######## mem_arbiter ########
[src/rtl/mem_pkg.sv]
// Shared types and constants for the IFU/LSU memory-port arbiter.
// Any module that exchanges these types must use the same widths.
package mem_pkg;

  localparam int ADDR_W = 64;
  localparam int DATA_W = 64;
  localparam int MASK_W = DATA_W / 8;
  localparam int CNT_W  = 16;

  typedef enum logic [1:0] {
    IDLE,
    REQ,
    WAIT,
    RESP
  } state_e;

  typedef enum logic {
    OWN_IFU,
    OWN_LSU
  } owner_e;

  typedef struct packed {
    logic [ADDR_W-1:0] addr;
    logic              wen;
    logic [DATA_W-1:0] wdata;
    logic [MASK_W-1:0] wmask;
  } mem_req_t;

  // The memory port only understands doubleword addresses.
  function automatic logic [ADDR_W-1:0] dword_align(input logic [ADDR_W-1:0] addr);
    return addr & ~ADDR_W'(7);
  endfunction

endpackage

[src/rtl/mem_arbiter_rr_arb2.sv]
// Two-way round-robin picker: bit 0 = IFU, bit 1 = LSU.
// On a tie the requester that was not granted last time wins.
module rr_arb2
  import mem_pkg::*;
(
  input  logic [1:0] valid_i,
  input  owner_e     last_grant_i,
  output logic [1:0] grant_o
);

  always_comb begin
    grant_o = 2'b00;
    case (valid_i)
      2'b01:   grant_o = 2'b01;
      2'b10:   grant_o = 2'b10;
      2'b11:   grant_o = (last_grant_i == OWN_LSU) ? 2'b01 : 2'b10;
      default: grant_o = 2'b00;
    endcase
  end

endmodule

[src/rtl/mem_arbiter.sv]
// Shares one memory port between the IFU and LSU, one transaction at a time,
// with round-robin arbitration and a response timeout.
module mem_arbiter #(
  parameter int ADDR_W  = mem_pkg::ADDR_W,
  parameter int DATA_W  = mem_pkg::DATA_W,
  parameter int TIMEOUT = 255
) (
  input  logic                clock,
  input  logic                reset,

  input  logic                ifu_req_valid,
  output logic                ifu_req_ready,
  input  logic [ADDR_W-1:0]   ifu_addr,
  output logic                ifu_resp_valid,
  output logic [DATA_W-1:0]   ifu_resp_data,
  output logic                ifu_resp_err,

  input  logic                lsu_req_valid,
  output logic                lsu_req_ready,
  input  logic [ADDR_W-1:0]   lsu_addr,
  input  logic                lsu_wen,
  input  logic [DATA_W-1:0]   lsu_wdata,
  input  logic [DATA_W/8-1:0] lsu_wmask,
  output logic                lsu_resp_valid,
  output logic [DATA_W-1:0]   lsu_resp_data,
  output logic                lsu_resp_err,

  output logic                mem_req_valid,
  input  logic                mem_req_ready,
  output logic [ADDR_W-1:0]   mem_addr,
  output logic                mem_wen,
  output logic [DATA_W-1:0]   mem_wdata,
  output logic [DATA_W/8-1:0] mem_wmask,
  input  logic                mem_resp_valid,
  input  logic [DATA_W-1:0]   mem_resp_data,

  output logic                busy
);

  import mem_pkg::*;

  localparam logic [CNT_W-1:0] TIMEOUT_C = CNT_W'(TIMEOUT);

  state_e            state_q, state_d;
  owner_e            owner_q, owner_d;
  owner_e            last_q, last_d;
  mem_req_t          req_q, req_d;
  logic [CNT_W-1:0]  cnt_q, cnt_d;
  logic [DATA_W-1:0] ifu_data_q, ifu_data_d;
  logic [DATA_W-1:0] lsu_data_q, lsu_data_d;
  logic              ifu_err_q, ifu_err_d;
  logic              lsu_err_q, lsu_err_d;

  logic [1:0]        grant;
  logic              resp_load;
  logic [DATA_W-1:0] resp_data;
  logic              resp_err;
  logic [CNT_W-1:0]  cnt_inc;

  rr_arb2 u_rr_arb2 (
    .valid_i      ({lsu_req_valid, ifu_req_valid}),
    .last_grant_i (last_q),
    .grant_o      (grant)
  );

  // Ready is offered only in IDLE and never while reset is held.
  assign ifu_req_ready = reset && (state_q == IDLE) && grant[0];
  assign lsu_req_ready = reset && (state_q == IDLE) && grant[1];

  assign cnt_inc = cnt_q + CNT_W'(1);

  // NOTE: every variable written here gets a default first, so no path leaves one unassigned and no latch is inferred.
  always_comb begin
    state_d    = state_q;
    owner_d    = owner_q;
    last_d     = last_q;
    req_d      = req_q;
    cnt_d      = cnt_q;
    resp_load  = 1'b0;
    resp_data  = '0;
    resp_err   = 1'b0;

    case (state_q)
      IDLE: begin
        if (ifu_req_ready && ifu_req_valid) begin
          req_d   = '{addr: dword_align(ifu_addr), wen: 1'b0, wdata: '0, wmask: '0};
          owner_d = OWN_IFU;
          last_d  = OWN_IFU;
          state_d = REQ;
        end else if (lsu_req_ready && lsu_req_valid) begin
          req_d   = '{addr: dword_align(lsu_addr), wen: lsu_wen, wdata: lsu_wdata, wmask: lsu_wmask};
          owner_d = OWN_LSU;
          last_d  = OWN_LSU;
          state_d = REQ;
        end
      end

      REQ: begin
        if (mem_req_ready) begin
          cnt_d   = '0;
          state_d = WAIT;
        end
      end

      WAIT: begin
        if (mem_resp_valid) begin
          resp_load = 1'b1;
          resp_data = req_q.wen ? '0 : mem_resp_data;
          state_d   = RESP;
        end else begin
          cnt_d = cnt_inc;
          if (cnt_inc == TIMEOUT_C) begin
            resp_load = 1'b1;
            resp_err  = 1'b1;
            state_d   = RESP;
          end
        end
      end

      RESP:    state_d = IDLE;
      default: state_d = IDLE;
    endcase
  end

  // Each requester keeps its own copy so its outputs hold across the other's traffic.
  always_comb begin
    ifu_data_d = ifu_data_q;
    ifu_err_d  = ifu_err_q;
    lsu_data_d = lsu_data_q;
    lsu_err_d  = lsu_err_q;
    if (resp_load) begin
      if (owner_q == OWN_IFU) begin
        ifu_data_d = resp_data;
        ifu_err_d  = resp_err;
      end else begin
        lsu_data_d = resp_data;
        lsu_err_d  = resp_err;
      end
    end
  end

  // NOTE: state registers use non-blocking assignments so every flop samples pre-edge values.
  // NOTE: the latched request and response registers are reset too, since their values are visible on ports.
  always_ff @(posedge clock or negedge reset) begin
    if (!reset) begin
      state_q    <= IDLE;
      owner_q    <= OWN_IFU;
      last_q     <= OWN_LSU;
      req_q      <= '0;
      cnt_q      <= '0;
      ifu_data_q <= '0;
      ifu_err_q  <= 1'b0;
      lsu_data_q <= '0;
      lsu_err_q  <= 1'b0;
    end else begin
      state_q    <= state_d;
      owner_q    <= owner_d;
      last_q     <= last_d;
      req_q      <= req_d;
      cnt_q      <= cnt_d;
      ifu_data_q <= ifu_data_d;
      ifu_err_q  <= ifu_err_d;
      lsu_data_q <= lsu_data_d;
      lsu_err_q  <= lsu_err_d;
    end
  end

  assign mem_req_valid  = (state_q == REQ);
  assign mem_addr       = req_q.addr;
  assign mem_wen        = req_q.wen;
  assign mem_wdata      = req_q.wdata;
  assign mem_wmask      = req_q.wmask;

  assign ifu_resp_valid = (state_q == RESP) && (owner_q == OWN_IFU);
  assign lsu_resp_valid = (state_q == RESP) && (owner_q == OWN_LSU);
  assign ifu_resp_data  = ifu_data_q;
  assign ifu_resp_err   = ifu_err_q;
  assign lsu_resp_data  = lsu_data_q;
  assign lsu_resp_err   = lsu_err_q;

  assign busy           = (state_q != IDLE);

endmodule

[config.mk]
export PLATFORM = sky130hd
export DESIGN_NAME = mem_arbiter
export DESIGN_NICKNAME = d
export VERILOG_FILES = /design/src/rtl/mem_pkg.sv /design/src/rtl/mem_arbiter_rr_arb2.sv /design/src/rtl/mem_arbiter.sv
export SDC_FILE = /design/constraint.sdc
export NUM_CORES = 1
export LEC_CHECK = 0
export ABC_CLOCK_PERIOD_IN_PS = 2500
export CORE_AREA = 2 2 209 211
export DETAILED_ROUTE_END_ITERATION = 10
export DIE_AREA = 0 0 211 213
export PLACE_DENSITY_LB_ADDON = 0.05
export SKIP_CTS_REPAIR_TIMING = 1
export SYNTH_ARGS = -nofsm -noshare
export SYNTH_HDL_FRONTEND = slang
export SYNTH_SLANG_ARGS = --single-unit
export TNS_END_PERCENT = 100
[constraint.sdc]
create_clock -name clock -period 2.5 [get_ports clock]
set_input_delay 0.75 -clock clock [delete_from_list [all_inputs] [get_ports clock]]
set_output_delay 0.75 -clock clock [all_outputs]
set_load 0.005 [all_outputs]
==> mem_arbiter/met1.png <==
Scale: 3 px per um. Supply wires on this layer in gray.
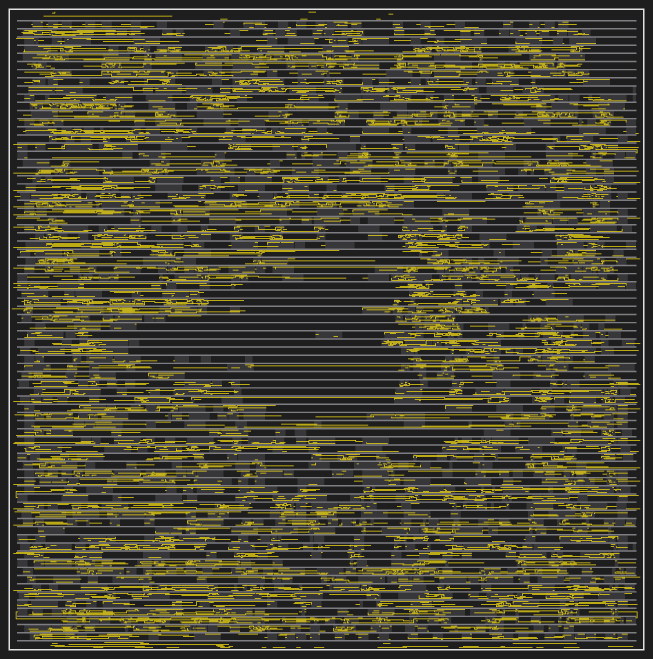
share of all routed wire	41%
longest straight run	84.4 um
main direction	horizontal

==> impl_metrics.ini <==
; synthesis and place-and-route metrics
[run_status]
status = finished with violations
violations = setup timing

[layout]
sh_seq_area_pct = 34.7
final-clk-cell-share_pct = 6.04
mi_logic_area_mm2 = 0.00512
clockBufferCount = 57

[yosys]
ys_seq_share_pct = 55.9
yosysTopAreaCellShare_pct = 55.7
yosys-top-cells-count = 283 x dfrtp_1, 272 x nand2_1, 128 x a22oi_1
synth_area_mm2 = 0.0127
ys_sh_mux_pct = 0.118
edf_count = 0
synthFlopType = dfrtp_1

[power_and_ir_drop]
powerSeq_mw = 8.27
clock_net_power_mw = 5.42
clockPowerShare_pct = 22.1
powerDensity_mw_per_mm2 = 1200
p_int_mw = 16.4
ir_drop_mv = 0.649
p_comb_mw = 10.9

[timing]
fin_ws_ns = -0.0583
timing.final.max_slew_violations = 0
whs_ns = 0.181
rsz0062_at_grt = true
setup_violations = 2

[critical_path]
crit_path_top_delay_cell = clkdlybuf4s50_1
r2r-start = cnt_q[0]$_DFFE_PN0P_
path_buffers = 3
path_max_fanout = 3
cp-start-kind = primary input
worst-r2r-cell-count = 9
path_class = primary input to output pin
crit_path_max_incr_delay_ns = 0.44
r2r_setup_slack_ns = 0.11

[job]
warning_count = 44

[placed_design]
port_buffers = 534
hpwl_um = 35500
post-place-ws_ns = -0.513

[clock_tree]
cts_tree = built

[routing]
drt_first_pass_iters = 7
ant_nets = 0

[die]
fp_util_pct = 29.8
die_w_um = 211
==> mem_arbiter/final_placement.png <==
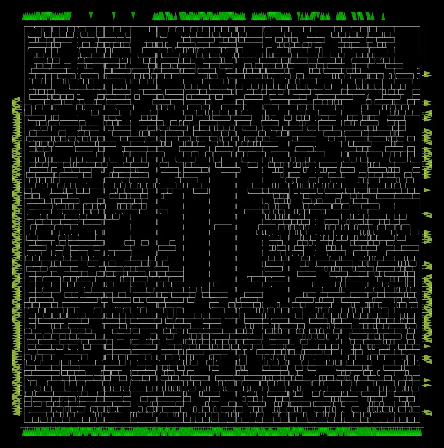
CORE AREA: 0.0427 mm2
non-filler cells, final: 2363
Tapcells: 546
Rows: 76
flop count: 284

-- metal layers --
metal | part of all wire [%] | vias up | routed length, um | GRT usage [%]
li1 | - | 5562 | - | -
met1 | 41 | 5911 | 21100 | 27.6
met2 | 49 | 372 | 25000 | 37.3
met3 | 7.3 | 74 | 3730 | 6.93
met4 | 2.6 | 4 | 1330 | 7.55
met5 | 0.049 | - | 25 | 0

######## bus_sched_rr ########
==> bus_sched_rr/met1.png <==
Scale: 6 px per um. Supply wires on this layer in gray.
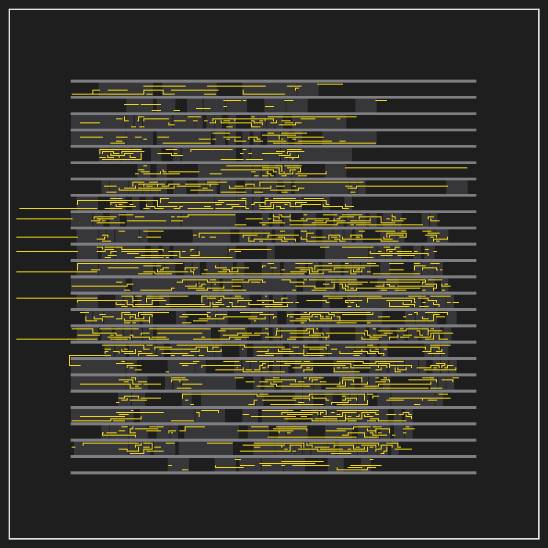
==> bus_sched_rr/drive_strength.png <==
Scale: 4 px per um.
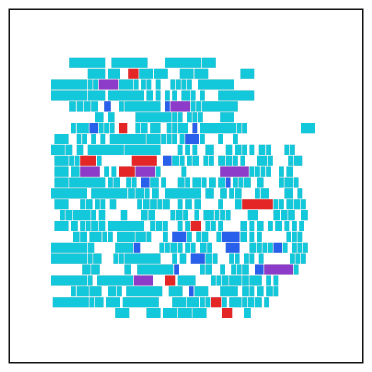
==> bus_sched_rr/port_nets.png <==
Scale: 4 px per um.
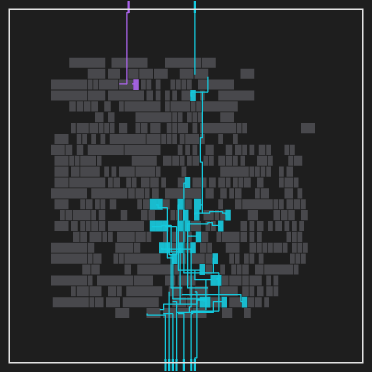
## src/rtl/bus_sched_rr.sv

```systemverilog
// Round-robin owner scheduler for the OR-wired system bus: one grant at a time, a dead
// turnaround cycle between owners, quantum preemption at idle bus, and a stuck-slave watchdog.
module bus_sched_rr #(
    parameter int NREQ    = 8,
    parameter int IDW     = 3,
    parameter int QUANTUM = 16,
    parameter int TIMEOUT = 64
) (
    input  logic            clk,
    input  logic            rst,
    input  logic [NREQ-1:0] bus_req,
    output logic [NREQ-1:0] bus_ack,
    input  logic            bus_rd,
    input  logic            bus_wr,
    input  logic            bus_ready,
    output logic [IDW-1:0]  owner,
    output logic            owner_valid,
    output logic            timeout_err,
    input  logic            clr_err
);
    localparam int BW = $clog2(QUANTUM + 1);
    localparam int WW = (TIMEOUT > 1) ? $clog2(TIMEOUT) : 1;
    localparam logic [NREQ-1:0] ONE = NREQ'(1);

    typedef enum logic [1:0] {IDLE, GRANT, TURN} state_t;

    state_t          state;
    logic [IDW-1:0]  ptr;
    logic [IDW-1:0]  pick;
    logic [IDW-1:0]  nxt_ptr;
    logic [IDW:0]    cand;
    logic            pick_vld;
    logic [BW-1:0]   beats;
    logic [WW-1:0]   wdog;
    logic            busy;
    logic            wd_fire;
    logic            preempt;
    logic            release_bus;

    // Rotating-priority search starting at ptr, wrapping modulo NREQ.
    always_comb begin
        pick_vld = 1'b0;
        pick     = '0;
        cand     = '0;
        for (int i = 0; i < NREQ; i++) begin
            cand = {1'b0, ptr} + (IDW+1)'(i);
            if (cand >= (IDW+1)'(NREQ))
                cand = cand - (IDW+1)'(NREQ);
            if (!pick_vld && bus_req[cand[IDW-1:0]]) begin
                pick_vld = 1'b1;
                pick     = cand[IDW-1:0];
            end
        end
    end

    // In GRANT bus_ack is onehot(owner), so masking it leaves only the waiters.
    always_comb begin
        busy        = bus_rd | bus_wr;
        wd_fire     = (wdog == WW'(TIMEOUT - 1)) && busy && !bus_ready;
        preempt     = (beats >= BW'(QUANTUM)) && (|(bus_req & ~bus_ack))
                      && !busy && !bus_ready;
        release_bus = wd_fire || !bus_req[owner] || preempt;
        nxt_ptr     = (owner == IDW'(NREQ - 1)) ? '0 : owner + IDW'(1);
    end

    always_ff @(posedge clk or posedge rst) begin
        if (rst) begin
            state       <= IDLE;
            bus_ack     <= '0;
            owner       <= '0;
            owner_valid <= 1'b0;
            timeout_err <= 1'b0;
            ptr         <= '0;
            beats       <= '0;
            wdog        <= '0;
        end else begin
            if (clr_err)
                timeout_err <= 1'b0;
            case (state)
                IDLE, TURN: begin
                    if (pick_vld) begin
                        state       <= GRANT;
                        owner       <= pick;
                        bus_ack     <= ONE << pick;
                        owner_valid <= 1'b1;
                        beats       <= '0;
                        wdog        <= '0;
                    end else begin
                        state <= IDLE;
                    end
                end
                GRANT: begin
                    if (bus_ready && beats < BW'(QUANTUM))
                        beats <= beats + BW'(1);
                    if (busy && !bus_ready)
                        wdog <= wdog + WW'(1);
                    else
                        wdog <= '0;
                    if (release_bus) begin
                        state       <= TURN;
                        bus_ack     <= '0;
                        owner_valid <= 1'b0;
                        ptr         <= nxt_ptr;
                        wdog        <= '0;
                    end
                    // Placed after the clear so a same-cycle set wins.
                    if (wd_fire)
                        timeout_err <= 1'b1;
                end
                default: state <= IDLE;
            endcase
        end
    end
endmodule

```

## config.mk

```make
export PLATFORM = sky130hd
export DESIGN_NAME = bus_sched_rr
export DESIGN_NICKNAME = d
export VERILOG_FILES = /design/src/rtl/bus_sched_rr.sv
export SDC_FILE = /design/constraint.sdc
export NUM_CORES = 1
export LEC_CHECK = 0
export ABC_AREA = 1
export CAP_MARGIN = 40
export CORE_MARGIN = 10
export CORE_UTILIZATION = 50
export CTS_CLUSTER_SIZE = 10
export DETAILED_ROUTE_END_ITERATION = 16
export MAX_ROUTING_LAYER = met4
export PLACE_DENSITY = 0.82
export SLEW_MARGIN = 20
export SYNTH_ARGS = -nofsm -noshare
export SYNTH_HDL_FRONTEND = slang
export SYNTH_SLANG_ARGS = --single-unit
```

## constraint.sdc

```tcl
create_clock -name clk -period 3.15 [get_ports clk]
set_input_delay 0.63 -clock clk [delete_from_list [all_inputs] [get_ports clk]]
set_output_delay 0.63 -clock clk [all_outputs]
set_load 0.01 [all_outputs]
```

==> impl_metrics.ini <==
; synthesis and place-and-route metrics
[min_path]
whs_path_depth = 2
hold_class = register to register

[timing]
tightest_slew_ns = 0.508
fmax_mhz = 368

[yosys]
ys_area_mm2 = 0.00231
yosys.area_share.simple_pct = 44.8
syn_avg_cell_area_um2 = 6.72
synth_cell_types = 30
largest_area_cell = dfrtp_1
yosysWarnings = 0
synth_area_mm2 = 0.00231
ys_sh_xor_pct = 3.41
synthTopCellsByArea = dfrtp_1 31%, nand2_1 16%, nand3_1 11%
ys_sh_aoi_pct = 8.12
yosysTopAreaCellShare_pct = 31.4
yosys-top-cells-count = 98 x nand2_1, 51 x nand3_1, 38 x inv_1, 38 x nor2_1, 29 x dfrtp_1

[clock_tree]
clk_latency_ns = 0.29
cts_max_level = 2
cts_tree = built

[routing]
met2_length_um = 3160

[layout]
nFillCells = 393
nonClkBufAreaFrac_pct = 10.9

[power_and_ir_drop]
power_mw = 3.36

[critical_path]
path_delay_family = simple AND/OR/NAND/NOR gates
crit_cells = 16
crit_arrival_ns = 2.89
path_class = register to register
crit_path_top_delay_cell = dfrtp_1

[die]
n_tap_cell = 52
core_area_mm2 = 0.00441

[global_routing]
first_global_vias = 2275
grt_use_met2_pct = 29.0
grt_max_degree = 30
grt_use_total_pct = 17.3

[run_status]
status = finished clean

[job]
warning_count = 29
## Picture notes: bus_sched_rr/met1.png
wire length on this layer	2630 um
longest straight run	20.7 um
nets with wire on the layer	379
share of all routed wire	42%
main direction	horizontal
vias post-DR: 2358
met1 Use GR: 20.1%
DRT Wirelength: 6200 um

## Picture notes: bus_sched_rr/drive_strength.png
color	size	cells	share
red	drive 3 to 4	10	2.6%
blue	drive 2	17	4.5%
cyan	drive 1 or less	344	91%
purple	drive 6 and up	7	1.9%
cell area after layout: 0.00273 mm2
Layout area overhead: 18.0%
Final WS setup: 0.434 ns
Repair and plain buffers: 31

## Picture notes: bus_sched_rr/port_nets.png
color	port	bits	direction	edge	end cells	buffers	wire
purple	rst	1	input	top	1	1	21.2 um
cyan	bus_req	8	input	7 bottom, 1 top	29	8	452 um

-- state kept, by name, indices dropped and copies added, names as in the netlist --
signal,flops
wdog,6
ptr,3
owner,3
state,2
owner_valid,1
bus_ack,8
beats,5
timeout_err,1
-- power by group --
group	switching (mW)	internal, mW	leakage [nW]
logic	1.70	0.788	0.977
registers	0.102	0.477	0.384
clock network	0.147	0.153	0.0450
total	1.94	1.42	1.41

######## mem_port_arbiter_flat ########
==> mem_port_arbiter_flat/port_nets.png <==
Scale: 4 px per um.
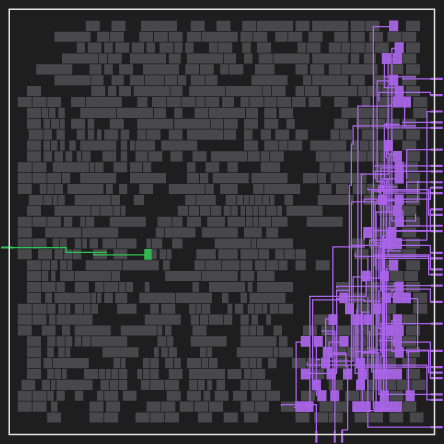
==> mem_port_arbiter_flat/met1.png <==
Scale: 6 px per um. Supply wires on this layer in gray.
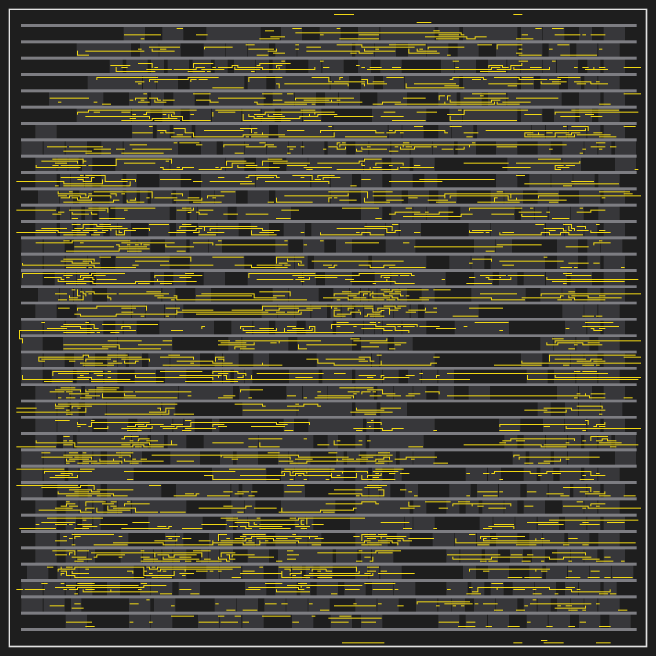
[src/rtl/mem_port_arbiter_if.sv]
// Bus bundle between the core's fetch/LSU ports, the arbiter and the shared
// single-port memory macro. Signal names are as seen from the arbiter
// (i_ = into the arbiter, o_ = out of it).
//   fetch port : i_if_req, i_if_addr -> o_if_gnt, o_if_rvalid, o_if_rdata
//   ls port    : i_ls_req, i_ls_wren, i_ls_addr, i_ls_wdata, i_ls_bmask
//                -> o_ls_gnt, o_ls_rvalid, o_ls_rdata
//   memory     : o_mem_addr, o_mem_wren, o_mem_wdata, o_mem_bmask <- i_mem_rdata
// Modports: slave = the arbiter, master = everything around it.
interface mem_port_arbiter_if #(
  parameter int ADDR_W = 32,
  parameter int DATA_W = 32
);
  logic              i_if_req;
  logic [ADDR_W-1:0] i_if_addr;
  logic              o_if_gnt;
  logic              o_if_rvalid;
  logic [DATA_W-1:0] o_if_rdata;

  logic              i_ls_req;
  logic              i_ls_wren;
  logic [ADDR_W-1:0] i_ls_addr;
  logic [DATA_W-1:0] i_ls_wdata;
  logic [3:0]        i_ls_bmask;
  logic              o_ls_gnt;
  logic              o_ls_rvalid;
  logic [DATA_W-1:0] o_ls_rdata;

  logic [ADDR_W-1:0] o_mem_addr;
  logic              o_mem_wren;
  logic [DATA_W-1:0] o_mem_wdata;
  logic [3:0]        o_mem_bmask;
  logic [DATA_W-1:0] i_mem_rdata;

  modport slave (
    input  i_if_req, i_if_addr,
    output o_if_gnt, o_if_rvalid, o_if_rdata,
    input  i_ls_req, i_ls_wren, i_ls_addr, i_ls_wdata, i_ls_bmask,
    output o_ls_gnt, o_ls_rvalid, o_ls_rdata,
    output o_mem_addr, o_mem_wren, o_mem_wdata, o_mem_bmask,
    input  i_mem_rdata
  );

  modport master (
    output i_if_req, i_if_addr,
    input  o_if_gnt, o_if_rvalid, o_if_rdata,
    output i_ls_req, i_ls_wren, i_ls_addr, i_ls_wdata, i_ls_bmask,
    input  o_ls_gnt, o_ls_rvalid, o_ls_rdata,
    input  o_mem_addr, o_mem_wren, o_mem_wdata, o_mem_bmask,
    output i_mem_rdata
  );
endinterface

[src/rtl/mem_port_arbiter.sv]
// Shares one single-port synchronous memory between the fetch port and the
// load/store port of the multi-cycle RV32I core. One access is in flight at a
// time: IDLE (grant) -> ACCESS (1+WAIT_CYCLES cycles) -> RESP (rvalid) -> IDLE.
// Ties are broken round-robin so neither port can starve.
// Ports:
//   i_clk   : clock, rising edge
//   i_rst_n : asynchronous active-low reset
//   bus     : mem_port_arbiter_if.slave (fetch, load/store and memory sides)
module mem_port_arbiter #(
  parameter int ADDR_W      = 32,
  parameter int DATA_W      = 32,
  parameter int WAIT_CYCLES = 0
) (
  input  logic               i_clk,
  input  logic               i_rst_n,
  mem_port_arbiter_if.slave  bus
);

  typedef enum logic [1:0] {S_IDLE, S_ACCESS, S_RESP} state_t;

  state_t            r_state, w_state_nxt;
  logic              r_last_ls;   // 1: last grant went to load/store
  logic              r_own_ls;    // owner of the access in flight
  logic              r_wren;
  logic [3:0]        r_cnt;
  logic [ADDR_W-1:0] r_addr;
  logic [DATA_W-1:0] r_wdata;
  logic [3:0]        r_bmask;

  logic              w_gnt_if, w_gnt_ls, w_first;
  logic              w_if_rvalid, w_ls_rvalid, w_mem_wren;
  logic [DATA_W-1:0] w_if_rdata, w_ls_rdata, w_mem_wdata;
  logic [ADDR_W-1:0] w_mem_addr;
  logic [3:0]        w_mem_bmask;

  // Grants are combinational in IDLE; gated by reset so all outputs drop at once.
  assign w_gnt_if = i_rst_n && (r_state == S_IDLE) && bus.i_if_req &&
                    (!bus.i_ls_req || r_last_ls);
  assign w_gnt_ls = i_rst_n && (r_state == S_IDLE) && bus.i_ls_req &&
                    (!bus.i_if_req || !r_last_ls);

  // The counter is loaded with WAIT_CYCLES at grant, so it still holds that
  // value only in the first ACCESS cycle: one write strobe per store.
  assign w_first = (r_cnt == 4'(WAIT_CYCLES));

  always_ff @(posedge i_clk or negedge i_rst_n) begin
    if (!i_rst_n) r_state <= S_IDLE;
    else          r_state <= w_state_nxt;
  end

  always_comb begin
    w_state_nxt = r_state;
    w_mem_addr  = '0;
    w_mem_wdata = '0;
    w_mem_bmask = '0;
    w_mem_wren  = 1'b0;
    w_if_rvalid = 1'b0;
    w_ls_rvalid = 1'b0;
    w_if_rdata  = '0;
    w_ls_rdata  = '0;
    case (r_state)
      S_IDLE: begin
        if (w_gnt_if || w_gnt_ls) w_state_nxt = S_ACCESS;
      end
      S_ACCESS: begin
        w_mem_addr  = r_addr;
        w_mem_wdata = r_wdata;
        w_mem_bmask = r_bmask;
        w_mem_wren  = r_wren && w_first;
        if (r_cnt == 4'd0) w_state_nxt = S_RESP;
      end
      S_RESP: begin
        w_mem_addr  = r_addr;
        w_state_nxt = S_IDLE;
        if (r_own_ls) begin
          w_ls_rvalid = 1'b1;
          w_ls_rdata  = r_wren ? '0 : bus.i_mem_rdata;
        end else begin
          w_if_rvalid = 1'b1;
          w_if_rdata  = bus.i_mem_rdata;
        end
      end
      default: w_state_nxt = S_IDLE;
    endcase
  end

  // Request fields are captured only on the grant edge; later input changes
  // cannot disturb the access in flight.
  always_ff @(posedge i_clk or negedge i_rst_n) begin
    if (!i_rst_n) begin
      r_last_ls <= 1'b0;
      r_own_ls  <= 1'b0;
      r_wren    <= 1'b0;
      r_cnt     <= 4'd0;
      r_addr    <= '0;
      r_wdata   <= '0;
      r_bmask   <= '0;
    end else if (w_gnt_if || w_gnt_ls) begin
      r_last_ls <= w_gnt_ls;
      r_own_ls  <= w_gnt_ls;
      r_wren    <= w_gnt_ls && bus.i_ls_wren;
      r_cnt     <= 4'(WAIT_CYCLES);
      r_addr    <= w_gnt_ls ? bus.i_ls_addr  : bus.i_if_addr;
      r_wdata   <= w_gnt_ls ? bus.i_ls_wdata : '0;
      r_bmask   <= w_gnt_ls ? bus.i_ls_bmask : 4'd0;
    end else if (r_state == S_ACCESS && r_cnt != 4'd0) begin
      r_cnt <= r_cnt - 4'd1;
    end
  end

  assign bus.o_if_gnt    = w_gnt_if;
  assign bus.o_ls_gnt    = w_gnt_ls;
  assign bus.o_if_rvalid = w_if_rvalid;
  assign bus.o_ls_rvalid = w_ls_rvalid;
  assign bus.o_if_rdata  = w_if_rdata;
  assign bus.o_ls_rdata  = w_ls_rdata;
  assign bus.o_mem_addr  = w_mem_addr;
  assign bus.o_mem_wren  = w_mem_wren;
  assign bus.o_mem_wdata = w_mem_wdata;
  assign bus.o_mem_bmask = w_mem_bmask;

endmodule

[src/flat_wrapper.sv]
// flat-port wrapper written by rule: the top's interface ports become plain ports
module mem_port_arbiter_flat 
#(
  parameter int ADDR_W      = 32,
  parameter int DATA_W      = 32,
  parameter int WAIT_CYCLES = 0
)
  (i_clk, i_rst_n, bus_i_if_req, bus_i_if_addr, bus_o_if_gnt, bus_o_if_rvalid, bus_o_if_rdata, bus_i_ls_req, bus_i_ls_wren, bus_i_ls_addr, bus_i_ls_wdata, bus_i_ls_bmask, bus_o_ls_gnt, bus_o_ls_rvalid, bus_o_ls_rdata, bus_o_mem_addr, bus_o_mem_wren, bus_o_mem_wdata, bus_o_mem_bmask, bus_i_mem_rdata);
  mem_port_arbiter_if #(.ADDR_W(ADDR_W), .DATA_W(DATA_W)) bus_i ();
  input  logic i_clk;
  input  logic i_rst_n;
  input wire logic [$bits(bus_i.i_if_req)-1:0] bus_i_if_req;
  input wire logic [$bits(bus_i.i_if_addr)-1:0] bus_i_if_addr;
  output wire logic [$bits(bus_i.o_if_gnt)-1:0] bus_o_if_gnt;
  output wire logic [$bits(bus_i.o_if_rvalid)-1:0] bus_o_if_rvalid;
  output wire logic [$bits(bus_i.o_if_rdata)-1:0] bus_o_if_rdata;
  input wire logic [$bits(bus_i.i_ls_req)-1:0] bus_i_ls_req;
  input wire logic [$bits(bus_i.i_ls_wren)-1:0] bus_i_ls_wren;
  input wire logic [$bits(bus_i.i_ls_addr)-1:0] bus_i_ls_addr;
  input wire logic [$bits(bus_i.i_ls_wdata)-1:0] bus_i_ls_wdata;
  input wire logic [$bits(bus_i.i_ls_bmask)-1:0] bus_i_ls_bmask;
  output wire logic [$bits(bus_i.o_ls_gnt)-1:0] bus_o_ls_gnt;
  output wire logic [$bits(bus_i.o_ls_rvalid)-1:0] bus_o_ls_rvalid;
  output wire logic [$bits(bus_i.o_ls_rdata)-1:0] bus_o_ls_rdata;
  output wire logic [$bits(bus_i.o_mem_addr)-1:0] bus_o_mem_addr;
  output wire logic [$bits(bus_i.o_mem_wren)-1:0] bus_o_mem_wren;
  output wire logic [$bits(bus_i.o_mem_wdata)-1:0] bus_o_mem_wdata;
  output wire logic [$bits(bus_i.o_mem_bmask)-1:0] bus_o_mem_bmask;
  input wire logic [$bits(bus_i.i_mem_rdata)-1:0] bus_i_mem_rdata;
  assign bus_i.i_if_req = bus_i_if_req;
  assign bus_i.i_if_addr = bus_i_if_addr;
  assign bus_o_if_gnt = bus_i.o_if_gnt;
  assign bus_o_if_rvalid = bus_i.o_if_rvalid;
  assign bus_o_if_rdata = bus_i.o_if_rdata;
  assign bus_i.i_ls_req = bus_i_ls_req;
  assign bus_i.i_ls_wren = bus_i_ls_wren;
  assign bus_i.i_ls_addr = bus_i_ls_addr;
  assign bus_i.i_ls_wdata = bus_i_ls_wdata;
  assign bus_i.i_ls_bmask = bus_i_ls_bmask;
  assign bus_o_ls_gnt = bus_i.o_ls_gnt;
  assign bus_o_ls_rvalid = bus_i.o_ls_rvalid;
  assign bus_o_ls_rdata = bus_i.o_ls_rdata;
  assign bus_o_mem_addr = bus_i.o_mem_addr;
  assign bus_o_mem_wren = bus_i.o_mem_wren;
  assign bus_o_mem_wdata = bus_i.o_mem_wdata;
  assign bus_o_mem_bmask = bus_i.o_mem_bmask;
  assign bus_i.i_mem_rdata = bus_i_mem_rdata;
  mem_port_arbiter #(.ADDR_W(ADDR_W), .DATA_W(DATA_W), .WAIT_CYCLES(WAIT_CYCLES)) u_core (.i_clk(i_clk), .i_rst_n(i_rst_n), .bus(bus_i));
endmodule
[config.mk]
export PLATFORM = sky130hd
export DESIGN_NAME = mem_port_arbiter_flat
export DESIGN_NICKNAME = d
export VERILOG_FILES = /design/src/rtl/mem_port_arbiter_if.sv /design/src/rtl/mem_port_arbiter.sv /design/src/flat_wrapper.sv
export SDC_FILE = /design/constraint.sdc
export NUM_CORES = 1
export LEC_CHECK = 0
export ABC_CLOCK_PERIOD_IN_PS = 2900
export CAP_MARGIN = 20
export CORE_MARGIN = 1.5
export CORE_UTILIZATION = 40
export DETAILED_ROUTE_END_ITERATION = 6
export PLACE_DENSITY_LB_ADDON = 0.2
export SLEW_MARGIN = 20
export SYNTH_ARGS = -nofsm -noshare
export SYNTH_HDL_FRONTEND = slang
export SYNTH_SLANG_ARGS = --single-unit
[constraint.sdc]
create_clock -name i_clk -period 2.9 [get_ports i_clk]
set_input_delay 0.29 -clock i_clk [delete_from_list [all_inputs] [get_ports i_clk]]
set_output_delay 0.29 -clock i_clk [all_outputs]
set_load 0.01 [all_outputs]
==> impl_metrics.ini <==
; synthesis and place-and-route metrics
[yosys]
largest_area_cell = dfrtp_1
ys_sh_xor_pct = 0
syn_avg_cell_area_um2 = 9.16
yosysTopAreaCellShare_pct = 44.9
logic_family = simple AND/OR/NAND/NOR gates

[timing]
fin_skew_ns = 0.0157
hold_viol = 0
period_used_pct = 87.4
fin_ws_ns = 0.365

[die]
core_area_mm2 = 0.0103
dieArea_mm2 = 0.0112

[critical_path]
r2r-start = u_core.r_state[1]$_DFFE_PN0P_
crit_arrival_ns = 2.24
crit_path_frequent_cell = and2_1
path_max_fanout = 32
worst-r2r-cell-count = 6
reg2reg_to = u_core.r_addr[31]$_DFFE_PN0P_
r2r_setup_slack_ns = 0.83

[global_routing]
first_global_vias = 4500
grt_max_degree = 53
antenna_found_initial = 0
grt_pass1_wl_um = 23700

[layout]
nFillCells = 814
final_cells = 860
drive_gt1_share_pct = 4.97
utilization_pct = 70.0

[clock_tree]
cts.sinks = 76
post_cts_buffers = 0
hold_buffers = 1
clk_latency_ns = 0.35

[power_and_ir_drop]
clock_net_power_uw = 749

[routing]
wl_per_cell_um = 17.9
drt_iter0_markers = 295
via_per_inst = 5.16

[run_status]
status = finished clean
Notes on mem_port_arbiter_flat/port_nets.png above:
color	port	bits	direction	edge	end cells	buffers	wire
purple	bus_i_mem_rdata	32	input	29 right, 3 bottom	64	32	2010 um
green	bus_o_if_gnt	1	output	left	1	1	38.4 um
I/O pin cnt: 274
number of port buffers: 273

Notes on mem_port_arbiter_flat/met1.png above:
wire length on this layer	5650 um
share of all routed wire	37%

cell type report:
class	instances	share of cell area, %
clock buffers	9	1.71
clock inverters	7	0.796
inverters	8	0.415
multi-input cells	337	29.2
flip-flops and latches	76	26.3
well taps	136	2.35
repair buffers	287	39.3
layer usage:
metal / vias to the layer above / global-route usage [%] / part of all wire, % / wire (um)
li1: 2109 / - / - / -
met1: 2081 / 29.3 / 37 / 5650
met2: 219 / 49.5 / 52 / 8010
met3: 31 / 7.42 / 7.8 / 1200
met4: 0 / 12.1 / 3.6 / 557
met5: - / 0 / 0 / 0

######## ram_reader ########
==> ram_reader/met1.png <==
Scale: 4 px per um. Supply wires on this layer in gray.
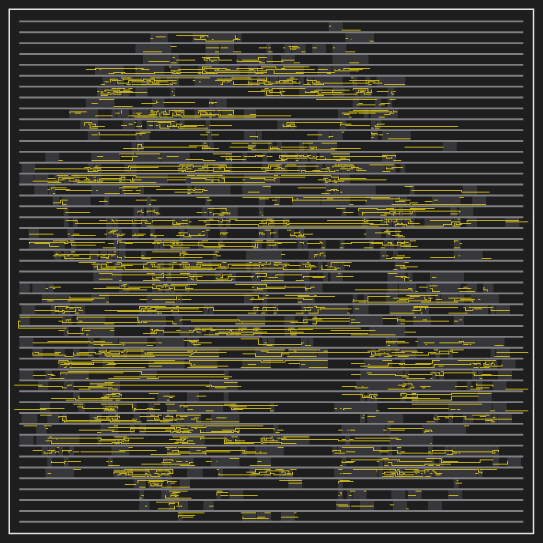
<file path="src/rtl/ram_reader_pkg.sv">
// Shared definitions for the RAM burst reader: FSM encoding and prefetch FIFO sizing.
package ram_reader_pkg;

  localparam int unsigned FIFO_DEPTH = 2;
  localparam int unsigned FIFO_CNT_W = $clog2(FIFO_DEPTH + 1);

  typedef enum logic [1:0] {
    IDLE  = 2'd0,
    RUN   = 2'd1,
    DRAIN = 2'd2
  } state_e;

endpackage

</file>
<file path="src/rtl/ram_reader_fifo.sv">
// Two-entry FIFO between the RAM read port and the output stream.
module ram_reader_fifo
  import ram_reader_pkg::*;
#(
  parameter int unsigned DATA_WIDTH = 8
) (
  input  logic                  clk,
  input  logic                  reset,
  input  logic                  push,
  input  logic [DATA_WIDTH-1:0] push_data,
  input  logic                  pop,
  output logic [DATA_WIDTH-1:0] head,
  output logic [FIFO_CNT_W-1:0] count
);

  localparam logic [FIFO_CNT_W-1:0] FullCnt = FIFO_CNT_W'(FIFO_DEPTH);

  logic [DATA_WIDTH-1:0] mem_q [FIFO_DEPTH];
  logic                  rd_ptr_q, wr_ptr_q;
  logic [FIFO_CNT_W-1:0] count_q;
  logic                  do_push, do_pop;

  always_comb begin
    do_pop  = pop && (count_q != '0);
    // A full FIFO can still accept a push in the same cycle it pops.
    do_push = push && ((count_q != FullCnt) || do_pop);
  end

  always_ff @(posedge clk) begin
    if (!reset) begin
      for (int i = 0; i < FIFO_DEPTH; i++) mem_q[i] <= '0;
      rd_ptr_q <= 1'b0;
      wr_ptr_q <= 1'b0;
      count_q  <= '0;
    end else begin
      if (do_push) begin
        mem_q[wr_ptr_q] <= push_data;
        wr_ptr_q        <= ~wr_ptr_q;
      end
      if (do_pop) rd_ptr_q <= ~rd_ptr_q;
      count_q <= count_q + FIFO_CNT_W'(do_push) - FIFO_CNT_W'(do_pop);
    end
  end

  assign head  = mem_q[rd_ptr_q];
  assign count = count_q;

endmodule

</file>
<file path="src/rtl/ram_reader.sv">
// Burst reader: fetches `length` words from a 1-cycle-latency RAM starting at base_addr
// and streams them out with valid/ready, prefetching through a 2-entry FIFO.
module ram_reader
  import ram_reader_pkg::*;
#(
  parameter int unsigned DATA_WIDTH = 8,
  parameter int unsigned ADDR_WIDTH = 12
) (
  input  logic                  clk,
  input  logic                  reset,
  input  logic                  start,
  input  logic [ADDR_WIDTH-1:0] base_addr,
  input  logic [ADDR_WIDTH:0]   length,
  output logic                  busy,
  output logic                  done,
  output logic                  ram_read_req,
  output logic [ADDR_WIDTH-1:0] ram_read_addr,
  input  logic [DATA_WIDTH-1:0] ram_read_data,
  output logic                  out_valid,
  input  logic                  out_ready,
  output logic [DATA_WIDTH-1:0] out_data,
  output logic                  out_last
);

  localparam int unsigned LEN_W = ADDR_WIDTH + 1;
  localparam int unsigned OCC_W = FIFO_CNT_W + 1;

  state_e                state_q, state_d;
  logic [ADDR_WIDTH-1:0] base_q;
  logic [LEN_W-1:0]      len_q;
  logic [LEN_W-1:0]      issue_cnt_q, issue_cnt_d;
  logic [LEN_W-1:0]      out_idx_q;
  logic                  inflight_q;
  logic                  done_q, done_d;
  logic                  issue, latch, pop;
  logic [OCC_W-1:0]      occ;
  logic [FIFO_CNT_W-1:0] fifo_count;
  logic [DATA_WIDTH-1:0] fifo_head;

  ram_reader_fifo #(
    .DATA_WIDTH(DATA_WIDTH)
  ) u_fifo (
    .clk      (clk),
    .reset    (reset),
    .push     (inflight_q),
    .push_data(ram_read_data),
    .pop      (pop),
    .head     (fifo_head),
    .count    (fifo_count)
  );

  assign out_valid = (fifo_count != '0);
  assign pop       = out_valid && out_ready;

  // Words held or owed to the FIFO once this cycle's pop is taken out.
  assign occ = {1'b0, fifo_count} + OCC_W'(inflight_q) - OCC_W'(pop);

  always_comb begin
    state_d     = state_q;
    issue_cnt_d = issue_cnt_q;
    issue       = 1'b0;
    latch       = 1'b0;
    done_d      = 1'b0;
    case (state_q)
      IDLE: begin
        if (start) begin
          if (length != '0) begin
            latch   = 1'b1;
            state_d = RUN;
          end else begin
            done_d = 1'b1;
          end
        end
      end
      RUN: begin
        if (occ < OCC_W'(FIFO_DEPTH)) begin
          issue       = 1'b1;
          issue_cnt_d = issue_cnt_q + LEN_W'(1);
          if (issue_cnt_d == len_q) state_d = DRAIN;
        end
      end
      DRAIN: begin
        if (occ == '0) begin
          state_d = IDLE;
          done_d  = 1'b1;
        end
      end
      default: state_d = IDLE;
    endcase
  end

  always_ff @(posedge clk) begin
    if (!reset) begin
      state_q     <= IDLE;
      base_q      <= '0;
      len_q       <= '0;
      issue_cnt_q <= '0;
      out_idx_q   <= '0;
      inflight_q  <= 1'b0;
      done_q      <= 1'b0;
    end else begin
      state_q    <= state_d;
      inflight_q <= issue;
      done_q     <= done_d;
      if (latch) begin
        base_q      <= base_addr;
        len_q       <= length;
        issue_cnt_q <= '0;
        out_idx_q   <= '0;
      end else begin
        issue_cnt_q <= issue_cnt_d;
        if (pop) out_idx_q <= out_idx_q + LEN_W'(1);
      end
    end
  end

  assign busy          = (state_q != IDLE);
  assign done          = done_q;
  assign ram_read_req  = issue;
  assign ram_read_addr = issue ? (base_q + issue_cnt_q[ADDR_WIDTH-1:0]) : '0;
  assign out_data      = out_valid ? fifo_head : '0;
  assign out_last      = out_valid && (out_idx_q == (len_q - LEN_W'(1)));

endmodule

</file>
<file path="config.mk">
export PLATFORM = sky130hd
export DESIGN_NAME = ram_reader
export DESIGN_NICKNAME = d
export VERILOG_FILES = /design/src/rtl/ram_reader_pkg.sv /design/src/rtl/ram_reader_fifo.sv /design/src/rtl/ram_reader.sv
export SDC_FILE = /design/constraint.sdc
export NUM_CORES = 1
export LEC_CHECK = 0
export ABC_AREA = 1
export CAP_MARGIN = 15
export CORE_MARGIN = 2
export CORE_UTILIZATION = 28
export CTS_CLUSTER_DIAMETER = 200
export DETAILED_ROUTE_END_ITERATION = 6
export PLACE_DENSITY_LB_ADDON = 0.1
export SYNTH_ARGS = -nofsm -noshare
export SYNTH_HDL_FRONTEND = slang
export SYNTH_SLANG_ARGS = --single-unit
</file>
<file path="constraint.sdc">
create_clock -name clk -period 3.4 [get_ports clk]
set_input_delay 0.34 -clock clk [delete_from_list [all_inputs] [get_ports clk]]
set_output_delay 0.34 -clock clk [all_outputs]
set_load 0.03 [all_outputs]
</file>
==> impl_metrics.ini <==
; synthesis and place-and-route metrics
[run_status]
status = finished clean

[layout]
regMostFlops = u_fifo.mem_q
final_cells = 915
utilization_pct = 36.1
diodes = 0

[power_and_ir_drop]
p_int_mw = 2.12
seqPwrFrac_pct = 33.6
comb_power_share_pct = 37.5
ir_drop_mv = 0.330
powerDensity_mw_per_mm2 = 603

[min_path]
min-delay-start = u_fifo.rd_ptr_q$_SDFFE_PN0P_
whs_path_depth = 1

[global_routing]
grt_pass1_wl_um = 19900
top_usage_layer = met2
grt_use_total_pct = 15.3

[yosys]
edf_count = 16
yosys-top-cells-count = 125 x nand2_1, 91 x nor2_1, 67 x a21oi_1
largest_area_cell = dfxtp_1
synth_area_mm2 = 0.00449

[clock_tree]
clk_latency_ns = 0.36
cts.sinks = 76

[die]
dieArea_mm2 = 0.0171

[routing]
drc = 0

[critical_path]
r2r_setup_slack_ns = 0.57
path_max_fanout = 8

[timing]
fin_ws_ns = 0.0966
About ram_reader/met1.png:
wire length on this layer	6090 um
share of all routed wire	49%
nets with wire on the layer	690
longest straight run	44.2 um
main direction	horizontal
DRT Wirelength: 12400 um
met1 Use GR: 20.7%
vias post-DR: 4212

## area by class of cell
cell class | count | area [um2]
fill | 1711 | 10100
sequential | 76 | 1690
multi-input combinational | 469 | 2510
timing repair buffer | 71 | 667
clock inverter | 6 | 72.6
inverter | 67 | 254
clock buffer | 10 | 229
tap | 216 | 270
## what timing repair did
item                                    in CTS  in global routing
resized                                      0                 13
buffers inserted                             0                  1
endpoints found under the setup margin       0                 14

######## student_ram ########
### config.mk
export PLATFORM = sky130hd
export DESIGN_NAME = student_ram
export DESIGN_NICKNAME = d
export VERILOG_FILES = /design/src/rtl/student_ram_pkg.sv /design/src/rtl/student_ram_register.sv /design/src/rtl/student_ram.sv
export SDC_FILE = /design/constraint.sdc
export NUM_CORES = 1
export LEC_CHECK = 0
export CAP_MARGIN = 20
export CORE_ASPECT_RATIO = 2
export CORE_UTILIZATION = 40
export DETAILED_ROUTE_END_ITERATION = 10
export DONT_BUFFER_PORTS = 1
export SETUP_SLACK_MARGIN = 0.15
export SYNTH_ARGS = -nofsm -noshare
export SYNTH_HDL_FRONTEND = slang
export SYNTH_SLANG_ARGS = --single-unit
export TNS_END_PERCENT = 1
### constraint.sdc
create_clock -name clk -period 3.37 [get_ports clk]
set_input_delay 0.8425 -clock clk [delete_from_list [all_inputs] [get_ports clk]]
set_output_delay 0.8425 -clock clk [all_outputs]
set_load 0.01 [all_outputs]
### src/rtl/student_ram_pkg.sv
// student_ram_pkg: FSM state type and default geometry shared by the student_ram slice.
package student_ram_pkg;
    typedef enum logic {IDLE = 1'b0, CLEAR = 1'b1} state_t;
    localparam int DEF_WIDTH = 16;
    localparam int DEF_DEPTH = 8;
endpackage

### src/rtl/student_ram_register.sv
// student_register: one load-enabled storage word, no reset (the sweep zeroes it).
module student_register #(
    parameter int WIDTH = 16
) (
    input  logic             clk,
    input  logic             load_i,
    input  logic [WIDTH-1:0] d_i,
    output logic [WIDTH-1:0] q_o
);
    logic [WIDTH-1:0] data_q;
    always_ff @(posedge clk)
        if (load_i) data_q <= d_i;
    assign q_o = data_q;
endmodule

### src/rtl/student_ram.sv
// student_ram: DEPTH-word register file with a zeroing sweep after reset or clear.
// Define STUDENT_RAM_BYPASS_EN for same-cycle write-through on out.
module student_ram
    import student_ram_pkg::*;
#(
    parameter int WIDTH = DEF_WIDTH,
    parameter int DEPTH = DEF_DEPTH,
    localparam int ADDR_W = ($clog2(DEPTH) > 1) ? $clog2(DEPTH) : 1
) (
    input  logic              clk,
    input  logic              rst_n,
    input  logic [WIDTH-1:0]  in,
    input  logic              load,
    input  logic [ADDR_W-1:0] address,
    input  logic              clear,
    output logic [WIDTH-1:0]  out,
    output logic              busy
);
    localparam logic [ADDR_W:0]   DEPTH_V = (ADDR_W+1)'(DEPTH);
    localparam logic [ADDR_W-1:0] LAST    = ADDR_W'(DEPTH-1);
    state_t            state_q, state_d;
    logic [ADDR_W-1:0] cnt_q, cnt_d;
    logic [WIDTH-1:0]  words [DEPTH];
    logic [WIDTH-1:0]  wr_data, rd_data;
    logic              in_rng, last;
    assign in_rng = {1'b0, address} < DEPTH_V;
    assign last   = cnt_q == LAST;
    always_ff @(posedge clk or negedge rst_n)
        if (!rst_n) begin
            state_q <= CLEAR;
            cnt_q   <= '0;
        end else begin
            state_q <= state_d;
            cnt_q   <= cnt_d;
        end
    always_comb begin
        state_d = (state_q == IDLE) ? (clear ? CLEAR : IDLE) : (last ? IDLE : CLEAR);
        cnt_d   = (state_q == CLEAR && !last) ? cnt_q + 1'b1 : '0;
    end
    always_comb busy = state_q == CLEAR;
    // During a sweep every word sees zero data; only the counter's word is enabled.
    assign wr_data = busy ? '0 : in;
    for (genvar g = 0; g < DEPTH; g++) begin : g_word
        logic we;
        assign we = busy ? (cnt_q == ADDR_W'(g)) : (load && !clear && address == ADDR_W'(g));
        student_register #(.WIDTH(WIDTH)) u_word (
            .clk    (clk),
            .load_i (we),
            .d_i    (wr_data),
            .q_o    (words[g])
        );
    end
    always_comb begin
        rd_data = '0;
        for (int i = 0; i < DEPTH; i++)
            if (address == ADDR_W'(i)) rd_data = words[i];
    end
`ifdef STUDENT_RAM_BYPASS_EN
    always_comb out = (busy || !in_rng) ? '0 : (load ? in : rd_data);
`else
    always_comb out = (busy || !in_rng) ? '0 : rd_data;
`endif
endmodule

==> student_ram/port_nets.png <==
Scale: 3 px per um.
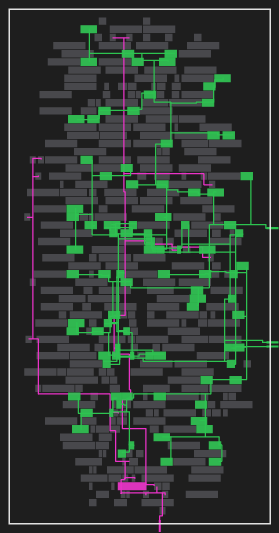
color	port	bits	direction	edge	end cells	buffers	wire
magenta	busy	1	output	bottom	1	1	440 um
green	address	3	input	right	92	0	1140 um
I/O pin cnt: 40
number of port buffers: 0

==> impl_metrics.ini <==
; synthesis and place-and-route metrics
[layout]
dominant_cells = sequential cells
nonClkBufAreaFrac_pct = 3.08
layout.nets = 391
sh_seq_area_pct = 59.9
utilization_pct = 47.4
drive_gt1_share_pct = 33.7
diodes = 0

[job]
drv_cap = 0
warning_count = 30

[global_routing]
top_usage_layer = met2
gr-usage-met3_pct = 3.52

[power_and_ir_drop]
clockPowerShare_pct = 33.5
powerSeq_mw = 2.46
switching_share_pct = 26.8
comb_power_share_pct = 19.0

[placed_design]
hpwl_um = 7990
post-place-ws_ns = 0.739
gp_congestion = 0.782

[yosys]
async_reset_ff_share_pct = 3.03
yosysWarnings = 0
synth_cell_types = 26
ys_sh_mux_pct = 13.7
fa_ha_area_share_pct = 1.31
synthFlopType = edfxtp_1

[timing]
whs_ns = 0.132
rsz0062_at_grt = false

[critical_path]
crit_chain = and3b_1 > buf_4 > a221oi_1 > a21oi_1 > buf_4
critPathLaunch = busy$_DFF_PN1_
r2r_setup_slack_ns = 1.14
critPathRequiredTime_ns = 2.53
path_max_fanout = 18

[run_status]
status = finished clean

[routing]
met2_length_um = 6990

[die]
core_area_mm2 = 0.0139
rows = 61

[clock_tree]
clk_pin_slew_ns = 0.06
==> student_ram/drive_strength.png <==
Scale: 3 px per um.
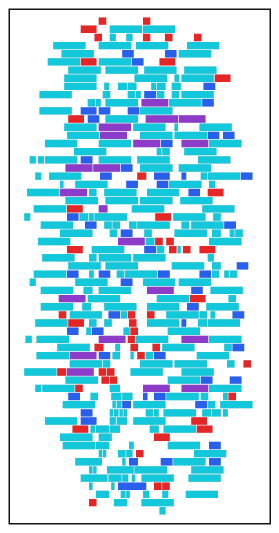
color	size	cells	share
purple	drive 6 and up	20	5.3%
blue	drive 2	57	15%
cyan	drive 1 or less	248	66%
red	drive 3 to 4	49	13%
Final WS setup: 0.349 ns
Repair and plain buffers: 27
Layout area overhead: 15.2%

-- cells in the mapped netlist (4+ instances only) --
library cell  count  area (um2)
nor2_1            5        18.8
a32o_1            5        50.1
a221oi_1         13         114
nand2_1           4        15.0
edfxtp_1        128        3840
buf_2            11        55.1
a22oi_1          16         120
clkbuf_1          5        18.8
mux2_4           16         240
a21oi_1          16        80.1
o21bai_1         16         120
buf_6             4        45.0
inv_1             6        22.5
nor2b_1          19         119
mux2_2           48         541
ha_1              6        75.1
-- state kept, by name, summed over array words and instances (netlist names) --
register,cells
g_word.u_word.q_o,128
cnt_q,3
busy,1

######## video_timing_sequencer ########
==> video_timing_sequencer/port_nets.png <==
Scale: 6 px per um.
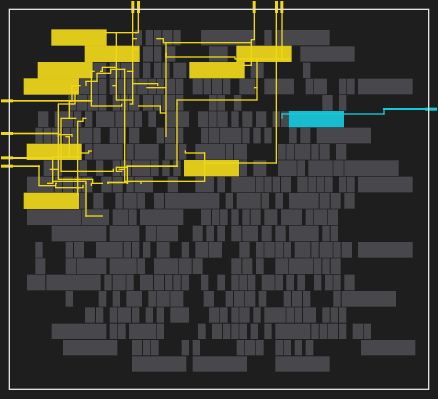
==> video_timing_sequencer/drive_strength.png <==
Scale: 6 px per um.
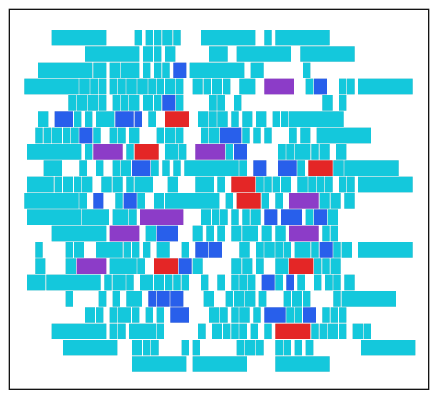
## config.mk

```make
export PLATFORM = sky130hd
export DESIGN_NAME = video_timing_sequencer
export DESIGN_NICKNAME = d
export VERILOG_FILES = /design/src/rtl/video_timing_sequencer.sv
export SDC_FILE = /design/constraint.sdc
export NUM_CORES = 1
export LEC_CHECK = 0
export ABC_AREA = 1
export ABC_CLOCK_PERIOD_IN_PS = 3800
export CAP_MARGIN = 10
export CORE_ASPECT_RATIO = 0.9
export CORE_MARGIN = 2
export CORE_UTILIZATION = 60
export DETAILED_ROUTE_END_ITERATION = 12
export DONT_BUFFER_PORTS = 1
export GPL_ROUTABILITY_DRIVEN = 0
export PLACE_DENSITY = 0.87
export SYNTH_ARGS = -nofsm -noshare
export SYNTH_HDL_FRONTEND = slang
export SYNTH_SLANG_ARGS = --single-unit
```

## constraint.sdc

```tcl
create_clock -name CLK -period 3.8 [get_ports CLK]
set_input_delay 0.76 -clock CLK [delete_from_list [all_inputs] [get_ports CLK]]
set_output_delay 0.76 -clock CLK [all_outputs]
set_load 0.01 [all_outputs]
```

## src/rtl/video_timing_sequencer.sv

```systemverilog
// ----------------------------------------------------------------------------
// video_timing_sequencer
//
// Scanline/frame sequencer for the composite video generator. It keeps the
// horizontal and vertical pixel counters, runs a per-line segment FSM, and
// drives the generator controls (SYNC, BURST, n_PICTURE) and the frame-timing
// strobes (HC, VC, VB). On odd frames with rendering enabled, the last line is
// one pixel short. This keeps the colour-subcarrier phase alternating between
// frames.
//
// Ports:
//   CLK        master clock, all state on the rising edge
//   n_RES      asynchronous active-low reset
//   PCLK_EN    pixel tick; state only advances on enabled edges
//   REN        rendering enabled (gates the odd-frame shortening)
//   H_out      current pixel position (9 bits)
//   V_out      current line (9 bits)
//   SYNC       sync level request (inverted on vertical-sync lines)
//   BURST      colour-burst request
//   n_PICTURE  low while the pixel is visible picture
//   HC         last pixel of the line
//   VC         whole last line of the frame
//   VB         vblank lines V_VB_S..V_TOTAL-2
//   ODD        frame parity, toggles at every frame wrap
//
// Every output is a register. Its next value is decoded from the next counter
// and state values, so it always describes the H_out/V_out of the same cycle.
// ----------------------------------------------------------------------------
module video_timing_sequencer #(
    parameter int H_TOTAL   = 341,
    parameter int H_PIC     = 256,
    parameter int H_SYNC_S  = 277,
    parameter int H_SYNC_E  = 302,
    parameter int H_BURST_S = 306,
    parameter int H_BURST_E = 321,
    parameter int V_TOTAL   = 262,
    parameter int V_PIC     = 240,
    parameter int V_VB_S    = 241,
    parameter int V_VSYNC_S = 244,
    parameter int V_VSYNC_E = 247
) (
    input  logic       CLK,
    input  logic       n_RES,
    input  logic       PCLK_EN,
    input  logic       REN,
    output logic [8:0] H_out,
    output logic [8:0] V_out,
    output logic       SYNC,
    output logic       BURST,
    output logic       n_PICTURE,
    output logic       HC,
    output logic       VC,
    output logic       VB,
    output logic       ODD
);

    localparam logic [8:0] LP_HT_M1 = 9'(H_TOTAL - 1);
    localparam logic [8:0] LP_HT_M2 = 9'(H_TOTAL - 2);
    localparam logic [8:0] LP_HT_M3 = 9'(H_TOTAL - 3);
    localparam logic [8:0] LP_HPIC  = 9'(H_PIC);
    localparam logic [8:0] LP_HSS   = 9'(H_SYNC_S);
    localparam logic [8:0] LP_HSE   = 9'(H_SYNC_E);
    localparam logic [8:0] LP_HBS   = 9'(H_BURST_S);
    localparam logic [8:0] LP_HBE   = 9'(H_BURST_E);
    localparam logic [8:0] LP_VT_M1 = 9'(V_TOTAL - 1);
    localparam logic [8:0] LP_VT_M2 = 9'(V_TOTAL - 2);
    localparam logic [8:0] LP_VPIC  = 9'(V_PIC);
    localparam logic [8:0] LP_VBS   = 9'(V_VB_S);
    localparam logic [8:0] LP_VSS   = 9'(V_VSYNC_S);
    localparam logic [8:0] LP_VSE   = 9'(V_VSYNC_E);

    localparam logic [2:0] ST_PIC    = 3'd0;
    localparam logic [2:0] ST_FPORCH = 3'd1;
    localparam logic [2:0] ST_HSYNC  = 3'd2;
    localparam logic [2:0] ST_BREEZE = 3'd3;
    localparam logic [2:0] ST_CBURST = 3'd4;
    localparam logic [2:0] ST_BPORCH = 3'd5;

    logic [8:0] r_h, r_v;
    logic [2:0] r_state;
    logic       r_odd, r_skip;
    logic       r_sync, r_burst, r_npic, r_hc, r_vc, r_vb;

    logic [8:0] w_h_nxt, w_v_nxt;
    logic [2:0] w_state_nxt;
    logic       w_eol, w_frame_end, w_skip_nxt, w_odd_nxt, w_vsync_line;

    always_comb begin
        // End of line. Out-of-range H values also count as end of line, so
        // an illegal value is forced back to 0 on the next tick.
        // r_skip can only be set on the last line of an odd frame.
        w_eol       = (r_h >= LP_HT_M1) || (r_skip && (r_h == LP_HT_M2));
        w_frame_end = w_eol && (r_v >= LP_VT_M1);

        w_h_nxt = w_eol ? 9'd0 : 9'(r_h + 9'd1);
        if (w_eol)
            w_v_nxt = (r_v >= LP_VT_M1) ? 9'd0 : 9'(r_v + 9'd1);
        else
            w_v_nxt = (r_v > LP_VT_M1) ? 9'd0 : r_v;

        w_odd_nxt = r_odd ^ w_frame_end;

        // REN is sampled once, three pixels before the nominal line end.
        // Later REN changes cannot shorten or lengthen the line.
        if (w_eol)
            w_skip_nxt = 1'b0;
        else if ((r_v == LP_VT_M1) && r_odd && (r_h == LP_HT_M3))
            w_skip_nxt = REN;
        else
            w_skip_nxt = r_skip;

        // Line-segment FSM: each state steps forward when H enters the
        // next range, and any line wrap returns the FSM to PIC.
        w_state_nxt = r_state;
        if (w_eol) begin
            w_state_nxt = ST_PIC;
        end else begin
            case (r_state)
                ST_PIC:    if (w_h_nxt == LP_HPIC) w_state_nxt = ST_FPORCH;
                ST_FPORCH: if (w_h_nxt == LP_HSS)  w_state_nxt = ST_HSYNC;
                ST_HSYNC:  if (w_h_nxt == LP_HSE)  w_state_nxt = ST_BREEZE;
                ST_BREEZE: if (w_h_nxt == LP_HBS)  w_state_nxt = ST_CBURST;
                ST_CBURST: if (w_h_nxt == LP_HBE)  w_state_nxt = ST_BPORCH;
                ST_BPORCH: w_state_nxt = ST_BPORCH;
                default:   w_state_nxt = ST_PIC;
            endcase
        end

        w_vsync_line = (w_v_nxt >= LP_VSS) && (w_v_nxt < LP_VSE);
    end

    always_ff @(posedge CLK or negedge n_RES) begin
        if (!n_RES) begin
            r_h     <= 9'd0;
            r_v     <= 9'd0;
            r_state <= ST_PIC;
            r_odd   <= 1'b0;
            r_skip  <= 1'b0;
            r_sync  <= 1'b0;
            r_burst <= 1'b0;
            r_npic  <= 1'b0;
            r_hc    <= 1'b0;
            r_vc    <= 1'b0;
            r_vb    <= 1'b0;
        end else if (PCLK_EN) begin
            r_h     <= w_h_nxt;
            r_v     <= w_v_nxt;
            r_state <= w_state_nxt;
            r_odd   <= w_odd_nxt;
            r_skip  <= w_skip_nxt;
            // Vertical-sync lines invert the sync level.
            r_sync  <= (w_state_nxt == ST_HSYNC) ^ w_vsync_line;
            r_burst <= (w_state_nxt == ST_CBURST) && !w_vsync_line;
            r_npic  <= !((w_state_nxt == ST_PIC) && (w_v_nxt < LP_VPIC));
            r_hc    <= (w_h_nxt == LP_HT_M1) || (w_skip_nxt && (w_h_nxt == LP_HT_M2));
            r_vc    <= (w_v_nxt == LP_VT_M1);
            r_vb    <= (w_v_nxt >= LP_VBS) && (w_v_nxt <= LP_VT_M2);
        end
    end

    assign H_out     = r_h;
    assign V_out     = r_v;
    assign SYNC      = r_sync;
    assign BURST     = r_burst;
    assign n_PICTURE = r_npic;
    assign HC        = r_hc;
    assign VC        = r_vc;
    assign VB        = r_vb;
    assign ODD       = r_odd;

endmodule

```

==> impl_metrics.ini <==
; synthesis and place-and-route metrics
[layout]
mi_logic_area_mm2 = 0.00135
layout_top_cells = 94 x nand2_1, 41 x inv_1, 32 x nand3_1
final_cells = 389

[routing]
wl_per_cell_um = 14.1
totalWireLength_um = 5500
via_per_inst = 5.69

[clock_tree]
post_cts_buffers = 0

[global_routing]
antenna_found_initial = 0

[critical_path]
r2r-start = H_out[0]$_DFFE_PN0P_
cp-start-kind = register
endpoint_kind = register

[yosys]
yosysWarnings = 0

[min_path]
hold_class = primary input to asynchronous set/reset pin

[run_status]
status = finished clean

[timing]
fin_crit_ns = 2.63
timing.final.max_slew_violations = 0
slew_headroom_pct = 57.2

[job]
warning_count = 29
## Picture notes: video_timing_sequencer/port_nets.png
color	port	bits	direction	edge	end cells	buffers	wire
yellow	V_out	9	output	5 top, 4 left	9	0	428 um
cyan	SYNC	1	output	right	1	0	25.7 um

## Picture notes: video_timing_sequencer/drive_strength.png
color	size	cells	share
purple	drive 6 and up	8	2.3%
cyan	drive 1 or less	297	87%
blue	drive 2	30	8.7%
red	drive 3 to 4	8	2.3%

==> metrics by stage <==
step	power (mW)	worst slack, ns
2_1_floorplan	1.00	1.66
3_3_place_gp	1.09	1.31
3_5_place_dp	1.12	1.20
4_1_cts	1.41	1.17
5_1_grt	1.52	0.957
6_report	1.41	1.17
==> power by group through the flow <==
stage                     clock network (mW)  registers (mW)  logic (mW)
after floorplan                            0           0.498       0.502
after global placement                     0           0.551       0.539
after detailed placement                   0           0.556       0.562
after CTS                              0.294           0.550       0.566
after global routing                   0.306           0.568       0.649
final                                  0.289           0.550       0.575

######## program_sequencer ########
===== src/rtl/program_sequencer.sv =====
// program_sequencer: fetch/decode/execute sequencer with PC, imem handshake, CE gating, HALT, step mode and retired counter
module program_sequencer #(
  parameter int PC_W     = 8,
  parameter int PROG_LEN = 256,
  parameter int CNT_W    = 16
) (
  input  logic             clk,
  input  logic             rst,
  input  logic             run,
  input  logic             step_mode,
  output logic             imem_req,
  output logic [PC_W-1:0]  imem_addr,
  input  logic             imem_ack,
  input  logic [5:0]       imem_data,
  output logic [5:0]       ins,
  input  logic             dec_reg_ce,
  input  logic             dec_a_ce,
  input  logic             dec_cy_ce,
  output logic             reg_ce,
  output logic             a_ce,
  output logic             cy_ce,
  output logic [PC_W-1:0]  pc,
  output logic             halted,
  output logic             busy,
  output logic [CNT_W-1:0] retired
);
  typedef enum logic [2:0] {S_IDLE, S_FETCH, S_DECODE, S_EXEC, S_HALT} state_t;
  state_t           r_state, w_next;
  logic [PC_W-1:0]  r_pc;
  logic [5:0]       r_ins;
  logic [CNT_W-1:0] r_retired;
  logic [PC_W-1:0]  w_pc_inc;
  logic             w_is_halt;
  logic             w_exec;
  assign w_pc_inc  = (r_pc == PC_W'(PROG_LEN - 1)) ? '0 : r_pc + 1'b1;
  assign w_is_halt = r_ins[5:2] == 4'd6;
  assign w_exec    = r_state == S_EXEC;
  // state register
  always_ff @(posedge clk) begin
    if (rst) r_state <= S_IDLE;
    else     r_state <= w_next;
  end
  // next-state: run only matters in IDLE/HALT, ack only in FETCH
  always_comb begin
    w_next = r_state;
    unique case (r_state)
      S_IDLE:   w_next = run ? S_FETCH : S_IDLE;
      S_FETCH:  w_next = imem_ack ? S_DECODE : S_FETCH;
      S_DECODE: w_next = w_is_halt ? S_HALT : S_EXEC;
      S_EXEC:   w_next = step_mode ? S_IDLE : S_FETCH;
      S_HALT:   w_next = run ? S_FETCH : S_HALT;
      default:  w_next = S_IDLE;
    endcase
  end
  // pc advances on EXEC and on the DECODE->HALT transition; counter saturates
  always_ff @(posedge clk) begin
    if (rst) begin
      r_pc      <= '0;
      r_ins     <= '0;
      r_retired <= '0;
    end else begin
      if (r_state == S_FETCH && imem_ack) r_ins <= imem_data;
      if (w_exec || (r_state == S_DECODE && w_is_halt)) r_pc <= w_pc_inc;
      if (w_exec && !(&r_retired)) r_retired <= r_retired + 1'b1;
    end
  end
  assign imem_req  = r_state == S_FETCH;
  assign imem_addr = r_pc;
  assign pc        = r_pc;
  assign ins       = r_ins;
  assign retired   = r_retired;
  assign halted    = r_state == S_HALT;
  assign busy      = r_state == S_FETCH || r_state == S_DECODE || w_exec;
  assign reg_ce    = dec_reg_ce & w_exec;
  assign a_ce      = dec_a_ce & w_exec;
  assign cy_ce     = dec_cy_ce & w_exec;
endmodule


===== config.mk =====
export PLATFORM = sky130hd
export DESIGN_NAME = program_sequencer
export DESIGN_NICKNAME = d
export VERILOG_FILES = /design/src/rtl/program_sequencer.sv
export SDC_FILE = /design/constraint.sdc
export NUM_CORES = 1
export LEC_CHECK = 0
export CAP_MARGIN = 10
export CORE_ASPECT_RATIO = 0.6
export CORE_MARGIN = 4
export CORE_UTILIZATION = 30
export CTS_CLUSTER_DIAMETER = 30
export DETAILED_ROUTE_END_ITERATION = 6
export GPL_ROUTABILITY_DRIVEN = 0
export PLACE_DENSITY_LB_ADDON = 0.05
export SLEW_MARGIN = 20
export SYNTH_ARGS = -nofsm -noshare
export SYNTH_HDL_FRONTEND = slang
export SYNTH_SLANG_ARGS = --single-unit
export TNS_END_PERCENT = 1

===== constraint.sdc =====
create_clock -name clk -period 1.9 [get_ports clk]
set_clock_uncertainty 0.15 [all_clocks]
set_input_delay 0.38 -clock clk [delete_from_list [all_inputs] [get_ports clk]]
set_output_delay 0.38 -clock clk [all_outputs]
set_load 0.1 [all_outputs]

==> program_sequencer/density.png <==
Scale: 4 px per um. The die is cut into 11 by 7 equal tiles; dark blue is low, red is high, 0 to 100% covered.
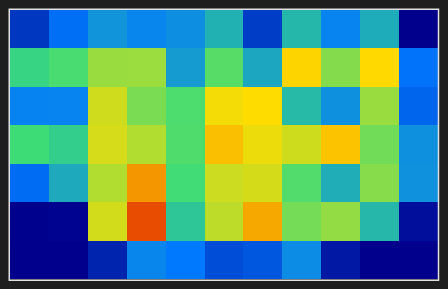
tiles over 75% full	9.1%
nearly empty tiles	9.1%
densest ninth of the die	middle
fullest tile	91%
mean over tiles	43%
CORE AREA: 0.00562 mm2
Util after Layout: 56.6%
initial core utilization: 31.3%

==> impl_metrics.ini <==
; synthesis and place-and-route metrics
[global_routing]
grt_max_degree = 19
grt_use_total_pct = 14.3
top_usage_layer = met1

[layout]
n_all_inverters = 3
mi_logic_area_mm2 = 0.00105
final_common_cell = buf_12
drive_gt1_share_pct = 47.6
signal_buffers = 82

[timing]
fin_ws_ns = 0.0155
slew_headroom_pct = 65.1

[yosys]
ys_sh_aoi_pct = 15.4
ys_area_mm2 = 0.00176
ys_sh_mux_pct = 7.03
synthFlopType = dfxtp_1
yosys.area_share.simple_pct = 28.2
ys_seq_share_pct = 37.5

[critical_path]
path_max_fanout = 7
endpoint_kind = register
worst-r2r-cell-count = 5
critPathLaunch = retired[9]$_SDFFE_PP0P_
r2r_setup_slack_ns = 0.02
cp-start-kind = register

[clock_tree]
clk_pin_slew_ns = 0.07
clockBufferDepth = 2
cts.sinks = 33

[routing]
drt-met1-wl_um = 2590
drt_iter0_markers = 66
met2_length_um = 1940
highest_layer = met4

[run_status]
status = finished clean

[power_and_ir_drop]
clockPowerShare_pct = 37.4
==> program_sequencer/drive_strength.png <==
Scale: 4 px per um.
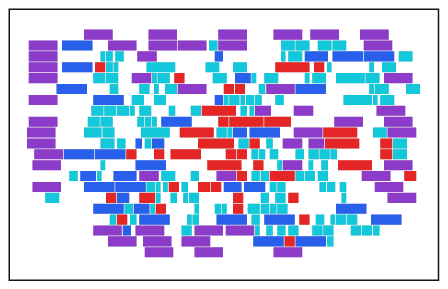
color	size	cells	share
red	drive 3 to 4	40	15%
cyan	drive 1 or less	142	52%
purple	drive 6 and up	53	20%
blue	drive 2	36	13%

## state kept, by name (all words and copies together) (netlist names)
register   flops
r_state        3
imem_addr      8
retired       16
ins            6
## power groups by stage
stage                     clock (mW)  combinational (mW)  sequential, mW
after global placement             0               0.270           0.728
after floorplan                    0               0.116           0.774
final                          0.592               0.282           0.708
after global routing           0.658               0.294           0.710
after detailed placement           0               0.271           0.728
after CTS                      0.613               0.280           0.708
## what timing repair did
action,in CTS,in global routing
endpoints found under the setup margin,5,12
resized,6,14
pin swaps,1,2
setup buffers,3,0

######## mult_div_unit ########
==> config.mk <==
export PLATFORM = sky130hd
export DESIGN_NAME = mult_div_unit
export DESIGN_NICKNAME = d
export VERILOG_FILES = /design/src/rtl/mult_div_unit.sv
export SDC_FILE = /design/constraint.sdc
export NUM_CORES = 1
export LEC_CHECK = 0
export CAP_MARGIN = 15
export CORE_UTILIZATION = 45
export CTS_BUF_LIST = sky130_fd_sc_hd__clkbuf_8
export DETAILED_ROUTE_END_ITERATION = 16
export PLACE_DENSITY_LB_ADDON = 0.3
export SLEW_MARGIN = 20
export SYNTH_ARGS = -nofsm -noshare
export SYNTH_HDL_FRONTEND = slang
export SYNTH_SLANG_ARGS = --single-unit
==> constraint.sdc <==
create_clock -name clk -period 5 [get_ports clk]
set_input_delay 0.75 -clock clk [delete_from_list [all_inputs] [get_ports clk]]
set_output_delay 0.75 -clock clk [all_outputs]
set_load 0.02 [all_outputs]
==> src/rtl/mult_div_unit.sv <==
`default_nettype none
// +----------------------------------------------------------------------------+
// | mult_div_unit                                                              |
// | Iterative shift-add multiplier / restoring divider with HI/LO registers.   |
// | Revision: 1.0                                                              |
// +----------------------------------------------------------------------------+
module mult_div_unit #(
    parameter int WIDTH = 32
) (
    input  logic             clk,
    input  logic             reset,
    input  logic             start,
    input  logic [2:0]       op,
    input  logic [WIDTH-1:0] a,
    input  logic [WIDTH-1:0] b,
    output logic             busy,
    output logic             done,
    output logic [WIDTH-1:0] result,
    output logic [WIDTH-1:0] hi,
    output logic [WIDTH-1:0] lo
);

    localparam int CW = $clog2(WIDTH + 1);
    localparam logic [CW-1:0] c_last = CW'(WIDTH - 1);

    localparam logic [1:0] c_st_idle = 2'd0;
    localparam logic [1:0] c_st_mul  = 2'd1;
    localparam logic [1:0] c_st_div  = 2'd2;
    localparam logic [1:0] c_st_fix  = 2'd3;

    logic [1:0]         r_state, w_state_nxt;
    logic [CW-1:0]      r_cnt;
    logic [2*WIDTH-1:0] r_acc;
    logic [WIDTH-1:0]   r_opnd;
    logic [WIDTH-1:0]   r_a_raw;
    logic [WIDTH-1:0]   r_hi, r_lo;
    logic               r_neg_res, r_neg_rem, r_is_div, r_dz, r_done;

    logic               w_signed;
    logic [WIDTH-1:0]   w_a_mag, w_b_mag;
    logic [WIDTH:0]     w_sum, w_rem_sh, w_diff;
    logic               w_qbit;
    logic [WIDTH-1:0]   w_rem_nxt;
    logic [2*WIDTH-1:0] w_prod;
    logic [WIDTH-1:0]   w_quo, w_rem;

    assign busy   = (r_state != c_st_idle);
    assign done   = r_done;
    assign hi     = r_hi;
    assign lo     = r_lo;
    assign result = (op == 3'b110) ? r_hi : r_lo;

    // op[1] marks the signed variants (MULT/DIV); magnitudes are iterated on
    assign w_signed = op[1];
    assign w_a_mag  = (w_signed && a[WIDTH-1]) ? -a : a;
    assign w_b_mag  = (w_signed && b[WIDTH-1]) ? -b : b;

    // Multiply step: conditionally add multiplicand to upper half, shift right
    assign w_sum = {1'b0, r_acc[2*WIDTH-1:WIDTH]} + {1'b0, (r_acc[0] ? r_opnd : '0)};

    // Divide step: upper half is the partial remainder, lower half shifts in quotient bits
    assign w_rem_sh  = {r_acc[2*WIDTH-1:WIDTH], r_acc[WIDTH-1]};
    assign w_diff    = w_rem_sh - {1'b0, r_opnd};
    assign w_qbit    = ~w_diff[WIDTH];
    assign w_rem_nxt = w_qbit ? w_diff[WIDTH-1:0] : w_rem_sh[WIDTH-1:0];

    assign w_prod = r_neg_res ? -r_acc : r_acc;
    assign w_quo  = r_neg_res ? -r_acc[WIDTH-1:0] : r_acc[WIDTH-1:0];
    assign w_rem  = r_neg_rem ? -r_acc[2*WIDTH-1:WIDTH] : r_acc[2*WIDTH-1:WIDTH];

    always_comb begin
        w_state_nxt = r_state;
        case (r_state)
            c_st_idle: if (start && !op[2]) w_state_nxt = op[0] ? c_st_mul : c_st_div;
            c_st_mul,
            c_st_div:  if (r_cnt == c_last) w_state_nxt = c_st_fix;
            c_st_fix:  w_state_nxt = c_st_idle;
            default:   w_state_nxt = c_st_idle;
        endcase
    end

    always_ff @(posedge clk) begin
        if (reset) r_state <= c_st_idle;
        else       r_state <= w_state_nxt;
    end

    always_ff @(posedge clk) begin
        if (reset) begin
            r_cnt     <= '0;
            r_acc     <= '0;
            r_opnd    <= '0;
            r_a_raw   <= '0;
            r_hi      <= '0;
            r_lo      <= '0;
            r_neg_res <= 1'b0;
            r_neg_rem <= 1'b0;
            r_is_div  <= 1'b0;
            r_dz      <= 1'b0;
            r_done    <= 1'b0;
        end else begin
            r_done <= 1'b0;
            case (r_state)
                c_st_idle: begin
                    if (start) begin
                        if (!op[2]) begin
                            r_cnt     <= '0;
                            r_a_raw   <= a;
                            r_is_div  <= ~op[0];
                            r_dz      <= ~op[0] && (b == '0);
                            r_neg_res <= w_signed && (a[WIDTH-1] ^ b[WIDTH-1]);
                            r_neg_rem <= w_signed && a[WIDTH-1];
                            r_opnd    <= op[0] ? w_a_mag : w_b_mag;
                            r_acc     <= {{WIDTH{1'b0}}, (op[0] ? w_b_mag : w_a_mag)};
                        end else if (op == 3'b100) begin
                            r_hi <= a;
                        end else if (op == 3'b101) begin
                            r_lo <= a;
                        end
                    end
                end
                c_st_mul: begin
                    r_acc <= {w_sum, r_acc[WIDTH-1:1]};
                    r_cnt <= r_cnt + CW'(1);
                end
                c_st_div: begin
                    r_acc <= {w_rem_nxt, r_acc[WIDTH-2:0], w_qbit};
                    r_cnt <= r_cnt + CW'(1);
                end
                default: begin
                    if (!r_is_div) begin
                        r_hi <= w_prod[2*WIDTH-1:WIDTH];
                        r_lo <= w_prod[WIDTH-1:0];
                    end else if (r_dz) begin
                        r_hi <= r_a_raw;
                        r_lo <= '1;
                    end else begin
                        r_hi <= w_rem;
                        r_lo <= w_quo;
                    end
                    r_cnt  <= '0;
                    r_done <= 1'b1;
                end
            endcase
        end
    end

endmodule
`default_nettype wire
==> mult_div_unit/port_nets.png <==
Scale: 2 px per um.
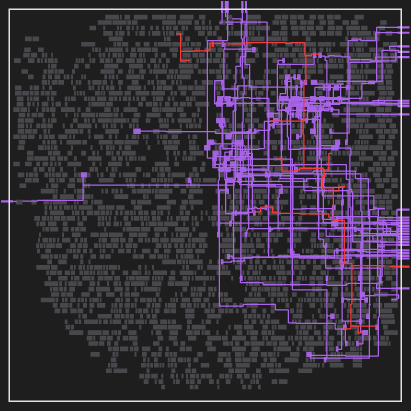
color	port	bits	direction	edge	end cells	buffers	wire
purple	a	32	input	26 right, 5 top, 1 left	131	34	5470 um
red	busy	1	output	right	1	2	424 um
number of port buffers: 167
I/O pin cnt: 168

==> mult_div_unit/density.png <==
Scale: 2 px per um. The die is cut into 20 by 20 equal tiles; dark blue is low, red is high, 0 to 100% covered.
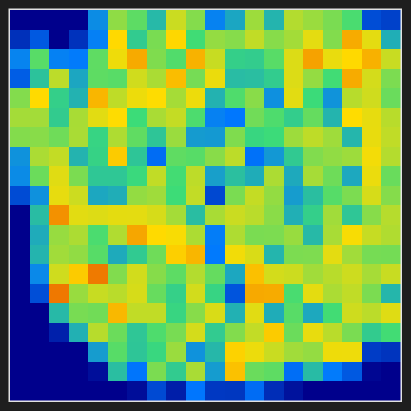
nearly empty tiles	8.7%
fullest tile	86%
mean over tiles	50%

==> impl_metrics.ini <==
; synthesis and place-and-route metrics
[run_status]
status = finished clean

[layout]
layout_top_cells = 283 x nand2_1, 238 x a21oi_1, 231 x nor2_1
clockBufferCount = 49
dominant_cells = combinational gates
n_all_inverters = 88

[global_routing]
grt_use_met2_pct = 51.9
grt_pass1_wl_um = 101000

[timing]
setup_tns_ns = 0

[critical_path]
reg2reg_to = r_acc[60]$_SDFFE_PP0P_
critPathLaunch = r_acc[31]$_SDFFE_PP0P_
r2r_setup_slack_ns = 0.92
crit_chain = inv_1 > ha_1 > fa_1 > nor2b_1 > o31a_1 > o21ai_1 > a21o_1 > or4_1 > a211o_1 > xnor2_2 > buf_12 > mux2i_1 > nor2_1 > a221o_1

[yosys]
edf_count = 0
largest_area_cell = dfxtp_1
yosys-top-cells-count = 283 x nand2_1, 240 x a21oi_1, 233 x nor2_1

[routing]
drt_first_pass_iters = 6
wl_per_cell_um = 23.4
highest_layer = met4

[clock_tree]
clk_latency_ns = 0.58
post_cts_buffers = 0

[die]
die_h_um = 195
n_tap_cell = 468

[placed_design]
dpl_cell_area_mm2 = 0.0187
post-place-ws_ns = 0.907
[worst max-delay path, delay by kind of cell, from the launching register on]
family	cells	cell delay, ns
multiplexers	1	0.23
adder cells (fa/ha/maj)	2	0.63
buffers and inverters	2	0.40
flip-flops	1	0.45
AND-OR/OR-AND	5	1.21
XOR/XNOR	1	0.19
AND/OR/NAND/NOR	3	0.85
[report_power, final]
part	switching, mW	internal, mW	leakage (nW)
registers	0.630	2.09	1.67
clock network	0.789	0.938	0.454
logic	3.78	2.23	5.32
total	5.20	5.26	7.45

######## interrupt_controller ########
[config.mk]
export PLATFORM = sky130hd
export DESIGN_NAME = interrupt_controller
export DESIGN_NICKNAME = d
export VERILOG_FILES = /design/src/rtl/interrupt_controller.sv
export SDC_FILE = /design/constraint.sdc
export NUM_CORES = 1
export LEC_CHECK = 0
export CAP_MARGIN = 5
export CELL_PAD_IN_SITES_DETAIL_PLACEMENT = 1
export CELL_PAD_IN_SITES_GLOBAL_PLACEMENT = 1
export CORE_MARGIN = 4
export CORE_UTILIZATION = 31
export CTS_BUF_LIST = sky130_fd_sc_hd__clkbuf_8
export DETAILED_ROUTE_END_ITERATION = 10
export PLACE_DENSITY_LB_ADDON = 0.1
export SYNTH_ARGS = -nofsm -noshare
export SYNTH_HDL_FRONTEND = slang
export SYNTH_SLANG_ARGS = --single-unit
[constraint.sdc]
create_clock -name i_clk -period 2.5 [get_ports i_clk]
set_clock_uncertainty 0.05 [all_clocks]
set_input_delay 0.375 -clock i_clk [delete_from_list [all_inputs] [get_ports i_clk]]
set_output_delay 0.375 -clock i_clk [all_outputs]
set_load 0.1 [all_outputs]
[src/rtl/interrupt_controller.sv]
// Fixed-priority interrupt controller: per-channel edge/level latch and mask, lowest index wins.
// Request reaches o_int two edges after the trigger; the presented ID stays frozen until i_ack.
module interrupt_controller #(
  parameter int NUM_IRQ = 8,
  parameter int ID_W    = $clog2(NUM_IRQ)
) (
  input  logic               i_clk,
  input  logic               i_rst_n,
  input  logic [NUM_IRQ-1:0] i_trigger,
  input  logic [NUM_IRQ-1:0] i_en,
  input  logic [NUM_IRQ-1:0] i_edge_mode,
  input  logic               i_global_en,
  input  logic               i_ack,
  output logic               o_int,
  output logic [ID_W-1:0]    o_id,
  output logic [NUM_IRQ-1:0] o_pending
);

  typedef enum logic {IDLE, ACTIVE} state_t;

  state_t             state_q, state_d;
  logic [ID_W-1:0]    id_q, id_d;
  logic [NUM_IRQ-1:0] pending_q, pending_d;
  logic [NUM_IRQ-1:0] trig_q;
  logic [NUM_IRQ-1:0] set_vec, clr_vec, eligible;

  // Edge channels need a low-to-high transition; level channels latch while high.
  assign set_vec  = i_en & i_trigger & (~i_edge_mode | ~trig_q);
  assign eligible = pending_q & i_en;

  always_comb begin
    clr_vec = '0;
    for (int i = 0; i < NUM_IRQ; i++) begin
      clr_vec[i] = (state_q == ACTIVE) && i_ack && (id_q == ID_W'(i));
    end
    pending_d = set_vec | (pending_q & ~clr_vec);
  end

  always_comb begin
    state_d = state_q;
    id_d    = id_q;
    case (state_q)
      IDLE: begin
        if (i_global_en && (eligible != '0)) begin
          state_d = ACTIVE;
          // Scan downward so the lowest set index is the final assignment.
          for (int i = NUM_IRQ - 1; i >= 0; i--) begin
            if (eligible[i]) id_d = ID_W'(i);
          end
        end
      end
      ACTIVE: begin
        if (i_ack) state_d = IDLE;
      end
      default: state_d = IDLE;
    endcase
  end

  always_ff @(posedge i_clk) begin
    if (!i_rst_n) begin
      state_q   <= IDLE;
      id_q      <= '0;
      pending_q <= '0;
      trig_q    <= i_trigger;
    end else begin
      state_q   <= state_d;
      id_q      <= id_d;
      pending_q <= pending_d;
      trig_q    <= i_trigger;
    end
  end

  assign o_int     = (state_q == ACTIVE);
  assign o_id      = id_q;
  assign o_pending = pending_q;

endmodule

==> impl_metrics.ini <==
; synthesis and place-and-route metrics
[power_and_ir_drop]
switching_share_pct = 33.9

[global_routing]
grt_use_total_pct = 14.6
gr-usage-met1_pct = 17.0
first_global_vias = 825

[routing]
highest_layer = met4
met2_length_um = 1100
drc = 0

[yosys]
syn_nets = 111
ys_area_um2 = 805
ys_seq_share_pct = 49.8

[layout]
nonClkBufAreaFrac_pct = 28.7
final_cells = 155
sh_seq_area_pct = 31.9

[critical_path]
cp-start-kind = register
crit_chain = buf_4
crit_cells = 1

[run_status]
status = finished clean
[cells in the mapped netlist]
cell       count
a22o_1         1
o21ai_0        7
nand3b_1       1
nand2b_1       4
nor3b_1        1
o31ai_1        2
nand2_1       14
o2111ai_1      1
a31oi_1        1
clkbuf_1       1
a41o_1         1
a21oi_1        2
o21a_1         1
a21boi_0       8
dfxtp_1       20
a22oi_2        4
a41oi_4        1
nand3_1        9
nor2_1         2
a32o_1         1
nor2b_1        1
[flip-flops by register name, summed over array words and instances, names as in the netlist]
name	count
o_pending	8
trig_q	8
o_int	1
o_id	3
==> interrupt_controller/drive_strength.png <==
Scale: 6 px per um.
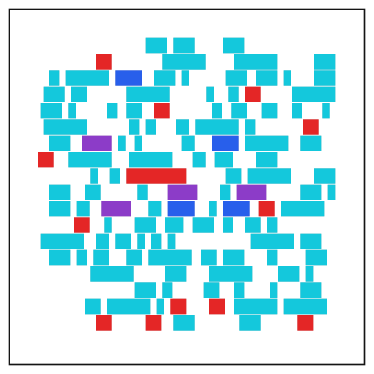
color	size	cells	share
purple	drive 6 and up	4	3.2%
cyan	drive 1 or less	104	83%
blue	drive 2	4	3.2%
red	drive 3 to 4	13	10%

==> interrupt_controller/port_nets.png <==
Scale: 6 px per um.
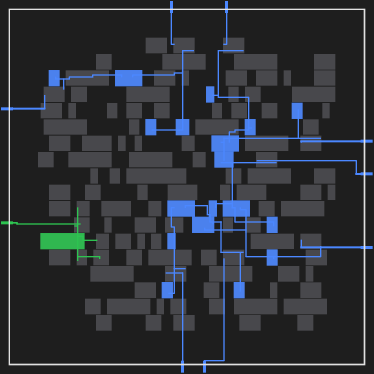
color	port	bits	direction	edge	end cells	buffers	wire
green	o_int	1	output	left	1	1	28.7 um
blue	i_en	8	input	3 right, 2 bottom, 2 top, 1 left	18	8	299 um


######## alu_op_sequencer ########
==> alu_op_sequencer/port_nets.png <==
Scale: 6 px per um.
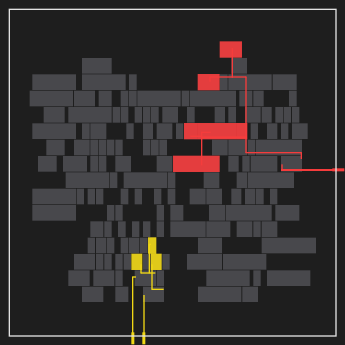
<file path="config.mk">
export PLATFORM = sky130hd
export DESIGN_NAME = alu_op_sequencer
export DESIGN_NICKNAME = d
export VERILOG_FILES = /design/src/rtl/alu_op_sequencer.sv
export SDC_FILE = /design/constraint.sdc
export NUM_CORES = 1
export LEC_CHECK = 0
export ABC_AREA = 1
export CAP_MARGIN = 15
export CORE_MARGIN = 3
export CORE_UTILIZATION = 30
export CTS_CLUSTER_SIZE = 12
export DETAILED_ROUTE_END_ITERATION = 8
export PLACE_DENSITY = 0.63
export SLEW_MARGIN = 5
export SYNTH_ARGS = -nofsm -noshare
export SYNTH_HDL_FRONTEND = slang
export SYNTH_SLANG_ARGS = --single-unit
</file>
<file path="constraint.sdc">
create_clock -name clk -period 1.3 [get_ports clk]
set_input_delay 0.26 -clock clk [delete_from_list [all_inputs] [get_ports clk]]
set_output_delay 0.26 -clock clk [all_outputs]
set_load 0.05 [all_outputs]
</file>
<file path="src/rtl/alu_op_sequencer.sv">
// alu_op_sequencer: decodes ARMv4 data-processing fields into the ALUControl
// select, holds it for the operation's latency and strobes res_valid when the
// multiplexer output is the finished result. Multi-cycle MULT/DIV ops stall
// new requests through in_ready until their final cycle.
module alu_op_sequencer #(
  parameter int unsigned MUL_CYCLES = 2,
  parameter int unsigned DIV_CYCLES = 8
) (
  input  logic       clk,
  input  logic       reset,
  input  logic       in_valid,
  output logic       in_ready,
  input  logic [3:0] cmd,
  input  logic [1:0] sh,
  input  logic       is_mul,
  input  logic       is_div,
  input  logic       flush,
  output logic [3:0] ALUControl,
  output logic       op_active,
  output logic       res_valid,
  output logic       illegal
);

  localparam int unsigned CNT_W  = 4;
  localparam int unsigned CTRL_W = 4;

  typedef enum logic {
    IDLE = 1'b0,
    EXEC = 1'b1
  } state_t;

  state_t            state_q, state_d;
  logic [CNT_W-1:0]  cnt_q, cnt_d;
  logic [CTRL_W-1:0] ctrl_d;
  logic              illegal_d;

  logic [CTRL_W-1:0] dec_ctrl;
  logic              dec_illegal;
  logic [CNT_W-1:0]  dec_lat;
  logic              last_cycle;
  logic              accept;

  // Decode request fields: divide beats multiply beats the opcode map
  always_comb begin
    dec_ctrl    = 4'b0000;
    dec_illegal = 1'b0;
    dec_lat     = CNT_W'(1);
    if (is_div) begin
      dec_ctrl = 4'b0011;
      dec_lat  = CNT_W'(DIV_CYCLES);
    end else if (is_mul) begin
      dec_ctrl = 4'b0010;
      dec_lat  = CNT_W'(MUL_CYCLES);
    end else begin
      unique case (cmd)
        4'b0100: dec_ctrl = 4'b0000;
        4'b0010: dec_ctrl = 4'b0001;
        4'b1010: dec_ctrl = 4'b0001;
        4'b0000: dec_ctrl = 4'b0110;
        4'b1100: dec_ctrl = 4'b0111;
        4'b0001: dec_ctrl = 4'b1000;
        4'b1111: dec_ctrl = 4'b1001;
        4'b1101: begin
          unique case (sh)
            2'b00:   dec_ctrl = 4'b0100;
            2'b01:   dec_ctrl = 4'b0101;
            default: dec_illegal = 1'b1;
          endcase
        end
        default: dec_illegal = 1'b1;
      endcase
    end
  end

  // Handshake and status outputs, gated by reset and flush (no path from inputs other than those)
  always_comb begin
    last_cycle = (state_q == EXEC) && (cnt_q == CNT_W'(1));
    op_active  = (state_q == EXEC) && !reset && !flush;
    res_valid  = op_active && last_cycle;
    in_ready   = !reset && !flush && ((state_q == IDLE) || last_cycle);
    accept     = in_valid && in_ready;
  end

  // Next state: flush aborts, accept reloads, otherwise count down to IDLE
  always_comb begin
    state_d   = state_q;
    cnt_d     = cnt_q;
    ctrl_d    = ALUControl;
    illegal_d = illegal;
    if (flush) begin
      state_d = IDLE;
      cnt_d   = '0;
    end else if (accept) begin
      state_d   = EXEC;
      cnt_d     = dec_lat;
      ctrl_d    = dec_ctrl;
      illegal_d = dec_illegal;
    end else if (state_q == EXEC) begin
      cnt_d = cnt_q - CNT_W'(1);
      if (last_cycle) state_d = IDLE;
    end
  end

  // State, counter and held select registers with synchronous reset
  always_ff @(posedge clk) begin
    if (reset) begin
      state_q    <= IDLE;
      cnt_q      <= '0;
      ALUControl <= '0;
      illegal    <= 1'b0;
    end else begin
      state_q    <= state_d;
      cnt_q      <= cnt_d;
      ALUControl <= ctrl_d;
      illegal    <= illegal_d;
    end
  end

endmodule

</file>
==> impl_metrics.ini <==
; synthesis and place-and-route metrics
[min_path]
whs_path_depth = 3

[yosys]
largest_area_cell = dfxtp_1
fa_ha_area_share_pct = 3.59
netlist_instances = 111
syn_nets = 125
yosysWarnings = 0
ys_seq_elements = 10
yosys-top-cells-count = 26 x nand2_1, 24 x nor2_1, 19 x inv_1

[layout]
final_common_cell = nand2_1

[power_and_ir_drop]
comb_power_share_pct = 26.6
seqPwrFrac_pct = 39.2
p_comb_uw = 219
top_power_group = sequential cells

[run_status]
violations = setup timing
status = finished with violations

[critical_path]
path_max_fanout = 3

[timing]
hold_viol = 0
fin_ws_ns = -0.172
setup_violations = 5

[die]
core_area_mm2 = 0.00208

[clock_tree]
ctsResizeCount = 9
Notes on alu_op_sequencer/port_nets.png above:
color	port	bits	direction	edge	end cells	buffers	wire
red	in_valid	1	input	right	6	1	59.6 um
yellow	sh	2	input	bottom	3	2	30.6 um
I/O pin cnt: 20
number of port buffers: 19

flip-flops by register name, summed over array words and instances (netlist names):
register and flops:
ALUControl 4, illegal 1, state_q 1, cnt_q 4
critical path, cell delays in order, from the launching register on:
cell and delay, ns:
dfxtp_2 0.33, inv_2 0.07, ha_4 0.13, nand2_4 0.07
a21oi_4 0.18, buf_12 0.16
final cells by class:
type	instances	area [um2]	area share, %
Multi-Input combinational cell	81	488	40.1
Timing Repair Buffer	33	377	30.9
Sequential cell	10	205	16.9
Inverter	20	77.6	6.37
Clock buffer	4	36.3	2.98
Tap cell	27	33.8	2.77

######## ram_access_ctrl ########
==> ram_access_ctrl/final_placement.png <==
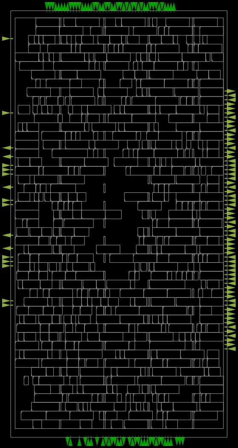
$ cat src/rtl/ram_pkg.sv
// ram_pkg: shared constants and state type for the RAM access controller.
//   DATA_W    - RAM word width
//   ADDR_W    - RAM address width (depth = 2^ADDR_W)
//   LEN_W     - burst length field width (beats = len + 1)
//   RAM_DEPTH - number of RAM words
// The controller state enum gains a CLEAR state when RAM_CLEAR_EN is defined.
package ram_pkg;

  localparam int DATA_W    = 32;
  localparam int ADDR_W    = 5;
  localparam int LEN_W     = 3;
  localparam int RAM_DEPTH = 1 << ADDR_W;

  typedef enum logic [2:0] {
    ST_IDLE    = 3'd0,
    ST_WR_BEAT = 3'd1,
    ST_RD_ADDR = 3'd2,
    ST_RD_DATA = 3'd3
`ifdef RAM_CLEAR_EN
    , ST_CLEAR = 3'd4
`endif
  } ram_ctrl_state_t;

endpackage

$ cat src/rtl/ram_addr_gen.sv
// ram_addr_gen: burst address register and remaining-beat counter.
//   clk, rst   - clock and synchronous active-high reset (clears both to 0)
//   load       - capture load_addr / load_len at the start of a burst
//   load_addr  - first word address of the burst
//   load_len   - beats minus one
//   step       - advance to the next beat (addr+1 modulo depth, count-1)
//   addr       - current word address
//   last       - current beat is the final one of the burst (count == 0)
module ram_addr_gen
  import ram_pkg::*;
(
  input  logic              clk,
  input  logic              rst,
  input  logic              load,
  input  logic [ADDR_W-1:0] load_addr,
  input  logic [LEN_W-1:0]  load_len,
  input  logic              step,
  output logic [ADDR_W-1:0] addr,
  output logic              last
);

  logic [LEN_W-1:0] count;

  // Address wraps naturally at 2^ADDR_W because the register is exactly
  // ADDR_W bits wide; the counter may wrap too but is reloaded per burst.
  always_ff @(posedge clk) begin
    if (rst) begin
      addr  <= '0;
      count <= '0;
    end else if (load) begin
      addr  <= load_addr;
      count <= load_len;
    end else if (step) begin
      addr  <= addr + ADDR_W'(1);
      count <= count - LEN_W'(1);
    end
  end

  assign last = (count == '0);

endmodule

$ cat src/rtl/ram_access_ctrl.sv
// ram_access_ctrl: burst sequencer that owns the single-port RAM interface.
// Accepts read/write bursts of 1..8 words on a valid/ready request channel,
// streams write beats in on wdata_*, streams read beats out on rdata_*, and
// drives the RAM ena/wena/addr/data_in from registers only.
//   clk, rst                         - clock, synchronous active-high reset
//   req_valid/req_ready/req_write/req_addr/req_len - burst request channel
//   wdata_valid/wdata_ready/wdata    - write beat channel
//   rdata_valid/rdata_ready/rdata/rdata_last - read beat channel
//   done                             - one-cycle pulse after a burst completes
//   ram_ena/ram_wena/ram_addr/ram_din - to the RAM
//   ram_dout                         - from the RAM (ignored unless reading)
// Optional feature macro: RAM_CLEAR_EN -- after reset, zero every RAM word
// (one per cycle) before accepting requests.
module ram_access_ctrl
  import ram_pkg::*;
(
  input  logic              clk,
  input  logic              rst,
  input  logic              req_valid,
  output logic              req_ready,
  input  logic              req_write,
  input  logic [ADDR_W-1:0] req_addr,
  input  logic [LEN_W-1:0]  req_len,
  input  logic              wdata_valid,
  output logic              wdata_ready,
  input  logic [DATA_W-1:0] wdata,
  output logic              rdata_valid,
  input  logic              rdata_ready,
  output logic [DATA_W-1:0] rdata,
  output logic              rdata_last,
  output logic              done,
  output logic              ram_ena,
  output logic              ram_wena,
  output logic [ADDR_W-1:0] ram_addr,
  output logic [DATA_W-1:0] ram_din,
  input  logic [DATA_W-1:0] ram_dout
);

`ifdef RAM_CLEAR_EN
  localparam ram_ctrl_state_t RESET_STATE = ST_CLEAR;
`else
  localparam ram_ctrl_state_t RESET_STATE = ST_IDLE;
`endif

  ram_ctrl_state_t state, next_state;

  logic              req_hs, wr_hs, rd_hs;
  logic              clear_step;
  logic              ag_step, ag_last;
  logic [ADDR_W-1:0] cur_addr;

  logic              req_ready_nxt, wdata_ready_nxt, done_nxt;
  logic              rdata_valid_nxt, rdata_last_nxt;
  logic [DATA_W-1:0] rdata_nxt;
  logic              ram_ena_nxt, ram_wena_nxt;
  logic [ADDR_W-1:0] ram_addr_nxt;
  logic [DATA_W-1:0] ram_din_nxt;

  // Handshakes are qualified by state as well as by the registered ready
  // flags so a stale flag can never be mistaken for a transfer.
  assign req_hs = (state == ST_IDLE)    && req_valid   && req_ready;
  assign wr_hs  = (state == ST_WR_BEAT) && wdata_valid && wdata_ready;
  assign rd_hs  = (state == ST_RD_DATA) && rdata_valid && rdata_ready;

`ifdef RAM_CLEAR_EN
  assign clear_step = (state == ST_CLEAR);
`else
  assign clear_step = 1'b0;
`endif

  // The address generator doubles as the clear-address counter; reset
  // zeroes it, which is exactly where a clear sweep must start.
  assign ag_step = wr_hs || (rd_hs && !ag_last) || clear_step;

  ram_addr_gen u_addr_gen (
    .clk       (clk),
    .rst       (rst),
    .load      (req_hs),
    .load_addr (req_addr),
    .load_len  (req_len),
    .step      (ag_step),
    .addr      (cur_addr),
    .last      (ag_last)
  );

  always_ff @(posedge clk) begin
    if (rst) state <= RESET_STATE;
    else     state <= next_state;
  end

  always_comb begin
    next_state = state;
    case (state)
      ST_IDLE:    if (req_hs) next_state = req_write ? ST_WR_BEAT : ST_RD_ADDR;
      ST_WR_BEAT: if (wr_hs && ag_last) next_state = ST_IDLE;
      ST_RD_ADDR: next_state = ST_RD_DATA;
      ST_RD_DATA: if (rd_hs) next_state = ag_last ? ST_IDLE : ST_RD_ADDR;
`ifdef RAM_CLEAR_EN
      ST_CLEAR:   if (cur_addr == ADDR_W'(RAM_DEPTH - 1)) next_state = ST_IDLE;
`endif
      default:    next_state = ST_IDLE;
    endcase
  end

  // Next values for every output register. The ready flags follow the
  // next state so they are already correct in the first cycle of a state.
  // In RD_DATA, rdata_valid low means the RAM word has not been captured
  // yet; the first cycle captures it and later cycles wait for the consumer.
  always_comb begin
    req_ready_nxt   = (next_state == ST_IDLE);
    wdata_ready_nxt = (next_state == ST_WR_BEAT);
    done_nxt        = (wr_hs || rd_hs) && ag_last;
    rdata_nxt       = rdata;
    rdata_valid_nxt = rdata_valid;
    rdata_last_nxt  = rdata_last;
    ram_ena_nxt     = 1'b0;
    ram_wena_nxt    = 1'b0;
    ram_addr_nxt    = ram_addr;
    ram_din_nxt     = ram_din;
    case (state)
      ST_WR_BEAT: begin
        if (wr_hs) begin
          ram_ena_nxt  = 1'b1;
          ram_wena_nxt = 1'b1;
          ram_addr_nxt = cur_addr;
          ram_din_nxt  = wdata;
        end
      end
      ST_RD_ADDR: begin
        ram_ena_nxt  = 1'b1;
        ram_addr_nxt = cur_addr;
      end
      ST_RD_DATA: begin
        ram_ena_nxt = 1'b1;
        if (!rdata_valid) begin
          rdata_nxt       = ram_dout;
          rdata_valid_nxt = 1'b1;
          rdata_last_nxt  = ag_last;
        end else if (rdata_ready) begin
          rdata_valid_nxt = 1'b0;
          rdata_last_nxt  = 1'b0;
          ram_ena_nxt     = 1'b0;
        end
      end
`ifdef RAM_CLEAR_EN
      ST_CLEAR: begin
        ram_ena_nxt  = 1'b1;
        ram_wena_nxt = 1'b1;
        ram_addr_nxt = cur_addr;
        ram_din_nxt  = '0;
      end
`endif
      default: begin
      end
    endcase
  end

  // Reset forces ram_ena low at the reset edge, so an aborted burst never
  // issues a fresh RAM write.
  always_ff @(posedge clk) begin
    if (rst) begin
      req_ready   <= 1'b0;
      wdata_ready <= 1'b0;
      done        <= 1'b0;
      rdata       <= '0;
      rdata_valid <= 1'b0;
      rdata_last  <= 1'b0;
      ram_ena     <= 1'b0;
      ram_wena    <= 1'b0;
      ram_addr    <= '0;
      ram_din     <= '0;
    end else begin
      req_ready   <= req_ready_nxt;
      wdata_ready <= wdata_ready_nxt;
      done        <= done_nxt;
      rdata       <= rdata_nxt;
      rdata_valid <= rdata_valid_nxt;
      rdata_last  <= rdata_last_nxt;
      ram_ena     <= ram_ena_nxt;
      ram_wena    <= ram_wena_nxt;
      ram_addr    <= ram_addr_nxt;
      ram_din     <= ram_din_nxt;
    end
  end

endmodule

$ cat config.mk
export PLATFORM = sky130hd
export DESIGN_NAME = ram_access_ctrl
export DESIGN_NICKNAME = d
export VERILOG_FILES = /design/src/rtl/ram_pkg.sv /design/src/rtl/ram_addr_gen.sv /design/src/rtl/ram_access_ctrl.sv
export SDC_FILE = /design/constraint.sdc
export NUM_CORES = 1
export LEC_CHECK = 0
export CAP_MARGIN = 25
export CORE_ASPECT_RATIO = 2
export CORE_UTILIZATION = 38
export CTS_BUF_LIST = sky130_fd_sc_hd__clkbuf_4 sky130_fd_sc_hd__clkbuf_8
export CTS_CLUSTER_SIZE = 28
export DETAILED_ROUTE_END_ITERATION = 8
export PLACE_DENSITY_LB_ADDON = 0.2
export SLEW_MARGIN = 0
export SYNTH_ARGS = -nofsm -noshare
export SYNTH_HDL_FRONTEND = slang
export SYNTH_SLANG_ARGS = --single-unit
$ cat constraint.sdc
create_clock -name clk -period 1.75 [get_ports clk]
set_clock_uncertainty 0.1 [all_clocks]
set_input_delay 0.2625 -clock clk [delete_from_list [all_inputs] [get_ports clk]]
set_output_delay 0.2625 -clock clk [all_outputs]
set_load 0.1 [all_outputs]
==> impl_metrics.ini <==
; synthesis and place-and-route metrics
[run_status]
status = finished clean

[power_and_ir_drop]
p_int_mw = 3.35
switching_share_pct = 19.8
clockPowerShare_pct = 44.3

[yosys]
netlist_instances = 395
syn_nets = 476
synthTopCellsByArea = dfxtp_1 54%, nand2_1 15%, a21oi_1 11%
yosysTopAreaCellShare_pct = 53.6

[routing]
drt_first_pass_iters = 4
vias = 3317

[timing]
rsz0062_at_grt = true
setup_violations = 0

[clock_tree]
clk_latency_ns = 0.36
cts_buffers = 9
cts_max_level = 3
clk_pin_slew_ns = 0.08

[critical_path]
crit_arrival_ns = 1.87
path_class = register to register
crit_path_frequent_cell = nor2b_4
crit_path_max_incr_delay_ns = 0.37

[global_routing]
grt_use_total_pct = 23.0
grt_use_met2_pct = 41.8

[layout]
dominant_cells = buffers
area_growth_pct = 89.0
drive_gt1_share_pct = 26.1

[die]
die_w_um = 67.4
About ram_access_ctrl/final_placement.png:
Rows: 47
flop share of the area: 28.6%
Util after Layout: 74.1%
Layout fillers: 574
non-filler cells, final: 661

[cell families (layout without fill, tap and decap cells)]
family / Yosys count / in the layout / synth area share (%)
adders and majority gates: 3 / 3 / 1.15
muxes: 7 / 7 / 2.16
AOI/OAI and AO/OA: 86 / 86 / 14.6
other: 1 / 1 / 0.115
buffers and inverters: 28 / 196 / 3.81
and+or+nand+nor: 180 / 180 / 23.8
DFF: 87 / 87 / 53.6
xor gates and xnor gates: 3 / 3 / 0.808

######## bit_serializer ########
==> bit_serializer/final_placement.png <==
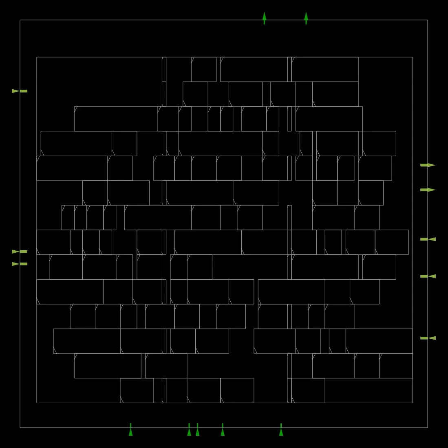
==> bit_serializer/port_nets.png <==
Scale: 8 px per um.
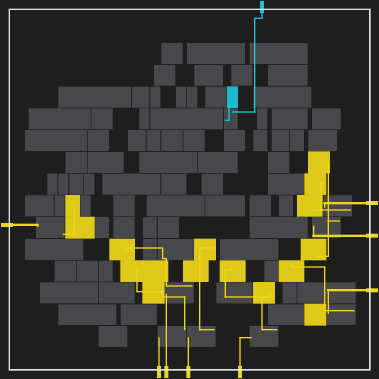
**config.mk**
```make
export PLATFORM = sky130hd
export DESIGN_NAME = bit_serializer
export DESIGN_NICKNAME = d
export VERILOG_FILES = /design/src/rtl/bit_serializer.sv
export SDC_FILE = /design/constraint.sdc
export NUM_CORES = 1
export LEC_CHECK = 0
export ABC_CLOCK_PERIOD_IN_PS = 1400
export CAP_MARGIN = 20
export CORE_MARGIN = 1.5
export CORE_UTILIZATION = 44
export CTS_CLUSTER_DIAMETER = 60
export DETAILED_ROUTE_END_ITERATION = 8
export PLACE_DENSITY = 0.74
export SYNTH_ARGS = -nofsm -noshare
export SYNTH_HDL_FRONTEND = slang
export SYNTH_SLANG_ARGS = --single-unit
```
**constraint.sdc**
```tcl
create_clock -name clk -period 1.4 [get_ports clk]
set_input_delay 0.14 -clock clk [delete_from_list [all_inputs] [get_ports clk]]
set_output_delay 0.14 -clock clk [all_outputs]
set_load 0.01 [all_outputs]
```
**src/rtl/bit_serializer.sv**
```systemverilog
// bit_serializer
//   Parallel-to-serial front end for the serial pattern detector.
//   A WIDTH-bit word is accepted through a load/ready handshake and is
//   presented one bit per clock on x. A word loaded during the last-bit
//   cycle of the previous word follows with no gap, so the detector sees
//   one continuous bit stream across word boundaries.
//
//   state | meaning
//   ------+-------------------------------------------------------------
//   IDLE  | no word in flight; x/x_valid/done low, ready high
//   SHIFT | word in flight; x carries the head bit, cnt_q = bits already
//         | sent; ready only on the last bit (cnt_q == WIDTH-1)
//
//   x, x_valid and done are flops loaded with the values for the next
//   cycle, so nothing combinational runs from load/data_in to the
//   detector. ready decodes state and counter only; the reset term keeps
//   ready low while reset is held.

module bit_serializer #(
  parameter int WIDTH     = 8,
  parameter bit MSB_FIRST = 1'b1
) (
  input  logic             clk,
  input  logic             reset,
  input  logic [WIDTH-1:0] data_in,
  input  logic             load,
  output logic             ready,
  output logic             x,
  output logic             x_valid,
  output logic             done
);

  localparam int CW = (WIDTH > 1) ? $clog2(WIDTH) : 1;
  localparam logic [CW-1:0] LAST_CNT = CW'(WIDTH - 1);

  typedef enum logic {
    IDLE  = 1'b0,
    SHIFT = 1'b1
  } state_t;

  state_t           state_q;
  logic [WIDTH-1:0] shreg_q;
  logic [CW-1:0]    cnt_q;
  logic             x_q;
  logic             x_valid_q;
  logic             done_q;

  logic             last_bit;
  logic             accept;
  logic [WIDTH-1:0] shreg_adv;
  logic [CW-1:0]    cnt_adv;

  // Bit that is presented first from a given register image.
  function automatic logic head_bit(input logic [WIDTH-1:0] v);
    if (MSB_FIRST) begin
      return v[WIDTH-1];
    end
    return v[0];
  endfunction

  // Register image after the current head bit has been consumed.
  function automatic logic [WIDTH-1:0] advance(input logic [WIDTH-1:0] v);
    if (MSB_FIRST) begin
      return {v[WIDTH-2:0], 1'b0};
    end
    return {1'b0, v[WIDTH-1:1]};
  endfunction

  // Handshake decode and next-bit arithmetic shared by the FSM.
  always_comb begin
    last_bit  = (state_q == SHIFT) && (cnt_q == LAST_CNT);
    ready     = !reset && ((state_q == IDLE) || last_bit);
    accept    = load && ready;
    shreg_adv = advance(shreg_q);
    cnt_adv   = cnt_q + CW'(1);
  end

  // FSM: state, shift register, bit counter and the registered outputs.
  always_ff @(posedge clk) begin
    if (reset) begin
      state_q   <= IDLE;
      shreg_q   <= '0;
      cnt_q     <= '0;
      x_q       <= 1'b0;
      x_valid_q <= 1'b0;
      done_q    <= 1'b0;
    end else begin
      case (state_q)
        IDLE: begin
          if (accept) begin
            state_q   <= SHIFT;
            shreg_q   <= data_in;
            cnt_q     <= '0;
            x_q       <= head_bit(data_in);
            x_valid_q <= 1'b1;
            done_q    <= 1'b0;
          end
        end
        SHIFT: begin
          if (last_bit) begin
            if (accept) begin
              // Seamless reload: first bit of the new word follows directly.
              shreg_q   <= data_in;
              cnt_q     <= '0;
              x_q       <= head_bit(data_in);
              x_valid_q <= 1'b1;
              done_q    <= 1'b0;
            end else begin
              state_q   <= IDLE;
              shreg_q   <= '0;
              cnt_q     <= '0;
              x_q       <= 1'b0;
              x_valid_q <= 1'b0;
              done_q    <= 1'b0;
            end
          end else begin
            // Loads here are dropped; ready is low so nothing is accepted.
            shreg_q   <= shreg_adv;
            cnt_q     <= cnt_adv;
            x_q       <= head_bit(shreg_adv);
            x_valid_q <= 1'b1;
            done_q    <= (cnt_adv == LAST_CNT);
          end
        end
        default: begin
          state_q   <= IDLE;
          shreg_q   <= '0;
          cnt_q     <= '0;
          x_q       <= 1'b0;
          x_valid_q <= 1'b0;
          done_q    <= 1'b0;
        end
      endcase
    end
  end

  assign x       = x_q;
  assign x_valid = x_valid_q;
  assign done    = done_q;

endmodule

```
==> impl_metrics.ini <==
; synthesis and place-and-route metrics
[yosys]
synthFlopType = dfxtp_1
ys_cells = 81
syn_avg_cell_area_um2 = 9.53

[clock_tree]
clk_pin_slew_ns = 0.08

[timing]
rsz0062_at_grt = true

[global_routing]
grt_max_degree = 24
grt_use_total_pct = 18.4

[layout]
regArea_um2 = 283
ff_count = 14
drive_gt1_share_pct = 28.7
area_growth_pct = 31.8
largestRegisters = shreg_q: 7 flops, cnt_q: 3 flops
signal_buffers = 24

[routing]
drc = 0
wl_per_cell_um = 13.5
via_per_inst = 5.89

[critical_path]
path_delay_family = flip-flops
crit_chain = ha_4 > ha_4 > nor2b_4 > nor2_1 > buf_2

[run_status]
status = finished clean
## Picture notes: bit_serializer/final_placement.png
Layout fillers: 126
Tapcells: 16

## Picture notes: bit_serializer/port_nets.png
color	port	bits	direction	edge	end cells	buffers	wire
cyan	ready	1	output	top	1	1	18.6 um
yellow	data_in	8	input	4 bottom, 3 right, 1 left	16	8	145 um
number of port buffers: 14
I/O pin cnt: 15

[what timing repair did]
action,4_1_cts,5_1_grt
endpoints found under the setup margin,1,2
pin swaps,0,1
resized,10,1
endpoints found under the hold margin,0,0
[power by group through the flow]
stage | Clock, mW | Sequential (mW) | Combinational [mW]
global placement | 0 | 0.446 | 0.184
global route | 0.324 | 0.443 | 0.205
CTS | 0.310 | 0.439 | 0.187
floorplan | 0 | 0.448 | 0.112
finish | 0.299 | 0.439 | 0.187
detailed placement | 0 | 0.446 | 0.188

######## pipe_ctrl ########
==> pipe_ctrl/final_placement.png <==
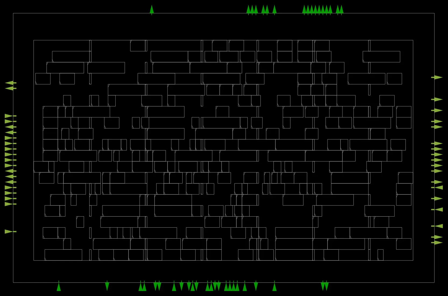
==> pipe_ctrl/port_nets.png <==
Scale: 4 px per um.
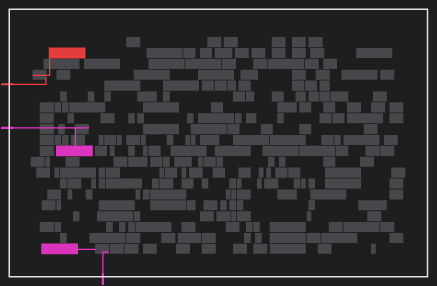
[config.mk]
export PLATFORM = sky130hd
export DESIGN_NAME = pipe_ctrl
export DESIGN_NICKNAME = d
export VERILOG_FILES = /design/src/rtl/pipe_ctrl_pkg.sv /design/src/rtl/pipe_ctrl_hazard_unit.sv /design/src/rtl/pipe_ctrl.sv
export SDC_FILE = /design/constraint.sdc
export NUM_CORES = 1
export LEC_CHECK = 0
export CELL_PAD_IN_SITES_DETAIL_PLACEMENT = 0
export CELL_PAD_IN_SITES_GLOBAL_PLACEMENT = 1
export CORE_ASPECT_RATIO = 0.6
export CORE_MARGIN = 5
export CORE_UTILIZATION = 34
export DETAILED_ROUTE_END_ITERATION = 12
export GPL_TIMING_DRIVEN = 0
export PLACE_DENSITY_LB_ADDON = 0.1
export SLEW_MARGIN = 10
export SYNTH_ARGS = -nofsm -noshare
export SYNTH_HDL_FRONTEND = slang
export SYNTH_SLANG_ARGS = --single-unit
[constraint.sdc]
create_clock -name clk -period 4.3 [get_ports clk]
set_input_delay 0.43 -clock clk [delete_from_list [all_inputs] [get_ports clk]]
set_output_delay 0.43 -clock clk [all_outputs]
set_load 0.02 [all_outputs]
[src/rtl/pipe_ctrl_pkg.sv]
// rtl/pipe_ctrl_pkg.sv - shared control-bundle types and forwarding select codes
package pipe_ctrl_pkg;

   localparam int RF_AW_DEFAULT = 5;

   localparam logic [1:0] FWD_RF  = 2'b00;
   localparam logic [1:0] FWD_MEM = 2'b10;
   localparam logic [1:0] FWD_WB  = 2'b01;

   // Field order matches the decoder's 10-bit control bundle, MSB first.
   typedef struct packed {
      logic [1:0] jump;
      logic       branch;
      logic       mem_read;
      logic       mem_to_reg;
      logic [1:0] alu_op;
      logic       mem_write;
      logic       alu_src;
      logic       reg_write;
   } ctrl_t;

   localparam ctrl_t CTRL_BUBBLE = '0;

   // Newer producer (MEM) wins over older producer (WB).
   function automatic logic [1:0] fwd_sel(input logic mem_hit, input logic wb_hit);
      if (mem_hit)
         return FWD_MEM;
      else if (wb_hit)
         return FWD_WB;
      else
         return FWD_RF;
   endfunction

endpackage

[src/rtl/pipe_ctrl_hazard_unit.sv]
// rtl/pipe_ctrl_hazard_unit.sv - combinational load-use stall, flush and EX forwarding selects
module hazard_unit
   import pipe_ctrl_pkg::*;
#(
   parameter int RF_AW = RF_AW_DEFAULT
) (
   input  logic             id_valid,
   input  logic [RF_AW-1:0] id_rs1,
   input  logic [RF_AW-1:0] id_rs2,
   input  logic             ex_taken,
   input  logic             ex_valid,
   input  logic [1:0]       ex_jump,
   input  logic             ex_branch,
   input  logic             ex_mem_read,
   input  logic [RF_AW-1:0] ex_rs1,
   input  logic [RF_AW-1:0] ex_rs2,
   input  logic [RF_AW-1:0] ex_rd,
   input  logic             mem_valid,
   input  logic             mem_reg_write,
   input  logic [RF_AW-1:0] mem_rd,
   input  logic             wb_valid,
   input  logic             wb_reg_write,
   input  logic [RF_AW-1:0] wb_rd,
   output logic             load_use,
   output logic             stall,
   output logic             flush,
   output logic [1:0]       fwd_a,
   output logic [1:0]       fwd_b
);

   logic mem_producer;
   logic wb_producer;

   // A taken indication only counts for a real control-transfer instruction in EX.
   assign flush = ex_taken & ex_valid & (ex_branch | (ex_jump != 2'b00));

   // rs2 is compared regardless of opcode; occasional false stalls on I-type are tolerated.
   assign load_use = ex_valid & ex_mem_read & (ex_rd != '0) & id_valid &
                     ((ex_rd == id_rs1) | (ex_rd == id_rs2));

   // The ID instruction is being squashed, so holding it would be pointless.
   assign stall = load_use & ~flush;

   assign mem_producer = mem_valid & mem_reg_write & (mem_rd != '0);
   assign wb_producer  = wb_valid & wb_reg_write & (wb_rd != '0);

   assign fwd_a = fwd_sel(mem_producer & (mem_rd == ex_rs1), wb_producer & (wb_rd == ex_rs1));
   assign fwd_b = fwd_sel(mem_producer & (mem_rd == ex_rs2), wb_producer & (wb_rd == ex_rs2));

endmodule

[src/rtl/pipe_ctrl.sv]
// rtl/pipe_ctrl.sv - ID/EX, EX/MEM, MEM/WB control stage registers plus hazard generation
module pipe_ctrl
   import pipe_ctrl_pkg::*;
#(
   parameter int RF_AW = RF_AW_DEFAULT
) (
   input  logic             clk,
   input  logic             rst,
   input  logic             id_valid,
   input  logic [1:0]       id_jump,
   input  logic             id_branch,
   input  logic             id_mem_read,
   input  logic             id_mem_to_reg,
   input  logic [1:0]       id_alu_op,
   input  logic             id_mem_write,
   input  logic             id_alu_src,
   input  logic             id_reg_write,
   input  logic [RF_AW-1:0] id_rs1,
   input  logic [RF_AW-1:0] id_rs2,
   input  logic [RF_AW-1:0] id_rd,
   input  logic             ex_taken,
   output logic             ex_valid,
   output logic [1:0]       ex_jump,
   output logic             ex_branch,
   output logic             ex_mem_read,
   output logic             ex_mem_to_reg,
   output logic [1:0]       ex_alu_op,
   output logic             ex_mem_write,
   output logic             ex_alu_src,
   output logic             ex_reg_write,
   output logic [RF_AW-1:0] ex_rs1,
   output logic [RF_AW-1:0] ex_rs2,
   output logic [RF_AW-1:0] ex_rd,
   output logic             mem_valid,
   output logic             mem_mem_read,
   output logic             mem_mem_write,
   output logic             mem_mem_to_reg,
   output logic             mem_reg_write,
   output logic [RF_AW-1:0] mem_rd,
   output logic             wb_valid,
   output logic             wb_mem_to_reg,
   output logic             wb_reg_write,
   output logic [RF_AW-1:0] wb_rd,
   output logic             stall,
   output logic             flush,
   output logic [1:0]       fwd_a,
   output logic [1:0]       fwd_b
);

   ctrl_t id_ctrl;
   ctrl_t ex_ctrl;
   logic  load_use;
   logic  ex_bubble;

   assign id_ctrl = '{
      jump:       id_jump,
      branch:     id_branch,
      mem_read:   id_mem_read,
      mem_to_reg: id_mem_to_reg,
      alu_op:     id_alu_op,
      mem_write:  id_mem_write,
      alu_src:    id_alu_src,
      reg_write:  id_reg_write
   };

   assign ex_jump       = ex_ctrl.jump;
   assign ex_branch     = ex_ctrl.branch;
   assign ex_mem_read   = ex_ctrl.mem_read;
   assign ex_mem_to_reg = ex_ctrl.mem_to_reg;
   assign ex_alu_op     = ex_ctrl.alu_op;
   assign ex_mem_write  = ex_ctrl.mem_write;
   assign ex_alu_src    = ex_ctrl.alu_src;
   assign ex_reg_write  = ex_ctrl.reg_write;

   // Squashed or load-use-held instructions leave a bubble behind in EX.
   assign ex_bubble = flush | load_use;

   always_ff @(posedge clk or posedge rst) begin
      if (rst) begin
         ex_valid <= 1'b0;
         ex_ctrl  <= CTRL_BUBBLE;
         ex_rs1   <= '0;
         ex_rs2   <= '0;
         ex_rd    <= '0;
      end else if (ex_bubble) begin
         ex_valid <= 1'b0;
         ex_ctrl  <= CTRL_BUBBLE;
         ex_rs1   <= '0;
         ex_rs2   <= '0;
         ex_rd    <= '0;
      end else begin
         ex_valid <= id_valid;
         ex_ctrl  <= id_valid ? id_ctrl : CTRL_BUBBLE;
         ex_rs1   <= id_rs1;
         ex_rs2   <= id_rs2;
         ex_rd    <= id_rd;
      end
   end

   // EX/MEM and MEM/WB never stall: the load keeps moving while its consumer waits.
   always_ff @(posedge clk or posedge rst) begin
      if (rst) begin
         mem_valid      <= 1'b0;
         mem_mem_read   <= 1'b0;
         mem_mem_write  <= 1'b0;
         mem_mem_to_reg <= 1'b0;
         mem_reg_write  <= 1'b0;
         mem_rd         <= '0;
      end else begin
         mem_valid      <= ex_valid;
         mem_mem_read   <= ex_ctrl.mem_read;
         mem_mem_write  <= ex_ctrl.mem_write;
         mem_mem_to_reg <= ex_ctrl.mem_to_reg;
         mem_reg_write  <= ex_ctrl.reg_write;
         mem_rd         <= ex_rd;
      end
   end

   always_ff @(posedge clk or posedge rst) begin
      if (rst) begin
         wb_valid      <= 1'b0;
         wb_mem_to_reg <= 1'b0;
         wb_reg_write  <= 1'b0;
         wb_rd         <= '0;
      end else begin
         wb_valid      <= mem_valid;
         wb_mem_to_reg <= mem_mem_to_reg;
         wb_reg_write  <= mem_reg_write;
         wb_rd         <= mem_rd;
      end
   end

   hazard_unit #(
      .RF_AW (RF_AW)
   ) u_hazard (
      .id_valid      (id_valid),
      .id_rs1        (id_rs1),
      .id_rs2        (id_rs2),
      .ex_taken      (ex_taken),
      .ex_valid      (ex_valid),
      .ex_jump       (ex_ctrl.jump),
      .ex_branch     (ex_ctrl.branch),
      .ex_mem_read   (ex_ctrl.mem_read),
      .ex_rs1        (ex_rs1),
      .ex_rs2        (ex_rs2),
      .ex_rd         (ex_rd),
      .mem_valid     (mem_valid),
      .mem_reg_write (mem_reg_write),
      .mem_rd        (mem_rd),
      .wb_valid      (wb_valid),
      .wb_reg_write  (wb_reg_write),
      .wb_rd         (wb_rd),
      .load_use      (load_use),
      .stall         (stall),
      .flush         (flush),
      .fwd_a         (fwd_a),
      .fwd_b         (fwd_b)
   );

endmodule

==> impl_metrics.ini <==
; synthesis and place-and-route metrics
[power_and_ir_drop]
seqPwrFrac_pct = 50.5
clockPowerShare_pct = 27.3
powerDensity_mw_per_mm2 = 340
p_int_uw = 662
top_power_group = sequential cells
clock_net_power_uw = 258

[die]
n_tap_cell = 66
ios = 79
dieArea_mm2 = 0.00693

[critical_path]
crit_arrival_ns = 2.55
r2r_setup_slack_ns = 2.43
r2r-start = ex_rd[1]$_DFF_PP0_
critPathLaunch = mem_rd[2]$_DFF_PP0_
path_delay_family = simple AND/OR/NAND/NOR gates
crit_path_max_incr_delay_ns = 0.64

[layout]
layout_top_cells = 78 x clkdlybuf4s50_1, 44 x dfrtp_1, 27 x a21oi_1
final-clk-cell-share_pct = 3.15
ff_count = 44
logic_gates = 105

[yosys]
netlist_instances = 158
ys_sh_aoi_pct = 10.2
logic_family = XOR/XNOR gates

[timing]
fin_crit_ns = 2.98
setup_tns_ns = 0
tightest_slew_ns = 0.768
fmax_mhz = 336
whs_ns = 0.376
fin_skew_ns = 0.0129
setup_violations = 0
fin_ws_ns = 1.32

[global_routing]
grt_max_degree = 31
top_usage_layer = met1
first_global_vias = 1568
grt_use_met2_pct = 21.8

[placed_design]
hpwl_um = 3990
gp_congestion = 0.758

[min_path]
hold_class = register to register
min-delay-start = ex_mem_to_reg$_DFF_PP0_

[clock_tree]
clockBufferDepth = 2

[routing]
drt_first_pass_iters = 4
ant_nets = 0
vias = 1448

[run_status]
status = finished clean
Notes on pipe_ctrl/final_placement.png above:
flop share of the area: 39.6%
Util after Layout: 54.5%
non-filler cells, final: 311
CORE AREA: 0.00510 mm2

Notes on pipe_ctrl/port_nets.png above:
color	port	bits	direction	edge	end cells	buffers	wire
red	ex_mem_write	1	output	left	1	1	27.7 um
magenta	ex_alu_op	2	output	1 left, 1 bottom	2	2	40.1 um

## synth_stat cells
library cell   n  share of area, %
o311ai_2       1              0.90
nor2_1         1              0.21
nor3_1         1              0.28
xor2_1        14               6.8
xnor2_1       16               7.7
nand2_1       18               3.7
o22ai_2        1              0.69
and3_1         1              0.35
inv_1          2              0.42
nor4_1         2              0.69
a21oi_1       27               7.5
clkbuf_1       5               1.0
o211ai_1       1              0.42
nor4_2         2               1.4
nand3_1       15               4.1
dfrtp_1       44                61
or4_1          4               1.7
o211ai_2       1              0.69
buf_2          2              0.55


==> notes/layouts.md <==
Pictures saved along the way, in no particular order.

Cells by drive strength.
shot_01.png
Scale: 8 px per um.
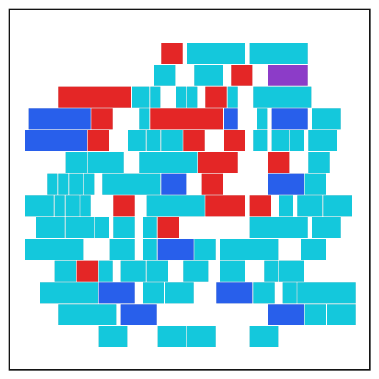
shot_02.png
Scale: 2 px per um.
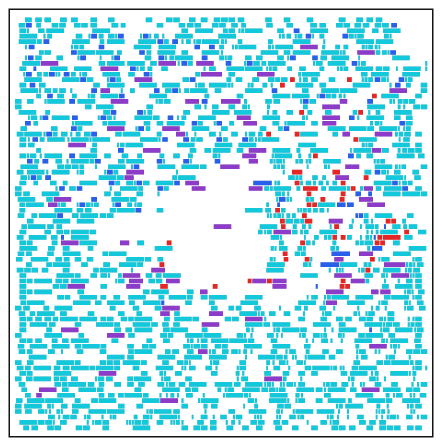
shot_03.png
Scale: 2 px per um.
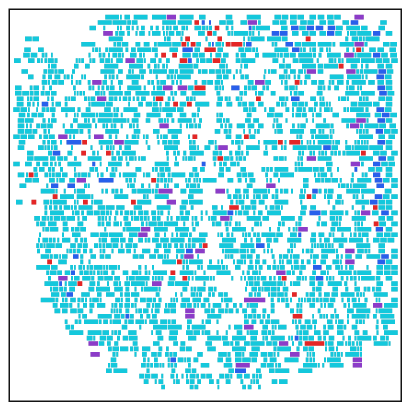
shot_04.png
Scale: 4 px per um.
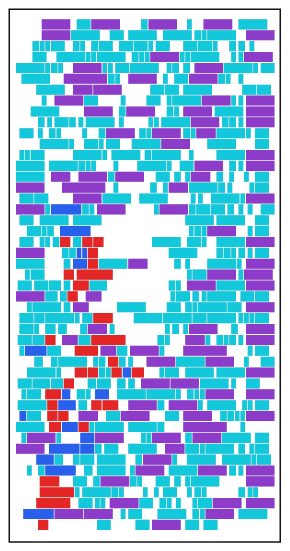
shot_05.png
Scale: 3 px per um.
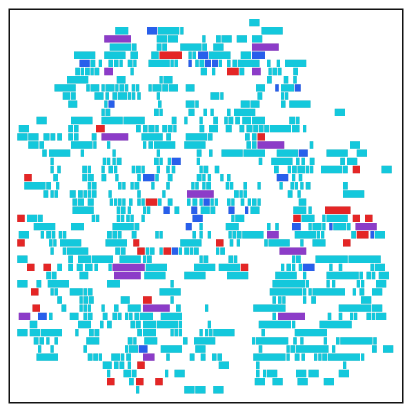
shot_06.png
Scale: 4 px per um.
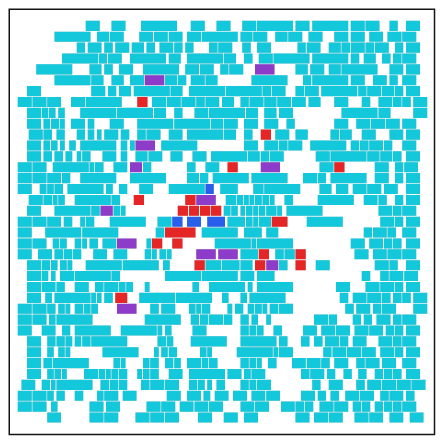
For mult_div_unit, see shot_03.png.
For bit_serializer, see shot_01.png.
For ram_access_ctrl, see shot_04.png.
For ram_reader, see shot_05.png.
For mem_arbiter, see shot_02.png.
For mem_port_arbiter_flat, see shot_06.png.
The one with the most cells is shot_03.png.
The one with the smallest die is shot_01.png.

Key to shot_01.png:
color	size	cells	share
blue	drive 2	11	11%
purple	drive 6 and up	1	0.99%
red	drive 3 to 4	17	17%
cyan	drive 1 or less	72	71%


## Gallery

M1 wires.
(a)
Scale: 6 px per um. Supply wires on this layer in gray.
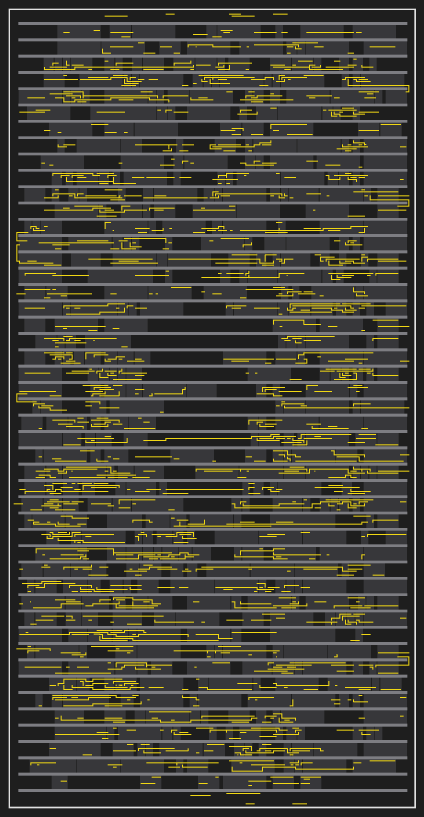
(b)
Scale: 12 px per um. Supply wires on this layer in gray.
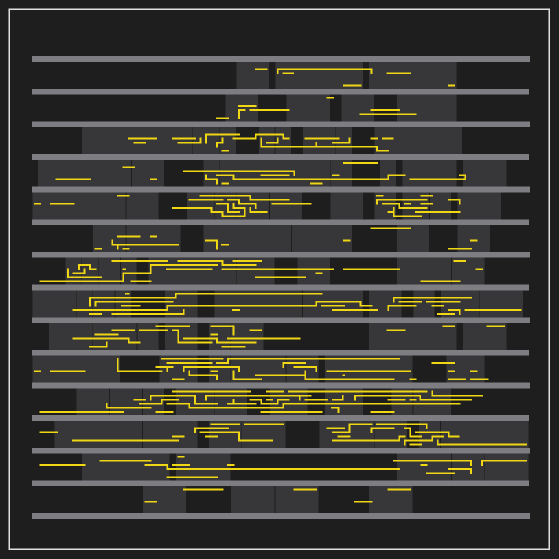
(c)
Scale: 6 px per um. Supply wires on this layer in gray.
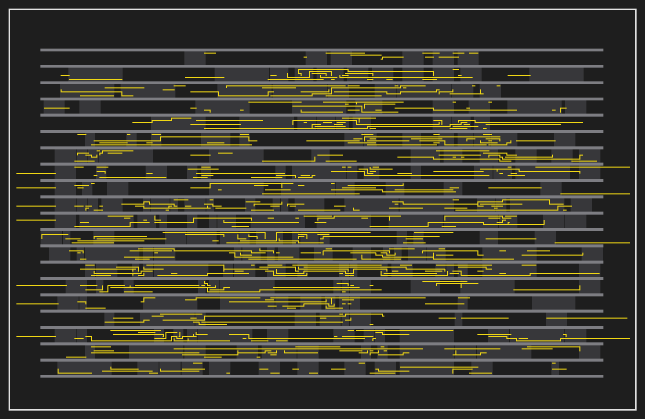
(d)
Scale: 3 px per um. Supply wires on this layer in gray.
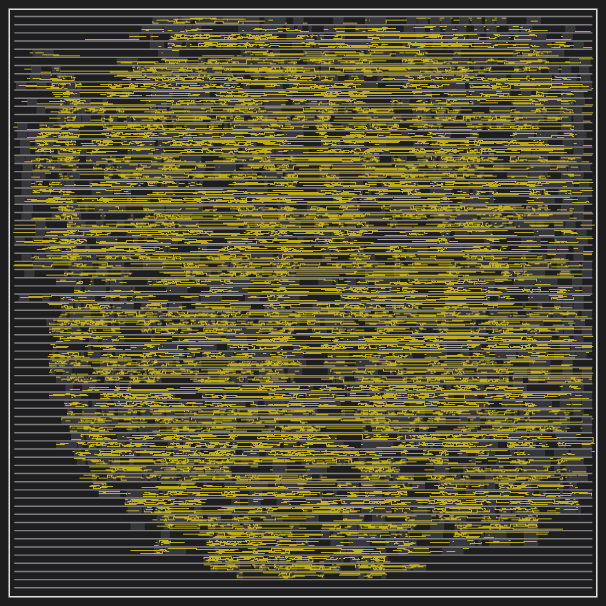
(e)
Scale: 4 px per um. Supply wires on this layer in gray.
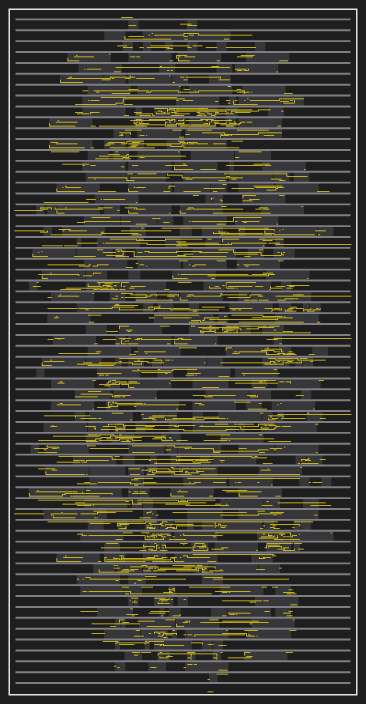
(f)
Scale: 6 px per um. Supply wires on this layer in gray.
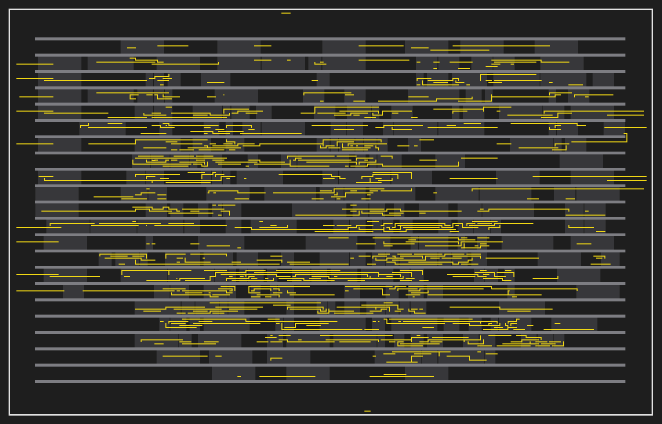
Of these, largest die: (d)
Of these, smallest die: (b)
student_ram -> (e)
mult_div_unit -> (d)
bit_serializer -> (b)
ram_access_ctrl -> (a)
pipe_ctrl -> (c)
program_sequencer -> (f)

Power figures rest on the tool's default switching activity, not on a simulated workload.
